==================== design 1
Figure 1. Clock wires, drivers and flops (design 1).
The bar under the picture is 20 um long.
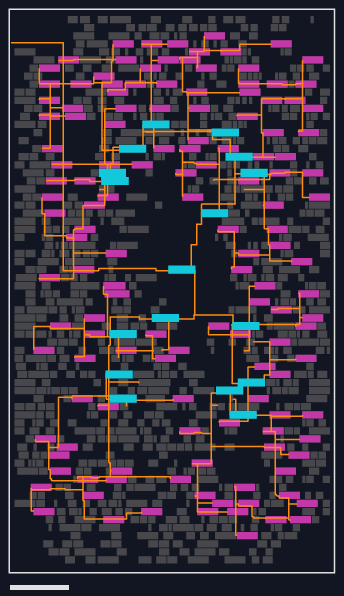

--- src/rtl/mem_port_arbiter_pkg.sv ---
`default_nettype none
// ============================================================================
// Module      : mem_port_arbiter_pkg
// Description : Shared types and constants for the I/D memory port arbiter.
// Revision    : 1.0 - initial release
// ============================================================================
package mem_port_arbiter_pkg;

    typedef enum logic [1:0] {
        IDLE   = 2'd0,
        ACCESS = 2'd1,
        RESP   = 2'd2
    } arb_state_t;

    typedef enum logic {
        PORT_I = 1'b0,
        PORT_D = 1'b1
    } arb_port_t;

    localparam logic [1:0] MEM_SIZE_BYTE = 2'd0;
    localparam logic [1:0] MEM_SIZE_HALF = 2'd1;
    localparam logic [1:0] MEM_SIZE_WORD = 2'd2;

    // Byte accesses are always aligned; anything not byte/half is a word.
    function automatic logic is_misaligned(input logic [1:0] size, input logic [1:0] addr_lo);
        case (size)
            MEM_SIZE_BYTE: return 1'b0;
            MEM_SIZE_HALF: return addr_lo[0];
            default:       return addr_lo != 2'b00;
        endcase
    endfunction

endpackage
`default_nettype wire

--- src/rtl/mem_port_arbiter_load_extend.sv ---
`default_nettype none
// ============================================================================
// Module      : load_extend
// Description : Byte/half/word extraction with sign or zero extension.
// Revision    : 1.0 - initial release
// ============================================================================
module load_extend
    import mem_port_arbiter_pkg::*;
#(
    parameter int XLEN = 32
) (
    input  logic [XLEN-1:0] raw_i,
    input  logic [1:0]      size_i,
    input  logic            unsigned_i,
    output logic [XLEN-1:0] result_o
);

    always_comb begin
        result_o = raw_i;
        case (size_i)
            MEM_SIZE_BYTE: result_o = {{(XLEN-8){~unsigned_i & raw_i[7]}}, raw_i[7:0]};
            MEM_SIZE_HALF: result_o = {{(XLEN-16){~unsigned_i & raw_i[15]}}, raw_i[15:0]};
            default:       result_o = raw_i;
        endcase
    end

endmodule
`default_nettype wire

--- src/rtl/mem_port_arbiter.sv ---
`default_nettype none
// ============================================================================
// Module      : mem_port_arbiter
// Description : Round-robin arbiter sharing one memory port between fetch (I)
//               and load/store (D). Optional alignment checking is enabled by
//               defining MEM_PORT_ARBITER_ALIGN_CHECK_EN.
// Revision    : 1.0 - initial release
// ============================================================================
module mem_port_arbiter
    import mem_port_arbiter_pkg::*;
#(
    parameter int XLEN = 32
) (
    input  logic            clk,
    input  logic            reset,

    input  logic            i_valid,
    output logic            i_ready,
    input  logic [XLEN-1:0] i_addr,
    output logic            i_rvalid,
    output logic [XLEN-1:0] i_rdata,
    output logic            i_err,

    input  logic            d_valid,
    output logic            d_ready,
    input  logic [XLEN-1:0] d_addr,
    input  logic            d_we,
    input  logic [1:0]      d_size,
    input  logic            d_unsigned,
    input  logic [XLEN-1:0] d_wdata,
    output logic            d_rvalid,
    output logic [XLEN-1:0] d_rdata,
    output logic            d_err,

    output logic [XLEN-1:0] mem_addr,
    output logic            mem_we,
    output logic [1:0]      mem_write_size,
    output logic [XLEN-1:0] mem_wd,
    input  logic [XLEN-1:0] mem_rd
);

    arb_state_t      state_q;
    arb_port_t       last_grant_q;
    arb_port_t       owner_q;
    logic [XLEN-1:0] addr_q;
    logic            we_q;
    logic [1:0]      size_q;
    logic            uns_q;
    logic [XLEN-1:0] wdata_q;
    logic            err_q;

    logic            i_rvalid_q;
    logic [XLEN-1:0] i_rdata_q;
    logic            i_err_q;
    logic            d_rvalid_q;
    logic [XLEN-1:0] d_rdata_q;
    logic            d_err_q;

    arb_port_t       w_grant;
    logic            w_slot;
    logic            w_hs;
    logic            w_access;
    logic [XLEN-1:0] w_req_addr;
    logic [1:0]      w_req_size;
    logic            w_misaligned;
    logic [XLEN-1:0] w_ext;

    // Under contention the port that did not win last time takes the slot.
    always_comb begin
        w_grant = (last_grant_q == PORT_D) ? PORT_I : PORT_D;
        if (i_valid && !d_valid) begin
            w_grant = PORT_I;
        end else if (d_valid && !i_valid) begin
            w_grant = PORT_D;
        end
    end

    assign w_slot     = (state_q == IDLE) || (state_q == RESP);
    assign i_ready    = w_slot && i_valid && (w_grant == PORT_I);
    assign d_ready    = w_slot && d_valid && (w_grant == PORT_D);
    assign w_hs       = i_ready || d_ready;

    assign w_req_addr = (w_grant == PORT_I) ? i_addr : d_addr;
    assign w_req_size = (w_grant == PORT_I || d_size == 2'd3) ? MEM_SIZE_WORD : d_size;

`ifdef MEM_PORT_ARBITER_ALIGN_CHECK_EN
    assign w_misaligned = is_misaligned(w_req_size, w_req_addr[1:0]);
`else
    assign w_misaligned = 1'b0;
`endif

    // Write enable also drops on reset so a store cut off by reset never commits.
    assign w_access       = (state_q == ACCESS);
    assign mem_addr       = w_access ? addr_q : '0;
    assign mem_we         = w_access && we_q && !err_q && !reset;
    assign mem_write_size = w_access ? size_q : MEM_SIZE_BYTE;
    assign mem_wd         = w_access ? wdata_q : '0;

    load_extend #(
        .XLEN(XLEN)
    ) u_load_extend (
        .raw_i      (mem_rd),
        .size_i     (size_q),
        .unsigned_i (uns_q),
        .result_o   (w_ext)
    );

    always_ff @(posedge clk) begin
        if (reset) begin
            state_q      <= IDLE;
            last_grant_q <= PORT_D;
            owner_q      <= PORT_I;
            addr_q       <= '0;
            we_q         <= 1'b0;
            size_q       <= MEM_SIZE_BYTE;
            uns_q        <= 1'b0;
            wdata_q      <= '0;
            err_q        <= 1'b0;
            i_rvalid_q   <= 1'b0;
            i_rdata_q    <= '0;
            i_err_q      <= 1'b0;
            d_rvalid_q   <= 1'b0;
            d_rdata_q    <= '0;
            d_err_q      <= 1'b0;
        end else begin
            case (state_q)
                IDLE, RESP: begin
                    i_rvalid_q <= 1'b0;
                    i_rdata_q  <= '0;
                    i_err_q    <= 1'b0;
                    d_rvalid_q <= 1'b0;
                    d_rdata_q  <= '0;
                    d_err_q    <= 1'b0;
                    if (w_hs) begin
                        state_q      <= ACCESS;
                        last_grant_q <= w_grant;
                        owner_q      <= w_grant;
                        addr_q       <= w_req_addr;
                        we_q         <= (w_grant == PORT_D) && d_we;
                        size_q       <= w_req_size;
                        uns_q        <= (w_grant == PORT_D) && d_unsigned;
                        wdata_q      <= (w_grant == PORT_D) ? d_wdata : '0;
                        err_q        <= w_misaligned;
                    end else begin
                        state_q <= IDLE;
                    end
                end
                ACCESS: begin
                    state_q    <= RESP;
                    i_rvalid_q <= (owner_q == PORT_I);
                    d_rvalid_q <= (owner_q == PORT_D);
                    i_rdata_q  <= (owner_q == PORT_I && !err_q) ? mem_rd : '0;
                    d_rdata_q  <= (owner_q == PORT_D && !we_q && !err_q) ? w_ext : '0;
                    i_err_q    <= (owner_q == PORT_I) && err_q;
                    d_err_q    <= (owner_q == PORT_D) && err_q;
                end
                default: begin
                    state_q <= IDLE;
                end
            endcase
        end
    end

    assign i_rvalid = i_rvalid_q;
    assign i_rdata  = i_rdata_q;
    assign i_err    = i_err_q;
    assign d_rvalid = d_rvalid_q;
    assign d_rdata  = d_rdata_q;
    assign d_err    = d_err_q;

endmodule
`default_nettype wire
--- config.mk ---
export PLATFORM = sky130hd
export DESIGN_NAME = mem_port_arbiter
export DESIGN_NICKNAME = d
export VERILOG_FILES = /design/src/rtl/mem_port_arbiter_pkg.sv /design/src/rtl/mem_port_arbiter_load_extend.sv /design/src/rtl/mem_port_arbiter.sv
export SDC_FILE = /design/constraint.sdc
export NUM_CORES = 1
export LEC_CHECK = 0
export CELL_PAD_IN_SITES_DETAIL_PLACEMENT = 0
export CELL_PAD_IN_SITES_GLOBAL_PLACEMENT = 1
export CORE_ASPECT_RATIO = 1.75
export CORE_UTILIZATION = 30
export CTS_CLUSTER_DIAMETER = 40
export DETAILED_ROUTE_END_ITERATION = 10
export PLACE_DENSITY_LB_ADDON = 0.3
export SYNTH_ARGS = -nofsm -noshare
export SYNTH_HDL_FRONTEND = slang
export SYNTH_SLANG_ARGS = --single-unit
export TNS_END_PERCENT = 20
--- constraint.sdc ---
create_clock -name clk -period 2.1 [get_ports clk]
set_clock_uncertainty 0.2 [all_clocks]
set_input_delay 0.42 -clock clk [delete_from_list [all_inputs] [get_ports clk]]
set_output_delay 0.42 -clock clk [all_outputs]
set_load 0.05 [all_outputs]
==================== design 2
## config.mk

```make
export PLATFORM = sky130hd
export DESIGN_NAME = exp_axi4lite_slave
export DESIGN_NICKNAME = d
export VERILOG_FILES = /design/src/rtl/exp_axi4lite_slave.sv
export SDC_FILE = /design/constraint.sdc
export NUM_CORES = 1
export LEC_CHECK = 0
export ABC_AREA = 1
export CORE_UTILIZATION = 39
export DETAILED_ROUTE_END_ITERATION = 8
export GPL_ROUTABILITY_DRIVEN = 0
export PLACE_DENSITY_LB_ADDON = 0.08
export SYNTH_ARGS = -nofsm -noshare
export SYNTH_HDL_FRONTEND = slang
export SYNTH_SLANG_ARGS = --single-unit
```

## constraint.sdc

```tcl
create_clock -name i_clk -period 1.4 [get_ports i_clk]
set_input_delay 0.28 -clock i_clk [delete_from_list [all_inputs] [get_ports i_clk]]
set_output_delay 0.28 -clock i_clk [all_outputs]
set_load 0.05 [all_outputs]
```

## src/rtl/exp_axi4lite_slave.sv

```systemverilog
// AXI4-Lite register front end for the modular-exponent core: CTRL/OPERAND/STATUS/RESULT
// registers plus a sequencer that sends load/start/ack pulses to the core.
module exp_axi4lite_slave #(
  parameter int C_ADDR_W = 4
) (
  input  logic                i_clk,
  input  logic                i_rst_n,
  // write address / data / response
  input  logic [C_ADDR_W-1:0] s_axi_awaddr,
  input  logic                s_axi_awvalid,
  output logic                s_axi_awready,
  input  logic [31:0]         s_axi_wdata,
  input  logic [3:0]          s_axi_wstrb,
  input  logic                s_axi_wvalid,
  output logic                s_axi_wready,
  output logic [1:0]          s_axi_bresp,
  output logic                s_axi_bvalid,
  input  logic                s_axi_bready,
  // read address / data
  input  logic [C_ADDR_W-1:0] s_axi_araddr,
  input  logic                s_axi_arvalid,
  output logic                s_axi_arready,
  output logic [31:0]         s_axi_rdata,
  output logic [1:0]          s_axi_rresp,
  output logic                s_axi_rvalid,
  input  logic                s_axi_rready,
  // exponent core
  output logic                o_load,
  output logic                o_start,
  output logic [3:0]          o_X,
  output logic [3:0]          o_A,
  input  logic                i_done,
  input  logic [14:0]         i_P,
  output logic                o_irq
);

  localparam logic [1:0] REG_CTRL    = 2'd0;
  localparam logic [1:0] REG_OPERAND = 2'd1;
  localparam logic [1:0] REG_STATUS  = 2'd2;
  localparam logic [1:0] REG_RESULT  = 2'd3;

  localparam logic [2:0] S_IDLE  = 3'd0;
  localparam logic [2:0] S_LOAD  = 3'd1;
  localparam logic [2:0] S_START = 3'd2;
  localparam logic [2:0] S_WAIT  = 3'd3;
  localparam logic [2:0] S_ACK   = 3'd4;

  logic        awready_q, bvalid_q, arready_q, rvalid_q;
  logic [31:0] rdata_q;
  logic [2:0]  state_q, state_d;
  logic        ie_q, ie_d;
  logic [3:0]  x_q, x_d, a_q, a_d;
  logic        done_q, done_d;
  logic [14:0] result_q, result_d;

  logic        wr_en, rd_en, go_accept, busy;
  logic [1:0]  wr_sel, rd_sel;
  logic [31:0] rd_mux;
  logic        unused_bits;

  // Only bits [3:2] select a register; byte offset and any upper address bits are don't-care.
  assign wr_sel    = s_axi_awaddr[3:2];
  assign rd_sel    = s_axi_araddr[3:2];
  assign wr_en     = awready_q & s_axi_awvalid & s_axi_wvalid;
  assign rd_en     = arready_q & s_axi_arvalid;
  assign busy      = (state_q != S_IDLE);
  assign go_accept = wr_en & (wr_sel == REG_CTRL) & s_axi_wstrb[0] & s_axi_wdata[0] & ~busy;

  assign unused_bits = ^{s_axi_awaddr, s_axi_araddr, s_axi_wdata, s_axi_wstrb};

  // NOTE: every handshake flop is reset because the AXI reset state of valid/ready is observable.
  always_ff @(posedge i_clk or negedge i_rst_n) begin
    if (!i_rst_n) begin
      awready_q <= 1'b0;
      bvalid_q  <= 1'b0;
      arready_q <= 1'b0;
      rvalid_q  <= 1'b0;
      rdata_q   <= '0;
    end else begin
      // NOTE: non-blocking assignments so every flop samples pre-edge values.
      if (awready_q)                                           awready_q <= 1'b0;
      else if (s_axi_awvalid && s_axi_wvalid && !bvalid_q)     awready_q <= 1'b1;

      if (wr_en)             bvalid_q <= 1'b1;
      else if (s_axi_bready) bvalid_q <= 1'b0;

      if (arready_q)                         arready_q <= 1'b0;
      else if (s_axi_arvalid && !rvalid_q)   arready_q <= 1'b1;

      if (rd_en) begin
        rvalid_q <= 1'b1;
        rdata_q  <= rd_mux;
      end else if (s_axi_rready) begin
        rvalid_q <= 1'b0;
      end
    end
  end

  always_comb begin
    // NOTE: default first so no path through this block leaves rd_mux unassigned (no latch).
    rd_mux = '0;
    case (rd_sel)
      REG_CTRL:    rd_mux = {30'd0, ie_q, 1'b0};
      REG_OPERAND: rd_mux = {20'd0, a_q, 4'd0, x_q};
      REG_STATUS:  rd_mux = {30'd0, done_q, busy};
      REG_RESULT:  rd_mux = {17'd0, result_q};
      default:     rd_mux = '0;
    endcase
  end

  always_comb begin
    state_d  = state_q;
    ie_d     = ie_q;
    x_d      = x_q;
    a_d      = a_q;
    done_d   = done_q;
    result_d = result_q;

    if (wr_en) begin
      case (wr_sel)
        REG_CTRL:    if (s_axi_wstrb[0]) ie_d = s_axi_wdata[1];
        REG_OPERAND: begin
          if (s_axi_wstrb[0]) x_d = s_axi_wdata[3:0];
          if (s_axi_wstrb[1]) a_d = s_axi_wdata[11:8];
        end
        REG_STATUS:  if (s_axi_wstrb[0] && s_axi_wdata[1]) done_d = 1'b0;
        default:     ;
      endcase
    end

    // Sequencer evaluated after the W1C so a completing operation's DONE set wins.
    case (state_q)
      S_IDLE:  if (go_accept) begin
                 state_d = S_LOAD;
                 done_d  = 1'b0;
               end
      S_LOAD:  state_d = S_START;
      S_START: state_d = S_WAIT;
      S_WAIT:  if (i_done) begin
                 result_d = i_P;
                 done_d   = 1'b1;
                 state_d  = S_ACK;
               end
      S_ACK:   state_d = S_IDLE;
      default: state_d = S_IDLE;
    endcase
  end

  always_ff @(posedge i_clk or negedge i_rst_n) begin
    if (!i_rst_n) begin
      state_q  <= S_IDLE;
      ie_q     <= 1'b0;
      x_q      <= '0;
      a_q      <= '0;
      done_q   <= 1'b0;
      result_q <= '0;
    end else begin
      state_q  <= state_d;
      ie_q     <= ie_d;
      x_q      <= x_d;
      a_q      <= a_d;
      done_q   <= done_d;
      result_q <= result_d;
    end
  end

  assign s_axi_awready = awready_q;
  assign s_axi_wready  = awready_q;
  assign s_axi_bvalid  = bvalid_q;
  assign s_axi_bresp   = 2'b00;
  assign s_axi_arready = arready_q;
  assign s_axi_rvalid  = rvalid_q;
  assign s_axi_rdata   = rdata_q;
  assign s_axi_rresp   = 2'b00;

  // Core pulses decode straight from state, so they drop the instant reset asserts.
  assign o_load  = (state_q == S_LOAD);
  assign o_start = (state_q == S_START) | (state_q == S_ACK);
  assign o_X     = x_q;
  assign o_A     = a_q;
  assign o_irq   = done_q & ie_q;

endmodule

```

Figure 2. Clock wires, drivers and flops (design 2).
The bar under the picture is 20 um long.
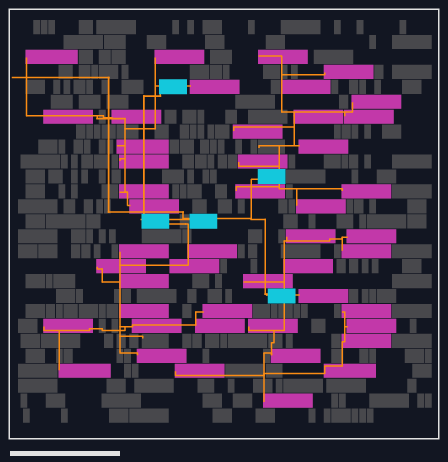
cells driving clock nets: shown in cyan, count 5. clock wires: shown in orange, length 519 um. flip-flops: shown in magenta, count 47.
There are 6 routed clock nets.
clk_skew: 0.008413 ns
Clk pwr share: 15.7%
Late-Pin Clk Latency: 0.29 ns
clk pwr: 890 uW

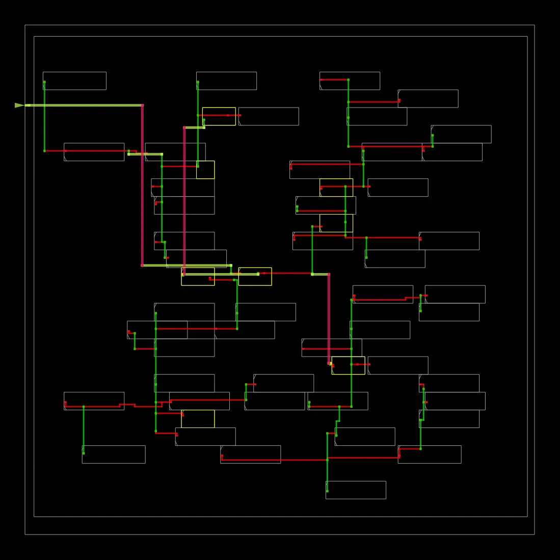
Figure 3: design 2, the clock network.
CTS sink count: 47
CTS buffer count: 5
flop count: 47
# clk buffers: 7

==> results.sh, design 2 <==
# flow metrics
export IMPL_dp_hpwl_um=3394
export IMPL_wl_met1_um=2128
export IMPL_worst_slack_ns=-0.03396
export IMPL_vias_per_cell=4.362
export IMPL_synth_main_ff_cell="dfrtp_1"
export IMPL_n_antenna_cell=0
export IMPL_violations="negative setup slack"
export IMPL_area_delta_synth_final_pct=55.85
export IMPL_hold_slack_ns=0.4832
export IMPL_placed_area_sq_mm=0.003317
export IMPL_ys_types=27
export IMPL_cp_slowest_cell="dfrtp_1"
export IMPL_grt_total_usage_pct=16.90
export IMPL_drt_iter0_markers=101
export IMPL_setup_viol=2
export IMPL_cts_tree="done"
export IMPL_reg2reg_to="result_q[4]$_DFFE_PN0P_"
export IMPL_drtPass1Iterations=4
export IMPL_outcome="finished, violations left"
export IMPL_met1_usage_pct=22.30
export IMPL_ys_seq_share_pct=52.34
export IMPL_async_flop_share_pct=100.0
export IMPL_core_area_sq_mm=0.005540
-- design 2: cells in the mapped netlist (2+ instances only) --
library cell and count:
o21ai_0 3, o211ai_1 6, o21ai_1 20, nand2_2 5, nand2_1 70, buf_2 2
nor2_2 3, inv_1 24, buf_4 22, nor2_1 7, nor2_4 2, o21ai_2 7
inv_2 5, nand3_1 14, dfrtp_1 47, buf_12 2, nand2_4 3
-- design 2: layout make-up --
| cell class | instances | area [sq um] |
|---|---|---|
| sequential | 47 | 1181 |
| fill | 467 | 2038 |
| tap | 72 | 90.09 |
| clock buffer | 7 | 96.34 |
| inverter | 30 | 115.1 |
| multi-input combinational | 168 | 842.1 |
| timing repair buffer | 87 | 1170 |
| clock inverter | 1 | 7.507 |
-- design 2: cell families (layout without fill, tap and decap cells) --
| kind of cell | Yosys count | after routing | synth area share, % |
|---|---|---|---|
| compound gates | 38 | 38 | 10.36 |
| buf+inv | 57 | 125 | 14.87 |
| flops | 47 | 47 | 52.34 |
| other cells | 1 | 21 | 0.1669 |
| simple gates | 109 | 109 | 22.27 |
-- design 2: flip-flops by register name, summed over array words and instances (netlist names), 3 cells and up --
register	count
o_A	4
o_X	4
state_q	3
result_q	15
s_axi_rdata	15
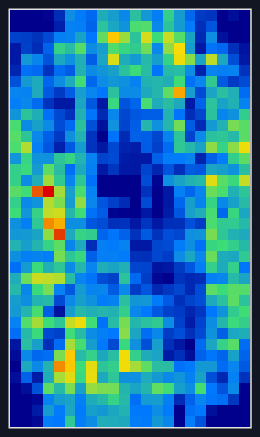
Figure 4: design 1, signal metal coverage by tile.
The die is cut into 22 by 38 equal tiles; dark blue is low, red is high, scaled to the fullest tile. Values are wire area over tile area, all layers added.
The fullest tile reaches 0.57. The emptiest ninth of the die: centre. The densest ninth of the die: west. 6.7% of the tiles are nearly empty. The mean over all tiles is 0.17. 13% of the tiles are over half the peak.
final WL: 22330 um
gr usage total: 21.20%
drt wl/cell: 18.92 um
via count: 6024

About Figure 1:
flip-flops: shown in magenta, count 138. clock wires: shown in orange, length 1950 um. cells driving clock nets: shown in cyan, count 17.
There are 18 routed clock nets. Position of the flops: widely spread.
Late-Pin Clk Latency: 0.40 ns
clk pwr: 3080 uW
Clk pwr share: 41.0%

==> results.sh, design 1 <==
# flow metrics
export IMPL_setup_viol=53
export IMPL_fillers=1817
export IMPL_tightestPinTransition_ns=0.6396
export IMPL_area_delta_synth_final_pct=76.79
export IMPL_met1_usage_pct=22.12
export IMPL_grt_max_degree=67
export IMPL_ys_sh_simple_pct=18.29
export IMPL_worst_slack_ns=-0.03908
export IMPL_clockBufferDepth=2
export IMPL_fmax_mhz=467.5
export IMPL_vias_per_cell=5.105
export IMPL_top_cells_by_area="dfxtp_1 46%, and2_1 7.2%, nor2_1 5.7%"
export IMPL_syn_avg_cell_area_sq_um=9.266
export IMPL_fp_row_count=68
export IMPL_inverters=3
export IMPL_utilization_pct=54.03
export IMPL_cts_buffers=17
export IMPL_placed_area_sq_mm=0.009729
export IMPL_power_top_group="the clock network"
export IMPL_worst_hold_path_type="primary input to flop"
export IMPL_port_buffers=270
export IMPL_chipArea_sq_mm=0.02070
export IMPL_internal_power_uw=5416
export IMPL_outcome="finished, violations left"
export IMPL_cts_tree="done"
export IMPL_cp_end_kind="output port"
export IMPL_violations="negative setup slack"
export IMPL_pg_seq_uw=2830
export IMPL_r2r_setup_slack_ns=0.19
export IMPL_nNetsFinal=1058
export IMPL_ys_types=41
export IMPL_fp_util_pct=30.56
export IMPL_whs_path_depth=2
export IMPL_reg2reg_to="d_rdata[31]$_SDFFE_PP0P_"
export IMPL_tap_cell_count=245
export IMPL_drtPass1Iterations=4
export IMPL_core_area_sq_mm=0.01974
export IMPL_ys_seq_share_pct=45.80
export IMPL_design_area_sq_mm=0.01066
export IMPL_grt_pass1_wl_um=33420
export IMPL_area_dominant_class="non-clock buffers"
export IMPL_dpl_cell_count=1137
export IMPL_async_flop_share_pct=0
export IMPL_max_cap_violations=0
export IMPL_final_seq_area_sq_mm=0.002768
-- design 1: synth_stat cells, types with 2 or more instances --
cell type and count:
o21ai_0 8, a211oi_1 33, a32oi_1 15, buf_4 8, inv_1 3, o31ai_1 5, clkbuf_2 4, a22o_1 19
a22oi_1 40, nand3b_1 16, a21oi_1 10, nand2_1 10, buf_2 25, o21a_1 8, dfxtp_1 138, a2111oi_0 32
clkbuf_1 36, nor3_1 2, o21bai_1 33, nor2b_1 17, nor2_1 92, o31ai_2 10, and2_1 69
-- design 1: worst max-delay path: stages, from the launching register on --
cell,delay (ns)
dfxtp_2,0.35
inv_4,0.05
nor2_4,0.12
buf_6,0.16
clkbuf_16,0.15
and2_4,0.15
buf_12,0.13
-- design 1: sequential cells by signal, indices dropped and copies added (netlist names) --
signal / count
last_grant_q: 1
we_q: 1
d_rdata: 32
state_q: 2
wdata_q: 32
i_rvalid: 1
i_rdata: 32
d_rvalid: 1
addr_q: 32
owner_q: 1
uns_q: 1
size_q: 2

==> gallery <==
Placement by cell class.
image #1
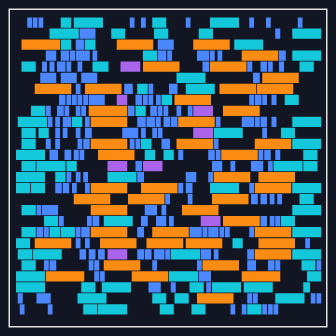
image #2
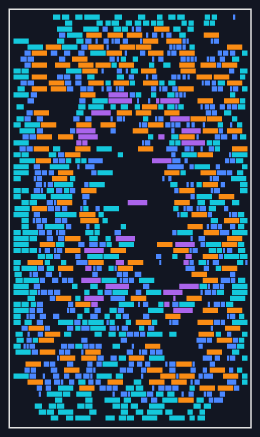
For design 2, see image #1.
For design 1, see image #2.
Of these, highest utilization: image #1

Key to image #1:
all other logic: shown in blue, cells 198, share of their area 28%. other buffers and delay cells: shown in cyan, cells 87, share of their area 34%. flip-flops: shown in orange, cells 47, share of their area 35%. clock drivers and dummy loads: shown in purple, cells 8, share of their area 3.0%.


==================== design 3
Figure 5. Placement by cell class (design 3).
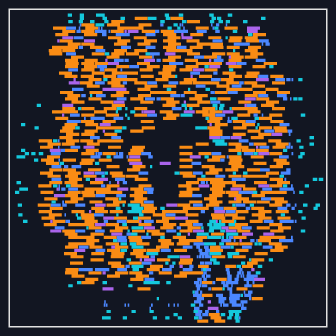

`config.mk`:
```
export PLATFORM = sky130hd
export DESIGN_NAME = divisor_resultado_buffer
export DESIGN_NICKNAME = d
export VERILOG_FILES = /design/src/rtl/divisor_resultado_buffer.sv
export SDC_FILE = /design/constraint.sdc
export NUM_CORES = 1
export LEC_CHECK = 0
export CAP_MARGIN = 10
export CORE_MARGIN = 2
export CORE_UTILIZATION = 30
export CTS_CLUSTER_SIZE = 28
export DETAILED_ROUTE_END_ITERATION = 8
export GPL_TIMING_DRIVEN = 0
export PLACE_DENSITY = 0.55
export SETUP_SLACK_MARGIN = 0.3
export SLEW_MARGIN = 40
export SYNTH_ARGS = -nofsm -noshare
export SYNTH_HDL_FRONTEND = slang
export SYNTH_SLANG_ARGS = --single-unit
```
`constraint.sdc`:
```
create_clock -name CLK -period 8.68 [get_ports CLK]
set_input_delay 1.736 -clock CLK [delete_from_list [all_inputs] [get_ports CLK]]
set_output_delay 1.736 -clock CLK [all_outputs]
set_load 0.02 [all_outputs]
```
`src/rtl/divisor_resultado_buffer.sv`:
```
// Result buffer behind the pipelined divider: in-order FIFO of {quotient, remainder}
// with a valid/ready output and an issue credit that reserves a slot per division in flight.
module divisor_resultado_buffer #(
    parameter int tamanyo     = 32,
    parameter int PROFUNDIDAD = 8,
    parameter int ENVUELO_W   = $clog2(PROFUNDIDAD + 2 * tamanyo + 2)
) (
    input  logic                                 CLK,
    input  logic                                 RSTa,
    input  logic                                 Start,
    input  logic                                 Done,
    input  logic signed [tamanyo-1:0]            Coc,
    input  logic signed [tamanyo-1:0]            Res,
    output logic                                 Out_Valid,
    input  logic                                 Out_Ready,
    output logic signed [tamanyo-1:0]            Out_Coc,
    output logic signed [tamanyo-1:0]            Out_Res,
    output logic                                 Can_Start,
    output logic [$clog2(PROFUNDIDAD+1)-1:0]     Count,
    output logic                                 Overflow,
    output logic                                 Err_Protocolo
);

    localparam int PTR_W = $clog2(PROFUNDIDAD);
    localparam int CNT_W = $clog2(PROFUNDIDAD + 1);
    localparam int SUM_W = ENVUELO_W + 1;

    localparam logic [CNT_W-1:0]     LLENO   = CNT_W'(PROFUNDIDAD);
    localparam logic [ENVUELO_W-1:0] ENV_MAX = '1;
    localparam logic [SUM_W-1:0]     LIMITE  = SUM_W'(PROFUNDIDAD);

    typedef struct packed {
        logic signed [tamanyo-1:0] coc;
        logic signed [tamanyo-1:0] res;
    } entrada_t;

    entrada_t mem_q [PROFUNDIDAD];

    logic [PTR_W-1:0]     wr_ptr_q, wr_ptr_d;
    logic [PTR_W-1:0]     rd_ptr_q, rd_ptr_d;
    logic [CNT_W-1:0]     count_q, count_d;
    logic [ENVUELO_W-1:0] envuelo_q, envuelo_d;
    logic                 overflow_q, overflow_d;
    logic                 err_q, err_d;

    logic                 vacio;
    logic                 lleno;
    logic                 pop;
    logic                 wr_acc;
    logic                 descarte;
    logic                 err_evt;
    logic [SUM_W-1:0]     ocupacion;

    // Saturating in-flight update; Start and Done together cancel out.
    function automatic logic [ENVUELO_W-1:0] envuelo_sig(
        input logic [ENVUELO_W-1:0] e,
        input logic                 inc,
        input logic                 dec
    );
        if (inc && !dec)
            return (e == ENV_MAX) ? e : e + 1'b1;
        if (dec && !inc)
            return (e == '0) ? e : e - 1'b1;
        return e;
    endfunction

    function automatic logic [PTR_W-1:0] ptr_sig(input logic [PTR_W-1:0] p);
        return p + 1'b1;
    endfunction

    function automatic logic [CNT_W-1:0] count_sig(
        input logic [CNT_W-1:0] c,
        input logic             wr,
        input logic             rd
    );
        if (wr && !rd)
            return c + 1'b1;
        if (rd && !wr)
            return c - 1'b1;
        return c;
    endfunction

    always_comb begin
        vacio    = (count_q == '0);
        lleno    = (count_q == LLENO);
        pop      = !vacio && Out_Ready;
        // A full FIFO still takes a result when the head leaves on the same edge.
        wr_acc   = Done && (!lleno || pop);
        descarte = Done && lleno && !pop;
        err_evt  = Done && !Start && (envuelo_q == '0);
    end

    always_comb begin
        wr_ptr_d   = wr_acc ? ptr_sig(wr_ptr_q) : wr_ptr_q;
        rd_ptr_d   = pop    ? ptr_sig(rd_ptr_q) : rd_ptr_q;
        count_d    = count_sig(count_q, wr_acc, pop);
        envuelo_d  = envuelo_sig(envuelo_q, Start, Done);
        overflow_d = overflow_q | descarte;
        err_d      = err_q | err_evt;
    end

    always_ff @(posedge CLK or posedge RSTa) begin
        if (RSTa) begin
            wr_ptr_q   <= '0;
            rd_ptr_q   <= '0;
            count_q    <= '0;
            envuelo_q  <= '0;
            overflow_q <= 1'b0;
            err_q      <= 1'b0;
        end else begin
            wr_ptr_q   <= wr_ptr_d;
            rd_ptr_q   <= rd_ptr_d;
            count_q    <= count_d;
            envuelo_q  <= envuelo_d;
            overflow_q <= overflow_d;
            err_q      <= err_d;
        end
    end

    // Storage is data only; validity is carried entirely by the pointers and count.
    always_ff @(posedge CLK) begin
        if (wr_acc)
            mem_q[wr_ptr_q] <= '{coc: Coc, res: Res};
    end

    always_comb begin
        ocupacion     = SUM_W'(count_q) + SUM_W'(envuelo_q);
        Can_Start     = (ocupacion < LIMITE);
        Out_Valid     = !vacio;
        Out_Coc       = vacio ? '0 : mem_q[rd_ptr_q].coc;
        Out_Res       = vacio ? '0 : mem_q[rd_ptr_q].res;
        Count         = count_q;
        Overflow      = overflow_q;
        Err_Protocolo = err_q;
    end

endmodule

```
==================== design 4
[config.mk]
export PLATFORM = sky130hd
export DESIGN_NAME = mc_controller
export DESIGN_NICKNAME = d
export VERILOG_FILES = /design/src/rtl/mc_controller.sv
export SDC_FILE = /design/constraint.sdc
export NUM_CORES = 1
export LEC_CHECK = 0
export CORE_UTILIZATION = 40
export DETAILED_ROUTE_END_ITERATION = 8
export PLACE_DENSITY = 0.75
export SLEW_MARGIN = 20
export SYNTH_ARGS = -nofsm -noshare
export SYNTH_HDL_FRONTEND = slang
export SYNTH_SLANG_ARGS = --single-unit
[constraint.sdc]
create_clock -name clk -period 4.57 [get_ports clk]
set_clock_uncertainty 0.1 [all_clocks]
set_input_delay 1.1425 -clock clk [delete_from_list [all_inputs] [get_ports clk]]
set_output_delay 1.1425 -clock clk [all_outputs]
set_load 0.02 [all_outputs]
[src/rtl/mc_controller.sv]
// Multicycle MIPS control unit: Moore FSM sequencing fetch/decode/execute/
// memory/writeback, producing datapath enables, mux selects and alucont.
// Ports:
//   clk, reset (async, active-high)
//   op[5:0], funct[5:0] : instruction fields from the IR
//   zero                : ALU zero flag, resolves beq
//   pcen, memwrite, irwrite, regwrite : write strobes (gated low in reset)
//   iord, alusrca, alusrcb[1:0], pcsrc[1:0], memtoreg, regdst : selects
//   alucont[2:0]        : ALU operation code
//   illegal             : pulse on unsupported opcode/funct
// All outputs are combinational decodes of the state register and inputs.
module mc_controller (
  input  logic       clk,
  input  logic       reset,
  input  logic [5:0] op,
  input  logic [5:0] funct,
  input  logic       zero,
  output logic       pcen,
  output logic       memwrite,
  output logic       irwrite,
  output logic       regwrite,
  output logic       iord,
  output logic       alusrca,
  output logic [1:0] alusrcb,
  output logic [1:0] pcsrc,
  output logic       memtoreg,
  output logic       regdst,
  output logic [2:0] alucont,
  output logic       illegal
);

  localparam int unsigned OP_W = 6;

  localparam logic [OP_W-1:0] OP_LW   = 6'b100011;
  localparam logic [OP_W-1:0] OP_SW   = 6'b101011;
  localparam logic [OP_W-1:0] OP_RTYP = 6'b000000;
  localparam logic [OP_W-1:0] OP_BEQ  = 6'b000100;
  localparam logic [OP_W-1:0] OP_ADDI = 6'b001000;
  localparam logic [OP_W-1:0] OP_J    = 6'b000010;

  typedef enum logic [3:0] {
    FETCH   = 4'd0,
    DECODE  = 4'd1,
    MEMADR  = 4'd2,
    MEMRD   = 4'd3,
    MEMWB   = 4'd4,
    MEMWR   = 4'd5,
    RTYPEEX = 4'd6,
    RTYPEWB = 4'd7,
    BEQEX   = 4'd8,
    ADDIEX  = 4'd9,
    ADDIWB  = 4'd10,
    JEX     = 4'd11
  } state_t;

  state_t state_q, state_d;

  logic       pcwrite, branch;
  logic       memwrite_r, irwrite_r, regwrite_r, iord_r, alusrca_r;
  logic       memtoreg_r, regdst_r, illegal_r;
  logic [1:0] alusrcb_r, pcsrc_r, aluop;
  logic [2:0] alucont_r, funct_alu;
  logic       funct_ok;

  // State register; reset forces FETCH without a clock edge.
  always_ff @(posedge clk or posedge reset) begin
    if (reset) state_q <= FETCH;
    else       state_q <= state_d;
  end

  // R-type funct decode; funct_ok flags the supported subset.
  always_comb begin
    funct_ok  = 1'b1;
    funct_alu = 3'b010;
    unique case (funct)
      6'b100000: funct_alu = 3'b010;
      6'b100010: funct_alu = 3'b110;
      6'b100100: funct_alu = 3'b000;
      6'b100101: funct_alu = 3'b001;
      6'b101010: funct_alu = 3'b111;
      default:   funct_ok  = 1'b0;
    endcase
  end

  // Next-state and per-state raw control outputs.
  always_comb begin
    state_d    = state_q;
    pcwrite    = 1'b0;
    branch     = 1'b0;
    memwrite_r = 1'b0;
    irwrite_r  = 1'b0;
    regwrite_r = 1'b0;
    iord_r     = 1'b0;
    alusrca_r  = 1'b0;
    alusrcb_r  = 2'b00;
    pcsrc_r    = 2'b00;
    memtoreg_r = 1'b0;
    regdst_r   = 1'b0;
    aluop      = 2'b00;
    illegal_r  = 1'b0;
    unique case (state_q)
      FETCH: begin
        irwrite_r = 1'b1;
        pcwrite   = 1'b1;
        alusrcb_r = 2'b01;
        state_d   = DECODE;
      end
      DECODE: begin
        alusrcb_r = 2'b11;
        unique case (op)
          OP_LW, OP_SW: state_d = MEMADR;
          OP_RTYP:      state_d = RTYPEEX;
          OP_BEQ:       state_d = BEQEX;
          OP_ADDI:      state_d = ADDIEX;
          OP_J:         state_d = JEX;
          default: begin
            state_d   = FETCH;
            illegal_r = 1'b1;
          end
        endcase
      end
      MEMADR: begin
        alusrca_r = 1'b1;
        alusrcb_r = 2'b10;
        state_d   = (op == OP_LW) ? MEMRD : MEMWR;
      end
      MEMRD: begin
        iord_r  = 1'b1;
        state_d = MEMWB;
      end
      MEMWB: begin
        regwrite_r = 1'b1;
        memtoreg_r = 1'b1;
        state_d    = FETCH;
      end
      MEMWR: begin
        iord_r     = 1'b1;
        memwrite_r = 1'b1;
        state_d    = FETCH;
      end
      RTYPEEX: begin
        alusrca_r = 1'b1;
        aluop     = 2'b10;
        illegal_r = ~funct_ok;
        state_d   = RTYPEWB;
      end
      RTYPEWB: begin
        // An unsupported funct completes without touching the register file.
        regwrite_r = funct_ok;
        regdst_r   = 1'b1;
        state_d    = FETCH;
      end
      BEQEX: begin
        alusrca_r = 1'b1;
        aluop     = 2'b01;
        pcsrc_r   = 2'b01;
        branch    = 1'b1;
        state_d   = FETCH;
      end
      ADDIEX: begin
        alusrca_r = 1'b1;
        alusrcb_r = 2'b10;
        state_d   = ADDIWB;
      end
      ADDIWB: begin
        regwrite_r = 1'b1;
        state_d    = FETCH;
      end
      JEX: begin
        pcsrc_r = 2'b10;
        pcwrite = 1'b1;
        state_d = FETCH;
      end
      default: state_d = FETCH;
    endcase
  end

  // ALU control from aluop.
  always_comb begin
    alucont_r = 3'b010;
    unique case (aluop)
      2'b01:   alucont_r = 3'b110;
      2'b10:   alucont_r = funct_alu;
      default: alucont_r = 3'b010;
    endcase
  end

  // Reset gating is combinational so strobes drop the instant reset rises.
  assign pcen     = ~reset & (pcwrite | (branch & zero));
  assign memwrite = ~reset & memwrite_r;
  assign irwrite  = ~reset & irwrite_r;
  assign regwrite = ~reset & regwrite_r;
  assign illegal  = ~reset & illegal_r;
  assign iord     = ~reset & iord_r;
  assign alusrca  = ~reset & alusrca_r;
  assign memtoreg = ~reset & memtoreg_r;
  assign regdst   = ~reset & regdst_r;
  assign alusrcb  = reset ? 2'b00 : alusrcb_r;
  assign pcsrc    = reset ? 2'b00 : pcsrc_r;
  assign alucont  = reset ? 3'b010 : alucont_r;

endmodule

Figure 6. Clock wires, drivers and flops (design 3).
The bar under the picture is 100 um long.
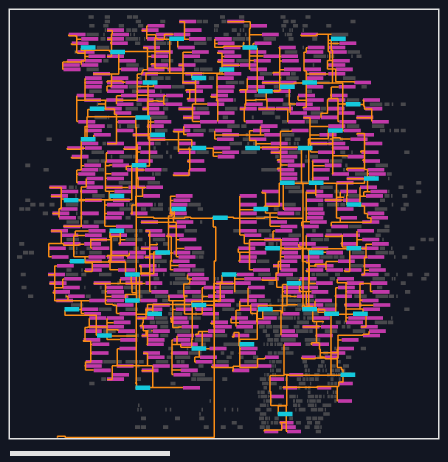
flip-flops: shown in magenta, count 531. cells driving clock nets: shown in cyan, count 53. clock wires: shown in orange, length 6290 um.
There are 54 routed clock nets.
clk pwr: 2210 uW
Late-Pin Clk Latency: 0.59 ns
clk_skew: 0.01908 ns
Clk pwr share: 24.9%

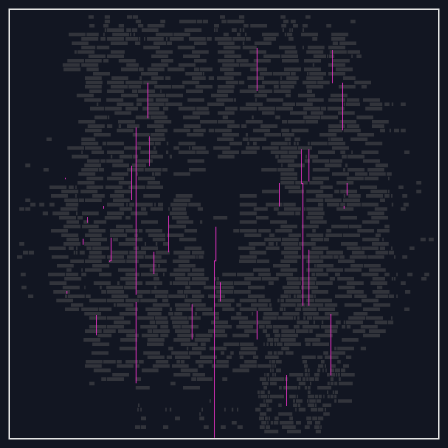
Figure 7: design 3, signal wires on met4.
12 nets have wire on it. The longest straight run is 110 um. The wires run mostly vertical.
via count: 9866
final WL: 46620 um

Notes on Figure 5 above:
all other logic: shown in blue, cells 375, share of their area 19%. other buffers and delay cells: shown in cyan, cells 243, share of their area 11%. flip-flops: shown in orange, cells 531, share of their area 64%. clock drivers and dummy loads: shown in purple, cells 91, share of their area 6.7%.
Seq area share: 61.29%
post-layout instance area: 0.02586 sq mm
Core Footprint: 0.06847 sq mm
utilization after layout: 37.77%
Core Rows: 96

==> results.sh, design 3 <==
# flow metrics
export IMPL_synthCells=952
export IMPL_start_kind="flop"
export IMPL_top_usage_layer="met2"
export IMPL_rsz0062_at_grt="false"
export IMPL_die_w_um=266.9
export IMPL_design_portCount=141
export IMPL_crit_chain="inv_1 > ha_1 > nor3b_1 > clkbuf_2 > clkbuf_1 > nor2_1 > clkdlybuf4s50_1"
export IMPL_edf_count=512
export IMPL_numSynthFlops=531
export IMPL_fmax_mhz=194.6
export IMPL_wl_per_cell_um=21.97
export IMPL_grt_max_degree=20
export IMPL_max_cap_violations=0
export IMPL_reg2reg_to="mem_q[0][6]$_DFFE_PP_"
export IMPL_slew_headroom_pct=47.84
export IMPL_grt_met2_usage_pct=23.36
export IMPL_finalHoldViolCount=0
export IMPL_grt_total_usage_pct=13.29
export IMPL_outcome="finished clean"
export IMPL_cp_slowest_cell="clkdlybuf4s50_1"
export IMPL_cp_arrival_ns=3.40
==> design 3: cell type report <==
| type | instances | area (sq um) |
|---|---|---|
| tap | 882 | 1104 |
| clock inverter | 26 | 267.8 |
| multi-input combinational | 364 | 4598 |
| timing repair buffer | 197 | 2306 |
| buffer | 46 | 300.3 |
| clock buffer | 65 | 1393 |
| fill | 6191 | 42610 |
| sequential | 531 | 15850 |
| inverter | 11 | 41.29 |
==> design 3: through the flow <==
step	area [sq um]	TNS [ns]	total power, uW	hold slack [ns]	cells
3_3_place_gp	23240	-764.72	6676	0.4470	1974
4_1_cts	25860	0	9028	0.4793	2122
6_report	25860	0	8843	0.4708	2122
5_1_grt	25860	0	9300	0.4861	2122
3_5_place_dp	24200	0	6794	0.4683	2031
2_1_floorplan	20730	0	5331	0.4900	952
==> design 3: cells by family after synthesis <==
group | after synthesis | share of synthesized area [%]
muxes | 196 | 17.19
xor gates and xnor gates | 10 | 0.4225
DFF | 531 | 76.46
adders and majority gates | 16 | 0.9656
AOI/OAI and AO/OA | 20 | 0.7062
buffers and inverters | 57 | 1.630
and+or+nand+nor | 122 | 2.626
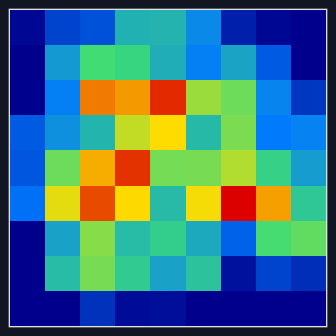
Figure 8: design 4, signal metal coverage by tile.
The die is cut into 9 by 9 equal tiles; dark blue is low, red is high, scaled to the fullest tile. Values are wire area over tile area, all layers added.
The mean over all tiles is 0.14. The densest ninth of the die: centre. 17% of the tiles are nearly empty.
via count: 793
gr usage total: 19.15%
drt wl/cell: 12.77 um
final WL: 1698 um

==> results.sh, design 4 <==
# flow metrics
export IMPL_outcome="finished clean"
export IMPL_wl_met2_um=874
export IMPL_first_global_vias=695
export IMPL_worstRegToRegCells=3
export IMPL_cts_resized=0
export IMPL_crit_chain="clkdlybuf4s50_1 > or4_4 > nand2b_1 > a32o_1 > clkdlybuf4s50_1"
export IMPL_p_clk_share_pct=16.3
export IMPL_cts_root_buffer="clkbuf_4"
export IMPL_setup_tns_final_ns=0
export IMPL_drt_iter0_markers=30
export IMPL_die_w_um=42.95
export IMPL_port_buffers=30
export IMPL_clkSlewWorstSetupHoldPaths_ns=0.04
export IMPL_utilization_pct=62.50
export IMPL_regMostFlops="state_q"
export IMPL_cellLeakagePower_uw=0.0003377
export IMPL_worst_hold_path_type="flop to flop"
export IMPL_worst_slack_ns=0.2335
export IMPL_power_switching_uw=112.9
export IMPL_max_stage_delay_ns=0.57
export IMPL_crit_end="illegal"
export IMPL_async_flop_share_pct=100.0
export IMPL_finalHoldViolCount=0
export IMPL_chipArea_sq_mm=0.001844
export IMPL_largestRegisters="state_q: 4 flops"
export IMPL_lay_top_count="clkdlybuf4s50_1"
export IMPL_yosysTopAreaCellShare_pct=14.93
export IMPL_syn_area_sq_um=670.6
export IMPL_critPathTopFamily="buffers and inverters"
export IMPL_synthCells=90
export IMPL_top_cell="nor2_1"
export IMPL_power_total_uw=260.2
export IMPL_post_place_ws_ns=0.2318
export IMPL_drive_gt1_share_pct=6.838
export IMPL_max_cap_violations=0
export IMPL_critPathKind="primary input to output port"
export IMPL_warnings=27
export IMPL_n_antenna_cell=0
export IMPL_clockBufferDepth=2
export IMPL_lay_top_cells="30 x clkdlybuf4s50_1, 8 x nor2_1, 6 x inv_1, 6 x nor3_1"
==> design 4: logic make-up after synthesis <==
kind of cell | count (synthesis) | share of synthesized area (%)
flip-flops | 4 | 14.93
AND-OR/OR-AND | 21 | 24.25
buffers and inverters | 13 | 11.94
XOR/XNOR | 3 | 3.919
adder cells (fa/ha/maj) | 2 | 3.731
AND/OR/NAND/NOR | 47 | 41.23
==> design 4: power by group through the flow <==
stage / Sequential (uW) / Combinational, uW / Clock, uW
floorplan: 51.9 / 118 / 0
global placement: 71.4 / 144 / 0
detailed placement: 71.7 / 146 / 0
CTS: 71.2 / 146 / 44.4
global route: 74.8 / 158 / 46.4
finish: 71.8 / 146 / 42.4
==> design 4: per-stage QoR <==
step | hold slack, ns | instances
finish | 0.6227 | 133
global placement | 0.6129 | 130
detailed placement | 0.6111 | 130
floorplan | 0.4971 | 90
CTS | 0.6164 | 133
global route | 0.6636 | 133
==> design 4: area by class of cell <==
cell class	count	area, sq um
fillers	144	578.1
multi-input cells	73	490.5
repair buffers	31	307.8
flip-flops and latches	4	100.1
clock buffers	3	22.52
inverters	6	22.52
well taps	16	20.02

==================== design 5
[src/rtl/tnet_axi_reg_mst.sv]
// tnet_axi_reg_mst: AXI4-Lite initiator turning single register write/read commands into AXI-Lite transactions
// Ports: ps_aclk/ps_rst (sync, active-high) clock and reset;
//        cmd_* command handshake (wr, byte addr, wdata), accepted when cmd_valid & cmd_ready;
//        rsp_* result handshake (rdata, BRESP/RRESP, timeout flag), held until rsp_ready;
//        m_axi_* AXI4-Lite master channels AW/W/B/AR/R, one outstanding transaction.
// Build option: define TNET_AXI_MST_TIMEOUT_EN to abort any wait phase after TIMEOUT_CYC cycles.
module tnet_axi_reg_mst #(
   parameter int ADDR_W      = 6,
   parameter int DATA_W      = 32,
   parameter int TIMEOUT_CYC = 1024
) (
   input  logic                ps_aclk,
   input  logic                ps_rst,
   input  logic                cmd_valid,
   output logic                cmd_ready,
   input  logic                cmd_wr,
   input  logic [ADDR_W-1:0]   cmd_addr,
   input  logic [DATA_W-1:0]   cmd_wdata,
   output logic                rsp_valid,
   input  logic                rsp_ready,
   output logic [DATA_W-1:0]   rsp_rdata,
   output logic [1:0]          rsp_resp,
   output logic                rsp_timeout,
   output logic [ADDR_W-1:0]   m_axi_awaddr,
   output logic [2:0]          m_axi_awprot,
   output logic                m_axi_awvalid,
   input  logic                m_axi_awready,
   output logic [DATA_W-1:0]   m_axi_wdata,
   output logic [DATA_W/8-1:0] m_axi_wstrb,
   output logic                m_axi_wvalid,
   input  logic                m_axi_wready,
   input  logic [1:0]          m_axi_bresp,
   input  logic                m_axi_bvalid,
   output logic                m_axi_bready,
   output logic [ADDR_W-1:0]   m_axi_araddr,
   output logic [2:0]          m_axi_arprot,
   output logic                m_axi_arvalid,
   input  logic                m_axi_arready,
   input  logic [DATA_W-1:0]   m_axi_rdata,
   input  logic [1:0]          m_axi_rresp,
   input  logic                m_axi_rvalid,
   output logic                m_axi_rready
);
   typedef enum logic [2:0] {IDLE, WR_AW_W, WR_B, RD_AR, RD_R, RSP} state_t;
   state_t state;
   logic [ADDR_W-1:0] addr;
   logic [DATA_W-1:0] wdata_q;
   logic hs, tmo;
   assign m_axi_awaddr = addr;
   assign m_axi_araddr = addr;
   assign m_axi_awprot = 3'b000;
   assign m_axi_arprot = 3'b000;
   assign m_axi_wdata  = wdata_q;
   assign m_axi_wstrb  = '1;
   // hs: the current wait phase completes this cycle (write address phase needs both AW and W done)
   always_comb
      hs = (state == WR_AW_W) ? ((!m_axi_awvalid || m_axi_awready) && (!m_axi_wvalid || m_axi_wready)) :
           (state == WR_B)    ? m_axi_bvalid :
           (state == RD_AR)   ? m_axi_arready :
           (state == RD_R)    ? m_axi_rvalid : 1'b0;
`ifdef TNET_AXI_MST_TIMEOUT_EN
   localparam int CW = $clog2(TIMEOUT_CYC + 1);
   logic [CW-1:0] cnt;
   logic tmo_q;
   // counter restarts whenever a phase completes, so each new phase starts from zero
   always_comb tmo = (state != IDLE) && (state != RSP) && !hs && (cnt == CW'(TIMEOUT_CYC - 1));
   always_ff @(posedge ps_aclk) begin
      if (ps_rst || hs || state == IDLE || state == RSP) cnt <= '0;
      else cnt <= cnt + 1'b1;
      if (ps_rst) tmo_q <= 1'b0;
      else if (tmo) tmo_q <= 1'b1;
      else if (state == RSP && rsp_ready) tmo_q <= 1'b0;
   end
   assign rsp_timeout = tmo_q;
`else
   assign tmo = 1'b0;
   assign rsp_timeout = 1'b0;
`endif
   always_ff @(posedge ps_aclk) begin
      if (ps_rst) begin
         state         <= IDLE;
         cmd_ready     <= 1'b1;
         m_axi_awvalid <= 1'b0;
         m_axi_wvalid  <= 1'b0;
         m_axi_bready  <= 1'b0;
         m_axi_arvalid <= 1'b0;
         m_axi_rready  <= 1'b0;
         rsp_valid     <= 1'b0;
         rsp_rdata     <= '0;
         rsp_resp      <= 2'b00;
         addr          <= '0;
         wdata_q       <= '0;
      end else begin
         case (state)
            IDLE: if (cmd_valid) begin
               cmd_ready     <= 1'b0;
               addr          <= cmd_addr & ~ADDR_W'(3);
               wdata_q       <= cmd_wdata;
               m_axi_awvalid <= cmd_wr;
               m_axi_wvalid  <= cmd_wr;
               m_axi_arvalid <= !cmd_wr;
               state         <= cmd_wr ? WR_AW_W : RD_AR;
            end
            WR_AW_W: begin
               if (m_axi_awready) m_axi_awvalid <= 1'b0;
               if (m_axi_wready) m_axi_wvalid <= 1'b0;
               if (hs) begin
                  m_axi_bready <= 1'b1;
                  state        <= WR_B;
               end
            end
            WR_B: if (hs) begin
               m_axi_bready <= 1'b0;
               rsp_resp     <= m_axi_bresp;
               rsp_rdata    <= '0;
               rsp_valid    <= 1'b1;
               state        <= RSP;
            end
            RD_AR: if (hs) begin
               m_axi_arvalid <= 1'b0;
               m_axi_rready  <= 1'b1;
               state         <= RD_R;
            end
            RD_R: if (hs) begin
               m_axi_rready <= 1'b0;
               rsp_rdata    <= m_axi_rdata;
               rsp_resp     <= m_axi_rresp;
               rsp_valid    <= 1'b1;
               state        <= RSP;
            end
            RSP: if (rsp_ready) begin
               rsp_valid <= 1'b0;
               cmd_ready <= 1'b1;
               state     <= IDLE;
            end
            default: state <= IDLE;
         endcase
         // abort overrides whatever the phase logic scheduled above
         if (tmo) begin
            m_axi_awvalid <= 1'b0;
            m_axi_wvalid  <= 1'b0;
            m_axi_bready  <= 1'b0;
            m_axi_arvalid <= 1'b0;
            m_axi_rready  <= 1'b0;
            rsp_rdata     <= '0;
            rsp_resp      <= 2'b10;
            rsp_valid     <= 1'b1;
            state         <= RSP;
         end
      end
   end
endmodule

[config.mk]
export PLATFORM = sky130hd
export DESIGN_NAME = tnet_axi_reg_mst
export DESIGN_NICKNAME = d
export VERILOG_FILES = /design/src/rtl/tnet_axi_reg_mst.sv
export SDC_FILE = /design/constraint.sdc
export NUM_CORES = 1
export LEC_CHECK = 0
export CORE_ASPECT_RATIO = 0.9
export CORE_MARGIN = 1.5
export CORE_UTILIZATION = 62
export CTS_BUF_LIST = sky130_fd_sc_hd__clkbuf_4 sky130_fd_sc_hd__clkbuf_8
export CTS_CLUSTER_SIZE = 25
export DETAILED_ROUTE_END_ITERATION = 16
export DONT_BUFFER_PORTS = 1
export PLACE_DENSITY = 0.78
export SYNTH_ARGS = -nofsm -noshare
export SYNTH_HDL_FRONTEND = slang
export SYNTH_SLANG_ARGS = --single-unit
[constraint.sdc]
create_clock -name ps_aclk -period 1.9 [get_ports ps_aclk]
set_input_delay 0.38 -clock ps_aclk [delete_from_list [all_inputs] [get_ports ps_aclk]]
set_output_delay 0.38 -clock ps_aclk [all_outputs]
set_load 0.01 [all_outputs]
==================== design 6
[config.mk]
export PLATFORM = sky130hd
export DESIGN_NAME = or_reduce_detector
export DESIGN_NICKNAME = d
export VERILOG_FILES = /design/src/rtl/or_det_pkg.sv /design/src/rtl/or_chan_filter.sv /design/src/rtl/or_reduce_detector.sv
export SDC_FILE = /design/constraint.sdc
export NUM_CORES = 1
export LEC_CHECK = 0
export CELL_PAD_IN_SITES_DETAIL_PLACEMENT = 0
export CELL_PAD_IN_SITES_GLOBAL_PLACEMENT = 1
export CORE_ASPECT_RATIO = 1.5
export CORE_MARGIN = 2
export CORE_UTILIZATION = 40
export DETAILED_ROUTE_END_ITERATION = 16
export PLACE_DENSITY_LB_ADDON = 0.1
export SETUP_SLACK_MARGIN = 0.15
export SYNTH_ARGS = -nofsm -noshare
export SYNTH_HDL_FRONTEND = slang
export SYNTH_SLANG_ARGS = --single-unit
[constraint.sdc]
create_clock -name clk -period 4.5 [get_ports clk]
set_input_delay 0.675 -clock clk [delete_from_list [all_inputs] [get_ports clk]]
set_output_delay 0.675 -clock clk [all_outputs]
set_load 0.005 [all_outputs]
[src/rtl/or_det_pkg.sv]
// Shared defaults and helpers for the OR-reduce detector and its channel filters.
package or_det_pkg;

    localparam int WIDTH_DEF  = 3;
    localparam int FILTER_DEF = 2;
    localparam int CNT_W_DEF  = 8;

    // Bits needed to hold values 0..v-1.
    function automatic int clog2(input int v);
        int r;
        int x;
        r = 0;
        x = v - 1;
        while (x > 0) begin
            r++;
            x = x >> 1;
        end
        return (r < 1) ? 1 : r;
    endfunction

endpackage

[src/rtl/or_chan_filter.sv]
// One-channel glitch filter: filt only follows the raw input after it has
// disagreed with filt for FILTER consecutive cycles.
module or_chan_filter
    import or_det_pkg::*;
#(
    parameter int FILTER = FILTER_DEF
) (
    input  logic clk,
    input  logic rst,
    input  logic in_bit_i,
    output logic filt_o
);

    localparam int FC_W = clog2(FILTER + 1);
    localparam logic [FC_W-1:0] FC_LAST = FC_W'(FILTER - 1);

    logic            filt_q, filt_d;
    logic [FC_W-1:0] fc_q, fc_d;

    always_comb begin
        filt_d = filt_q;
        fc_d   = fc_q;
        if (in_bit_i == filt_q) begin
            fc_d = '0;
        end else if (fc_q == FC_LAST) begin
            filt_d = in_bit_i;
            fc_d   = '0;
        end else begin
            fc_d = fc_q + FC_W'(1);
        end
    end

    always_ff @(posedge clk or posedge rst) begin
        if (rst) begin
            filt_q <= 1'b0;
            fc_q   <= '0;
        end else begin
            filt_q <= filt_d;
            fc_q   <= fc_d;
        end
    end

    assign filt_o = filt_q;

endmodule

[src/rtl/or_reduce_detector.sv]
// Filtered, masked WIDTH-channel OR with edge detect, optional sticky output,
// source accumulation and a saturating rise-event counter.
module or_reduce_detector
    import or_det_pkg::*;
#(
    parameter int WIDTH  = WIDTH_DEF,
    parameter int FILTER = FILTER_DEF,
    parameter int CNT_W  = CNT_W_DEF
) (
    input  logic             clk,
    input  logic             rst,
    input  logic [WIDTH-1:0] in_bits,
    input  logic [WIDTH-1:0] mask,
    input  logic             sticky_en,
    input  logic             clear,
    output logic             gate_out,
    output logic             rise_pulse,
    output logic [WIDTH-1:0] src,
    output logic [CNT_W-1:0] event_count
);

    localparam logic [CNT_W-1:0] CNT_MAX = {CNT_W{1'b1}};

    logic [WIDTH-1:0] filt;
    logic [WIDTH-1:0] act;
    logic             live, rise;

    logic             live_q;
    logic             gate_q, gate_d;
    logic             rise_q, rise_d;
    logic [WIDTH-1:0] src_q, src_d;
    logic [CNT_W-1:0] cnt_q, cnt_d;

    for (genvar gi = 0; gi < WIDTH; gi++) begin : g_chan
        or_chan_filter #(.FILTER(FILTER)) u_filt (
            .clk      (clk),
            .rst      (rst),
            .in_bit_i (in_bits[gi]),
            .filt_o   (filt[gi])
        );
    end

    assign act  = filt & mask;
    assign live = |act;
    assign rise = live & ~live_q;

    // clear wins over every set/increment; live_q is deliberately left out so
    // a level held across clear does not look like a fresh rise afterwards.
    always_comb begin
        gate_d = sticky_en ? (gate_q | live) : live;
        rise_d = rise;
        src_d  = src_q | act;
        cnt_d  = (rise && cnt_q != CNT_MAX) ? cnt_q + CNT_W'(1) : cnt_q;
        if (clear) begin
            gate_d = 1'b0;
            rise_d = 1'b0;
            src_d  = '0;
            cnt_d  = '0;
        end
    end

    always_ff @(posedge clk or posedge rst) begin
        if (rst) begin
            live_q <= 1'b0;
            gate_q <= 1'b0;
            rise_q <= 1'b0;
            src_q  <= '0;
            cnt_q  <= '0;
        end else begin
            live_q <= live;
            gate_q <= gate_d;
            rise_q <= rise_d;
            src_q  <= src_d;
            cnt_q  <= cnt_d;
        end
    end

    assign gate_out    = gate_q;
    assign rise_pulse  = rise_q;
    assign src         = src_q;
    assign event_count = cnt_q;

endmodule

==================== design 7
<file path="config.mk">
export PLATFORM = sky130hd
export DESIGN_NAME = nanorv32_div_seq
export DESIGN_NICKNAME = d
export VERILOG_FILES = /design/src/rtl/nanorv32_div_seq.sv
export SDC_FILE = /design/constraint.sdc
export NUM_CORES = 1
export LEC_CHECK = 0
export CORE_MARGIN = 2
export CORE_UTILIZATION = 31
export DETAILED_ROUTE_END_ITERATION = 10
export GPL_ROUTABILITY_DRIVEN = 1
export SLEW_MARGIN = 20
export SYNTH_ARGS = -nofsm -noshare
export SYNTH_HDL_FRONTEND = slang
export SYNTH_SLANG_ARGS = --single-unit
</file>
<file path="constraint.sdc">
create_clock -name clk -period 3.8 [get_ports clk]
set_input_delay 0.57 -clock clk [delete_from_list [all_inputs] [get_ports clk]]
set_output_delay 0.57 -clock clk [all_outputs]
set_load 0.005 [all_outputs]
</file>
<file path="src/rtl/nanorv32_div_seq.sv">
`default_nettype none
// +------------------------------------------------------------------------+
// | Module      : nanorv32_div_seq                                         |
// | Description : Sequential radix-2 restoring divider for RV32 DIV/DIVU/  |
// |               REM/REMU. It produces one quotient bit per BUSY cycle,   |
// |               so a result takes 33 cycles from accept to resp_valid.   |
// |               Optional macro NANORV32_DIV_EARLY_OUT_EN skips BUSY when |
// |               the divisor is zero or |dividend| < |divisor|.           |
// | Revision    : 1.0 - initial release                                    |
// +------------------------------------------------------------------------+
module nanorv32_div_seq #(
   parameter int DATA_W = 32
) (
   input  logic              clk,
   input  logic              rst,
   input  logic              req_valid,
   output logic              req_ready,
   input  logic [DATA_W-1:0] req_in_1,
   input  logic [DATA_W-1:0] req_in_2,
   input  logic              req_in_1_signed,
   input  logic              req_in_2_signed,
   input  logic              rem_op_sel,
   output logic              resp_valid,
   output logic [DATA_W-1:0] resp_result
);

   typedef enum logic [1:0] {
      S_IDLE = 2'd0,
      S_BUSY = 2'd1,
      S_DONE = 2'd2
   } state_t;

   localparam logic [5:0] C_LAST_CNT = 6'(DATA_W - 1);

   state_t            state_q, state_d;
   logic [5:0]        cnt_q, cnt_d;
   logic [DATA_W-1:0] quo_q, quo_d;        // dividend shifts out, quotient shifts in
   logic [DATA_W-1:0] rem_q, rem_d;        // partial remainder
   logic [DATA_W-1:0] div_q, div_d;        // divisor magnitude
   logic              qneg_q, qneg_d;
   logic              rneg_q, rneg_d;
   logic              remsel_q, remsel_d;
   logic              bzero_q, bzero_d;
   logic              rvalid_q, rvalid_d;
   logic [DATA_W-1:0] result_q, result_d;

   logic              w_sign_a, w_sign_b;
   logic [DATA_W-1:0] w_mag_a, w_mag_b;
   logic              w_bzero;
   logic              w_early;
   logic [DATA_W:0]   w_shift;
   logic              w_fits;
   logic [DATA_W-1:0] w_sub;
   logic [DATA_W-1:0] w_quo_out, w_rem_out;

   // Operand signs and magnitudes taken straight from the request ports.
   assign w_sign_a = req_in_1[DATA_W-1] & req_in_1_signed;
   assign w_sign_b = req_in_2[DATA_W-1] & req_in_2_signed;
   assign w_mag_a  = w_sign_a ? (~req_in_1 + 1'b1) : req_in_1;
   assign w_mag_b  = w_sign_b ? (~req_in_2 + 1'b1) : req_in_2;
   assign w_bzero  = (req_in_2 == '0);

`ifdef NANORV32_DIV_EARLY_OUT_EN
   // Quotient is trivially all-ones (divide by zero) or zero (|a| < |b|).
   assign w_early = w_bzero | (w_mag_a < w_mag_b);
`else
   assign w_early = 1'b0;
`endif

   // One restoring step: shift in the next dividend bit, subtract if it fits.
   // The shifted remainder is always below 2*divisor, so the 32-bit
   // subtraction cannot wrap when w_fits is set.
   assign w_shift = {rem_q, quo_q[DATA_W-1]};
   assign w_fits  = (w_shift >= {1'b0, div_q});
   assign w_sub   = w_shift[DATA_W-1:0] - div_q;

   // Sign fix-up; a zero divisor keeps the all-ones quotient unsigned-looking.
   assign w_quo_out = (qneg_q & ~bzero_q) ? (~quo_q + 1'b1) : quo_q;
   assign w_rem_out = rneg_q ? (~rem_q + 1'b1) : rem_q;

   assign req_ready   = (state_q == S_IDLE);
   assign resp_valid  = rvalid_q;
   assign resp_result = result_q;

   // Next-state logic: accept, iterate, single-cycle DONE, abort on req_valid drop.
   always_comb begin
      state_d = state_q;
      case (state_q)
         S_IDLE: begin
            if (req_valid) begin
               state_d = w_early ? S_DONE : S_BUSY;
            end
         end
         S_BUSY: begin
            if (!req_valid) begin
               state_d = S_IDLE;
            end else if (cnt_q == C_LAST_CNT) begin
               state_d = S_DONE;
            end
         end
         S_DONE:  state_d = S_IDLE;
         default: state_d = S_IDLE;
      endcase
   end

   // Datapath next values: operand capture, division step, result latch.
   always_comb begin
      cnt_d    = cnt_q;
      quo_d    = quo_q;
      rem_d    = rem_q;
      div_d    = div_q;
      qneg_d   = qneg_q;
      rneg_d   = rneg_q;
      remsel_d = remsel_q;
      bzero_d  = bzero_q;
      rvalid_d = 1'b0;
      result_d = result_q;
      case (state_q)
         S_IDLE: begin
            if (req_valid) begin
               cnt_d    = '0;
               div_d    = w_mag_b;
               qneg_d   = w_sign_a ^ w_sign_b;
               rneg_d   = w_sign_a;
               remsel_d = rem_op_sel;
               bzero_d  = w_bzero;
               if (w_early) begin
                  quo_d = w_bzero ? '1 : '0;
                  rem_d = w_mag_a;
               end else begin
                  quo_d = w_mag_a;
                  rem_d = '0;
               end
            end
         end
         S_BUSY: begin
            if (!req_valid) begin
               cnt_d = '0;
            end else begin
               cnt_d = cnt_q + 6'd1;
               quo_d = {quo_q[DATA_W-2:0], w_fits};
               rem_d = w_fits ? w_sub : w_shift[DATA_W-1:0];
            end
         end
         S_DONE: begin
            cnt_d    = '0;
            rvalid_d = 1'b1;
            result_d = remsel_q ? w_rem_out : w_quo_out;
         end
         default: begin
            cnt_d = '0;
         end
      endcase
   end

   // State and datapath registers with synchronous reset.
   always_ff @(posedge clk) begin
      if (rst) begin
         state_q  <= S_IDLE;
         cnt_q    <= '0;
         quo_q    <= '0;
         rem_q    <= '0;
         div_q    <= '0;
         qneg_q   <= 1'b0;
         rneg_q   <= 1'b0;
         remsel_q <= 1'b0;
         bzero_q  <= 1'b0;
         rvalid_q <= 1'b0;
         result_q <= '0;
      end else begin
         state_q  <= state_d;
         cnt_q    <= cnt_d;
         quo_q    <= quo_d;
         rem_q    <= rem_d;
         div_q    <= div_d;
         qneg_q   <= qneg_d;
         rneg_q   <= rneg_d;
         remsel_q <= remsel_d;
         bzero_q  <= bzero_d;
         rvalid_q <= rvalid_d;
         result_q <= result_d;
      end
   end

endmodule
`default_nettype wire

</file>
==================== design 8
$ cat src/rtl/rel_cmp_pkg.sv
// Shared op encodings, FSM state type and defaults for the relational compare unit.
package rel_cmp_pkg;

   localparam int REL_DEF_WIDTH = 32;
   localparam int REL_DEF_CHUNK = 8;

   localparam logic [2:0] REL_EQ = 3'd0;
   localparam logic [2:0] REL_NE = 3'd1;
   localparam logic [2:0] REL_LT = 3'd2;
   localparam logic [2:0] REL_LE = 3'd3;
   localparam logic [2:0] REL_GT = 3'd4;
   localparam logic [2:0] REL_GE = 3'd5;

   typedef enum logic [1:0] {
      ST_IDLE = 2'd0,
      ST_BUSY = 2'd1,
      ST_DONE = 2'd2
   } rel_state_e;

   // Maps the accumulated less-than / equal flags onto the requested relation.
   function automatic logic rel_eval(input logic [2:0] op, input logic lt, input logic eq);
      logic res;
      case (op)
         REL_EQ:  res = eq;
         REL_NE:  res = ~eq;
         REL_LT:  res = lt;
         REL_LE:  res = lt | eq;
         REL_GT:  res = ~lt & ~eq;
         REL_GE:  res = ~lt;
         default: res = 1'b0;
      endcase
      return res;
   endfunction

endpackage

$ cat src/rtl/rel_chunk_cmp.sv
// Combinational unsigned compare of one CHUNK-wide slice pair.
module rel_chunk_cmp #(
   parameter int CHUNK = 8
) (
   input  logic [CHUNK-1:0] i_a,
   input  logic [CHUNK-1:0] i_b,
   output logic             o_lt,
   output logic             o_eq
);

   assign o_lt = (i_a < i_b);
   assign o_eq = (i_a == i_b);

endmodule

$ cat src/rtl/rel_compare_unit.sv
// Multi-cycle MSB-first relational comparator with valid/ready handshakes.
// Define REL_CMP_EARLY_EXIT_EN to leave BUSY on the first differing slice.
module rel_compare_unit
   import rel_cmp_pkg::*;
#(
   parameter int WIDTH = REL_DEF_WIDTH,
   parameter int CHUNK = REL_DEF_CHUNK
) (
   input  logic             clk,
   input  logic             rst,
   input  logic             in_valid,
   output logic             in_ready,
   input  logic [WIDTH-1:0] a,
   input  logic [WIDTH-1:0] b,
   input  logic [2:0]       op,
   input  logic             is_signed,
   output logic             out_valid,
   input  logic             out_ready,
   output logic             result,
   output logic             z,
   output logic             n
);

   localparam int NCHUNK = WIDTH / CHUNK;
   localparam int IDXW   = (NCHUNK > 1) ? $clog2(NCHUNK) : 1;
   localparam logic [WIDTH-1:0] MSB_MASK = {1'b1, {(WIDTH-1){1'b0}}};

   rel_state_e        r_state;
   logic [WIDTH-1:0]  r_a;
   logic [WIDTH-1:0]  r_b;
   logic [2:0]        r_op;
   logic [IDXW-1:0]   r_idx;
   logic              r_lt;
   logic              r_eq;
   logic              r_in_ready;
   logic              r_out_valid;
   logic              r_result;
   logic              r_z;
   logic              r_n;

   logic [CHUNK-1:0]  w_sa;
   logic [CHUNK-1:0]  w_sb;
   logic              w_clt;
   logic              w_ceq;
   logic              w_lt_nxt;
   logic              w_eq_nxt;
   logic              w_last;
   logic              w_res;

   rel_chunk_cmp #(.CHUNK(CHUNK)) u_chunk (
      .i_a  (w_sa),
      .i_b  (w_sb),
      .o_lt (w_clt),
      .o_eq (w_ceq)
   );

   // Slice select, first-difference tracking and end-of-scan detection.
   always_comb begin
      w_sa = r_a[r_idx*CHUNK +: CHUNK];
      w_sb = r_b[r_idx*CHUNK +: CHUNK];
      if (r_eq && !w_ceq) begin
         w_lt_nxt = w_clt;
         w_eq_nxt = 1'b0;
      end else begin
         w_lt_nxt = r_lt;
         w_eq_nxt = r_eq;
      end
`ifdef REL_CMP_EARLY_EXIT_EN
      w_last = (r_idx == IDXW'(0)) || (r_eq && !w_ceq);
`else
      w_last = (r_idx == IDXW'(0));
`endif
      w_res = rel_eval(r_op, w_lt_nxt, w_eq_nxt);
   end

   // Control FSM with registered handshake and flag outputs.
   always_ff @(posedge clk or posedge rst) begin
      if (rst) begin
         r_state     <= ST_IDLE;
         r_a         <= {WIDTH{1'b0}};
         r_b         <= {WIDTH{1'b0}};
         r_op        <= 3'd0;
         r_idx       <= IDXW'(0);
         r_lt        <= 1'b0;
         r_eq        <= 1'b1;
         r_in_ready  <= 1'b0;
         r_out_valid <= 1'b0;
         r_result    <= 1'b0;
         r_z         <= 1'b0;
         r_n         <= 1'b0;
      end else begin
         case (r_state)
            ST_IDLE: begin
               if (in_valid && r_in_ready) begin
                  // Flipping the sign bit turns a signed order into an unsigned one.
                  r_a        <= a ^ (is_signed ? MSB_MASK : {WIDTH{1'b0}});
                  r_b        <= b ^ (is_signed ? MSB_MASK : {WIDTH{1'b0}});
                  r_op       <= op;
                  r_idx      <= IDXW'(NCHUNK - 1);
                  r_lt       <= 1'b0;
                  r_eq       <= 1'b1;
                  r_in_ready <= 1'b0;
                  r_state    <= ST_BUSY;
               end else begin
                  r_in_ready <= 1'b1;
               end
            end
            ST_BUSY: begin
               r_lt <= w_lt_nxt;
               r_eq <= w_eq_nxt;
               if (w_last) begin
                  r_result    <= w_res;
                  r_z         <= ~w_res;
                  r_n         <= w_lt_nxt;
                  r_out_valid <= 1'b1;
                  r_state     <= ST_DONE;
               end else begin
                  r_idx <= r_idx - IDXW'(1);
               end
            end
            ST_DONE: begin
               if (out_ready) begin
                  r_out_valid <= 1'b0;
                  r_in_ready  <= 1'b1;
                  r_state     <= ST_IDLE;
               end else begin
                  r_out_valid <= 1'b1;
               end
            end
            default: begin
               r_out_valid <= 1'b0;
               r_in_ready  <= 1'b0;
               r_state     <= ST_IDLE;
            end
         endcase
      end
   end

   assign in_ready  = r_in_ready;
   assign out_valid = r_out_valid;
   assign result    = r_result;
   assign z         = r_z;
   assign n         = r_n;

endmodule

$ cat config.mk
export PLATFORM = sky130hd
export DESIGN_NAME = rel_compare_unit
export DESIGN_NICKNAME = d
export VERILOG_FILES = /design/src/rtl/rel_cmp_pkg.sv /design/src/rtl/rel_chunk_cmp.sv /design/src/rtl/rel_compare_unit.sv
export SDC_FILE = /design/constraint.sdc
export NUM_CORES = 1
export LEC_CHECK = 0
export CAP_MARGIN = 40
export CORE_MARGIN = 5
export CORE_UTILIZATION = 56
export DETAILED_ROUTE_END_ITERATION = 16
export GPL_ROUTABILITY_DRIVEN = 0
export PLACE_DENSITY = 0.87
export SLEW_MARGIN = 0
export SYNTH_ARGS = -nofsm -noshare
export SYNTH_HDL_FRONTEND = slang
export SYNTH_SLANG_ARGS = --single-unit
$ cat constraint.sdc
create_clock -name clk -period 6.7 [get_ports clk]
set_clock_uncertainty 0.05 [all_clocks]
set_input_delay 0.67 -clock clk [delete_from_list [all_inputs] [get_ports clk]]
set_output_delay 0.67 -clock clk [all_outputs]
set_load 0.03 [all_outputs]
Figure 9. Clock wires, drivers and flops (design 8).
The bar under the picture is 20 um long.
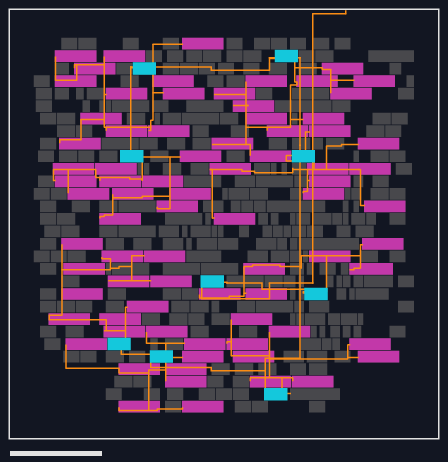
clock wires: shown in orange, length 934 um. cells driving clock nets: shown in cyan, count 9. flip-flops: shown in magenta, count 78.
There are 10 routed clock nets. Position of the flops: widely spread.
Late-Pin Clk Latency: 0.36 ns
clk pwr: 332 uW
Clk pwr share: 14.3%

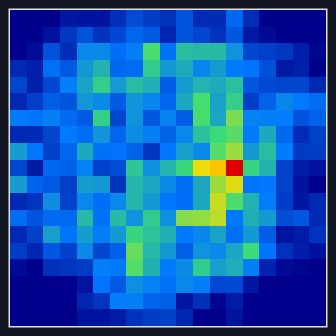
Figure 10: design 8, signal metal coverage by tile.
The die is cut into 19 by 19 equal tiles; dark blue is low, red is high, scaled to the fullest tile. Values are wire area over tile area, all layers added.
The densest ninth of the die: centre. The mean over all tiles is 0.15. The fullest tile reaches 0.67. 5.3% of the tiles are over half the peak. 13% of the tiles are nearly empty.
drt wl/cell: 18.06 um
via count: 2520

==> results.sh, design 8 <==
# flow metrics
export IMPL_outcome="finished clean"
export IMPL_rsz0062_at_grt="false"
export IMPL_synthCells=276
export IMPL_finalHoldViolCount=0
export IMPL_yosys_area_top_type="dfrtp_1"
export IMPL_grt_met2_usage_pct=34.07
export IMPL_ff_count=78
export IMPL_drt_iter0_markers=110
export IMPL_cts_tree="done"
export IMPL_inverters=16
export IMPL_design_area_sq_mm=0.004938
export IMPL_ys_seq_share_pct=50.67
export IMPL_wl_met1_um=3120
export IMPL_postCtsSetupRepairBufs=0
export IMPL_top_cells_by_area="dfrtp_1 50%, mux2_2 20%, mux4_2 9.3%"
export IMPL_combPwrFrac_pct=47.8
export IMPL_fp_dieH_um=92.97
export IMPL_nNetsFinal=439
export IMPL_yosys_area_sq_mm=0.003855
export IMPL_fmax_mhz=324.1
export IMPL_htreeDepth=3
export IMPL_critPathKind="flop to flop"
## design 8: cells by family (layout without fill, tap and decap cells)
group / Yosys count / in the layout / synth area share [%]
flip-flops: 78 / 78 / 50.67
AND/OR/NAND/NOR: 40 / 40 / 6.070
multiplexers: 86 / 86 / 29.76
AND-OR/OR-AND: 27 / 27 / 5.648
XOR/XNOR: 3 / 3 / 0.6817
adder cells (fa/ha/maj): 13 / 13 / 4.220
buffers and inverters: 29 / 111 / 2.954
## design 8: cell usage after synthesis, types with 2 or more instances
library cell and instances:
a21oi_1 2, a22oi_1 2, buf_1 5, buf_2 4, clkbuf_1 4, dfrtp_1 77, ha_1 13, inv_1 16
mux2_2 68, mux4_2 16, nand2_1 12, nand2b_1 3, nand3_1 2, nand4_1 3, nor2_1 4, nor2b_1 3
nor3_1 2, o21a_1 2, o21ai_0 7, o32a_1 2, xnor2_1 3
## design 8: flip-flops by register name, summed over array words and instances (netlist names), 2 cells and up
signal   cells
r_a         32
r_b         32
r_op         3
r_idx        2
r_state      2
## design 8: power by group through the flow
stage                     clock [uW]  combinational, uW  sequential [uW]
after floorplan                    0                863              826
after global placement             0               1020              893
after detailed placement           0               1110              887
after CTS                        342               1110              878
after global routing             361               1210              907
final                            332               1110              878
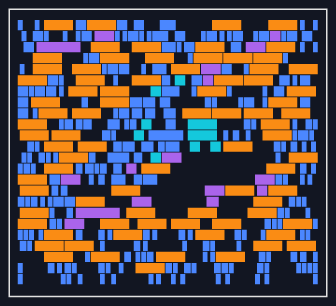
Figure 11: design 5, placement by cell class.
other buffers and delay cells: shown in cyan, cells 9, share of their area 2.9%. flip-flops: shown in orange, cells 80, share of their area 50%. clock drivers and dummy loads: shown in purple, cells 16, share of their area 7.0%. all other logic: shown in blue, cells 245, share of their area 40%.
utilization after layout: 67.60%
post-layout instance area: 0.003268 sq mm
Core Footprint: 0.004835 sq mm
Core Rows: 24
Seq area share: 49.00%

==> results.sh, design 5 <==
# flow metrics
export IMPL_clockBufferDepth=2
export IMPL_max_stage_delay_ns=0.52
export IMPL_maxSlewViolCount=0
export IMPL_p_sw_share_pct=33.26
export IMPL_drc_errors=0
export IMPL_pg_clk_uw=1350
export IMPL_hold_slack_ns=0.09966
export IMPL_nNetsFinal=429
export IMPL_final_seq_area_sq_mm=0.001602
export IMPL_min_period_ns=1.625
export IMPL_ys_sh_simple_pct=18.74
export IMPL_clkCellAreaFrac_pct=6.815
export IMPL_pg_seq_uw=2340
export IMPL_numSynthFlops=80
export IMPL_outcome="finished clean"
export IMPL_synth_main_ff_cell="dfxtp_1"
export IMPL_gp_congestion=0.7475
==> design 5: worst reg2reg max path, stage by stage, from the launching register on <==
cell and delay [ns]:
dfxtp_1 0.52, buf_4 0.24, nor4b_1 0.07, a211oi_1 0.35
o221ai_2 0.19, mux2i_1 0.14
==> design 5: cells in the mapped netlist (all sizes together) (3+ instances only) <==
master   n
a21oi   42
a22oi   33
a31oi    4
buf     39
clkbuf  10
dfxtp   80
inv      4
mux2i    4
nand2   74
nand2b   3
nor2    38
nor3     4
nor4b    3
==> design 5: final timing paths <==
| kind | slack (ns) | cells past startpoint | startpoint | endpoint |
|---|---|---|---|---|
| worst min-delay path | 0.1 | 1 | ps_rst | m_axi_wdata[0]$_SDFFE_PP0P_ |
| worst max-delay path | 0.27 | 5 | state[0]$_SDFFE_PP0P_ | state[1]$_SDFFE_PP0P_ |
| worst min register to register | 0.49 | 2 | m_axi_wdata[6]$_SDFFE_PP0P_ | m_axi_wdata[6]$_SDFFE_PP0P_ |
| worst max register to register | 0.27 | 5 | state[0]$_SDFFE_PP0P_ | state[1]$_SDFFE_PP0P_ |
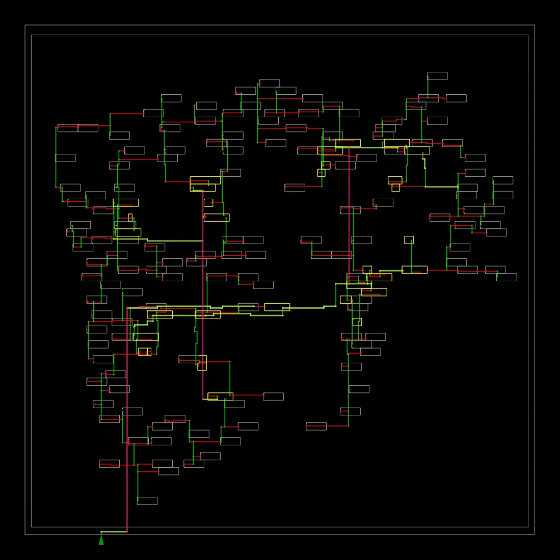
Figure 12: design 7, the clock network.
clk pwr: 1670 uW
clk_skew: 0.01859 ns
Late-Pin Clk Latency: 0.44 ns
# clk buffers: 20
CTS buffer count: 17

==> results.sh, design 7 <==
# flow metrics
export IMPL_cts_resized=0
export IMPL_synthCells=1354
export IMPL_warnings=26
export IMPL_critPathKind="flop to flop"
export IMPL_top_cells_by_area="dfxtp_1 28%, a21oi_1 6.0%, xor2_1 5.9%"
export IMPL_vias_per_cell=5.289
export IMPL_startpoint="quo_q[31]$_SDFFE_PP0P_"
export IMPL_drt_iter0_markers=704
export IMPL_crit_required_ns=4.16
export IMPL_worst_slack_ns=0.5903
export IMPL_drive_gt1_share_pct=7.078
export IMPL_area_delta_synth_final_pct=19.71
export IMPL_cp_arrival_ns=3.57
export IMPL_numSynthFlops=141
export IMPL_post_place_ws_ns=0.4749
export IMPL_drc_errors=0
export IMPL_yosysTopAreaCellShare_pct=27.53
export IMPL_power_switching_uw=1267
export IMPL_chipArea_sq_mm=0.03455
export IMPL_fp_util_pct=31.51
export IMPL_setup_viol=0
export IMPL_outcome="finished clean"
export IMPL_top_cell="nor2_1"
export IMPL_power_top_group="the clock network"
==> design 7: routing by layer <==
layer | global-route usage, % | share of wire [%] | up-vias
met2 | 27.30 | 45 | 260
met4 | 6.583 | 3.0 | 0
met3 | 2.250 | 4.4 | 46
met1 | 23.81 | 48 | 4589
met5 | 0 | 0 | -
li1 | - | - | 4991
==> design 7: final cells by class <==
cell class | count | area (sq um)
fillers | 3486 | 20260
clock inverters | 12 | 125.1
inverters | 58 | 217.7
multi-input cells | 1069 | 6885
repair buffers | 127 | 1221
flip-flops and latches | 141 | 2825
clock buffers | 20 | 446.7
well taps | 442 | 553.0
==> design 7: layout by cell type, fill, tap and decap left out, types with 9 or more instances in the layout <==
cell type and instances:
nor2_1 155, nand2_1 150, dfxtp_1 139, a21oi_1 122, clkdlybuf4s50_1 102, xor2_1 69
xnor2_1 63, a211oi_1 59, inv_1 58, o21ai_0 56, ha_1 37, mux2i_1 26
o211ai_1 25, o21ai_1 25, nor3_1 24, buf_4 24, nand3_1 22, o31ai_1 21
or3_1 18, clkbuf_16 17, a311oi_1 16, nor4_1 14, a31oi_1 13, o41ai_1 10
and3_1 10, a21o_1 10, nor2b_1 9
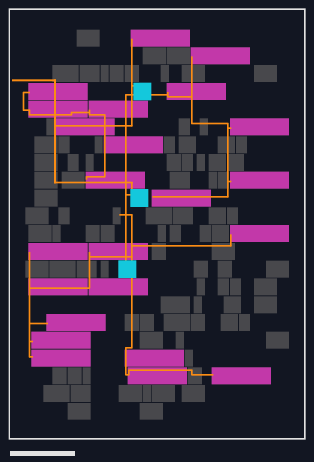
Figure 13: design 6, clock wires, drivers and flops.
The bar under the picture is 10 um long.
flip-flops: shown in magenta, count 23. cells driving clock nets: shown in cyan, count 3. clock wires: shown in orange, length 271 um.
There are 4 routed clock nets.
Late-Pin Clk Latency: 0.30 ns
clk_skew: 0.001121 ns
clk pwr: 93.1 uW

==> results.sh, design 6 <==
# flow metrics
export IMPL_outcome="finished clean"
export IMPL_port_buffers=22
export IMPL_ys_seq_share_pct=57.07
export IMPL_power_density_mw_per_mm2=423.0
export IMPL_async_flop_share_pct=100.0
export IMPL_rsz0062_at_grt="false"
export IMPL_edf_count=0
export IMPL_finalHoldViolCount=0
export IMPL_comb_cell_power_uw=152
export IMPL_p_clk_share_pct=17.4
export IMPL_lay_top_cells="23 x dfrtp_1, 22 x clkdlybuf4s50_1, 11 x nor2_1"
export IMPL_maxSlewViolCount=0
export IMPL_rr_startpoint="g_chan[1].u_filt.filt_o$_DFFE_PP0P_"
export IMPL_clockBufferDepth=2
export IMPL_synthCells=92
export IMPL_cts_sinks=23
export IMPL_nNetsFinal=127
export IMPL_fp_row_count=22
export IMPL_design_portCount=23
export IMPL_post_place_ws_ns=1.956
export IMPL_top_cells_by_count="23 x dfrtp_1, 11 x nor2_1, 8 x a21oi_1, 5 x mux2_2, 5 x nor2b_1"
export IMPL_power_switching_uw=160.8
export IMPL_grtUsageMet3_pct=1.648
export IMPL_cts_resized=0
export IMPL_postCtsSetupRepairBufs=0
export IMPL_warnings=26
export IMPL_cts_buffers=3
export IMPL_top_cells_by_area="dfrtp_1 57%, mux2_2 5.6%, nor2_1 4.1%"
export IMPL_drt_iter0_markers=12
export IMPL_sequentialPowerShare_pct=54.3
export IMPL_worst_slack_ns=2.276
export IMPL_vias_per_cell=5.360
export IMPL_numSynthFlops=23
export IMPL_reg2reg_to="event_count[5]$_DFFE_PP0P_"
export IMPL_grt_pass1_wl_um=3415
export IMPL_power_top_group="registers"
export IMPL_route_antenna_remaining_nets=0
design 6: cell type report:
class	instances	area [sq um]	share of cell area (%)
repair buffers	22	220.2	17.39
inverters	4	15.01	1.186
well taps	24	30.03	2.372
clock buffers	4	26.28	2.075
flip-flops and latches	23	575.6	45.45
multi-input cells	62	399.1	31.52
design 6: critical path: stages:
cell and delay (ns):
clkdlybuf4s50_1 0.42, a222oi_1 0.52, or2_1 0.39, nor4_1 0.12
mux2_2 0.29
design 6: stage by stage:
| stage | instances | power (uW) | util (%) | hold WS, ns |
|---|---|---|---|---|
| global route | 139 | 578.0 | 52.27 | 0.4483 |
| CTS | 139 | 545.4 | 52.27 | 0.4358 |
| detailed placement | 135 | 450.0 | 51.19 | 0.4158 |
| global placement | 135 | 445.1 | 51.19 | 0.4080 |
| floorplan | 92 | 392.4 | - | 0.4010 |
| finish | 139 | 535.6 | 52.27 | 0.4329 |
design 6: per-layer routing:
layer	vias to the layer above	wire [um]
li1	370	-
met1	359	844
met2	14	952
met3	2	52
met4	0	15
met5	-	0
design 6: registers in the layout, summed over array words and instances (netlist names):
register              count
gate_out                  1
g_chan.u_filt.filt_o      3
live_q                    1
rise_pulse                1
src                       3
g_chan.u_filt.fc_q        6
event_count               8


==> gallery <==
The clock network.
Plate I
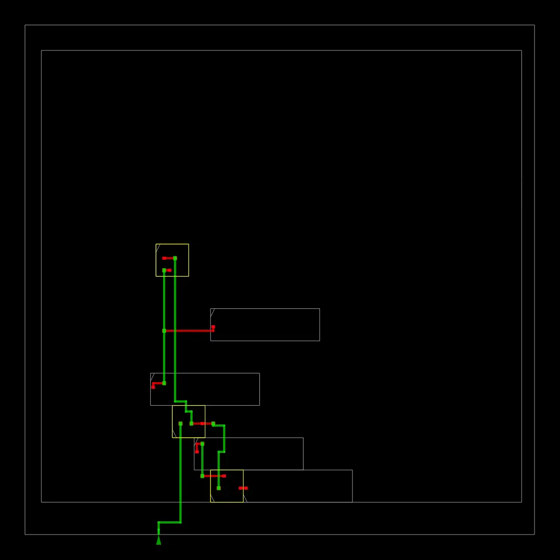
Plate II
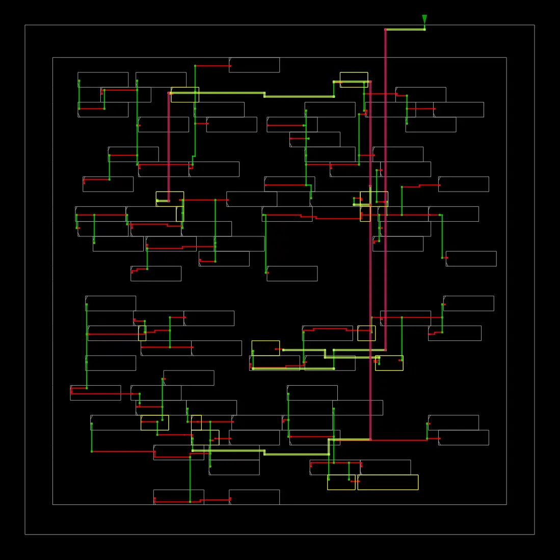
Plate III
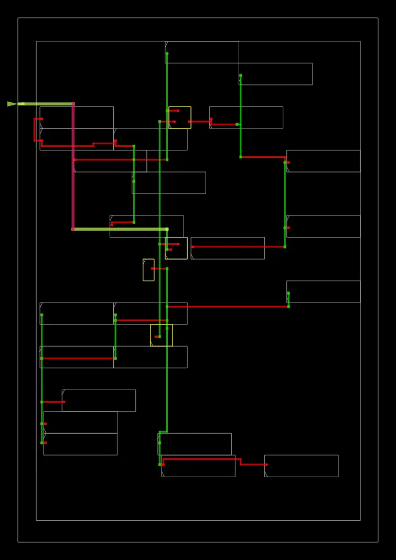
Plate IV
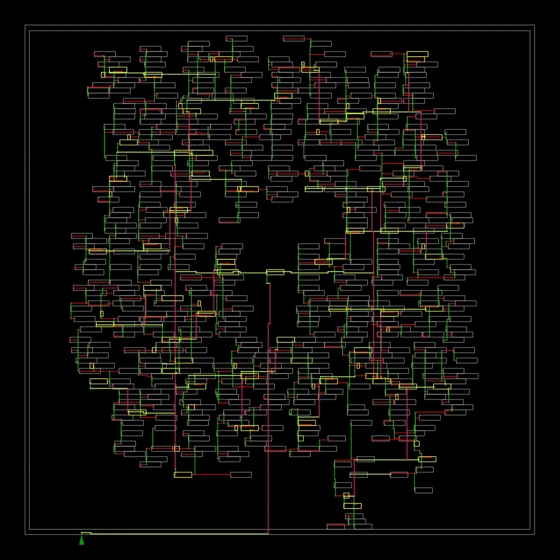
Plate V
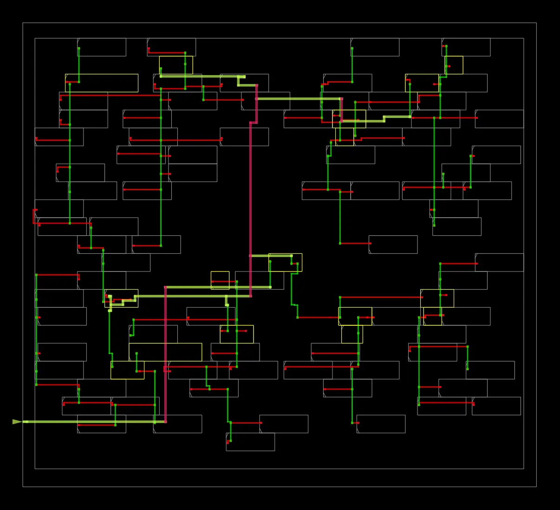
Plate VI
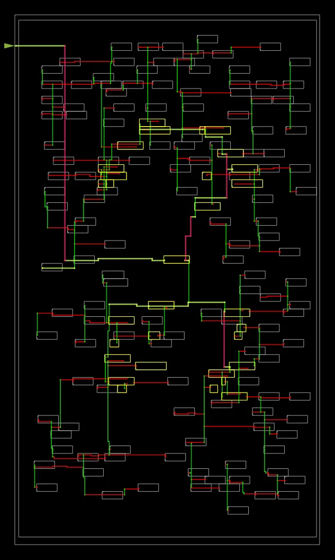
Plate IV comes from design 3.
Plate II comes from design 8.
Plate III comes from design 6.
Plate V comes from design 5.
Plate I comes from design 4.
Plate VI comes from design 1.


## Gallery

Sequential cells coloured by netlist name.
Other sequential cells in the stronger grey, the rest of the logic in the fainter grey.
(a)
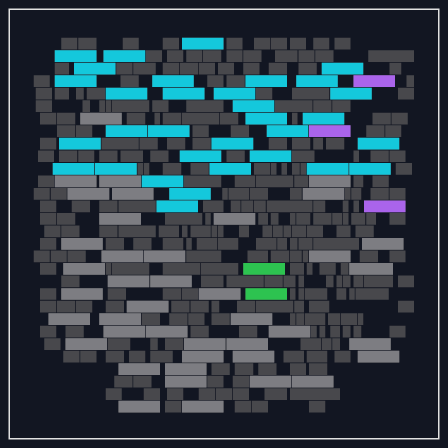
(b)
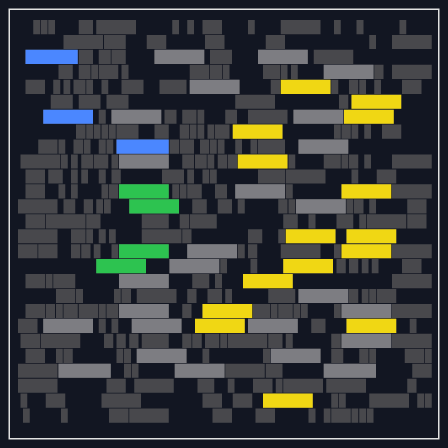
(c)
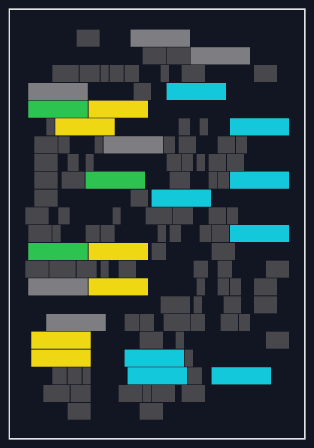
Of these, fewest cells: (c)
Of these, fewest sequential cells: (c)
(a): design 8
(c): design 6
(b): design 2

No activity file was given, so power comes from the tool's default toggle rates.
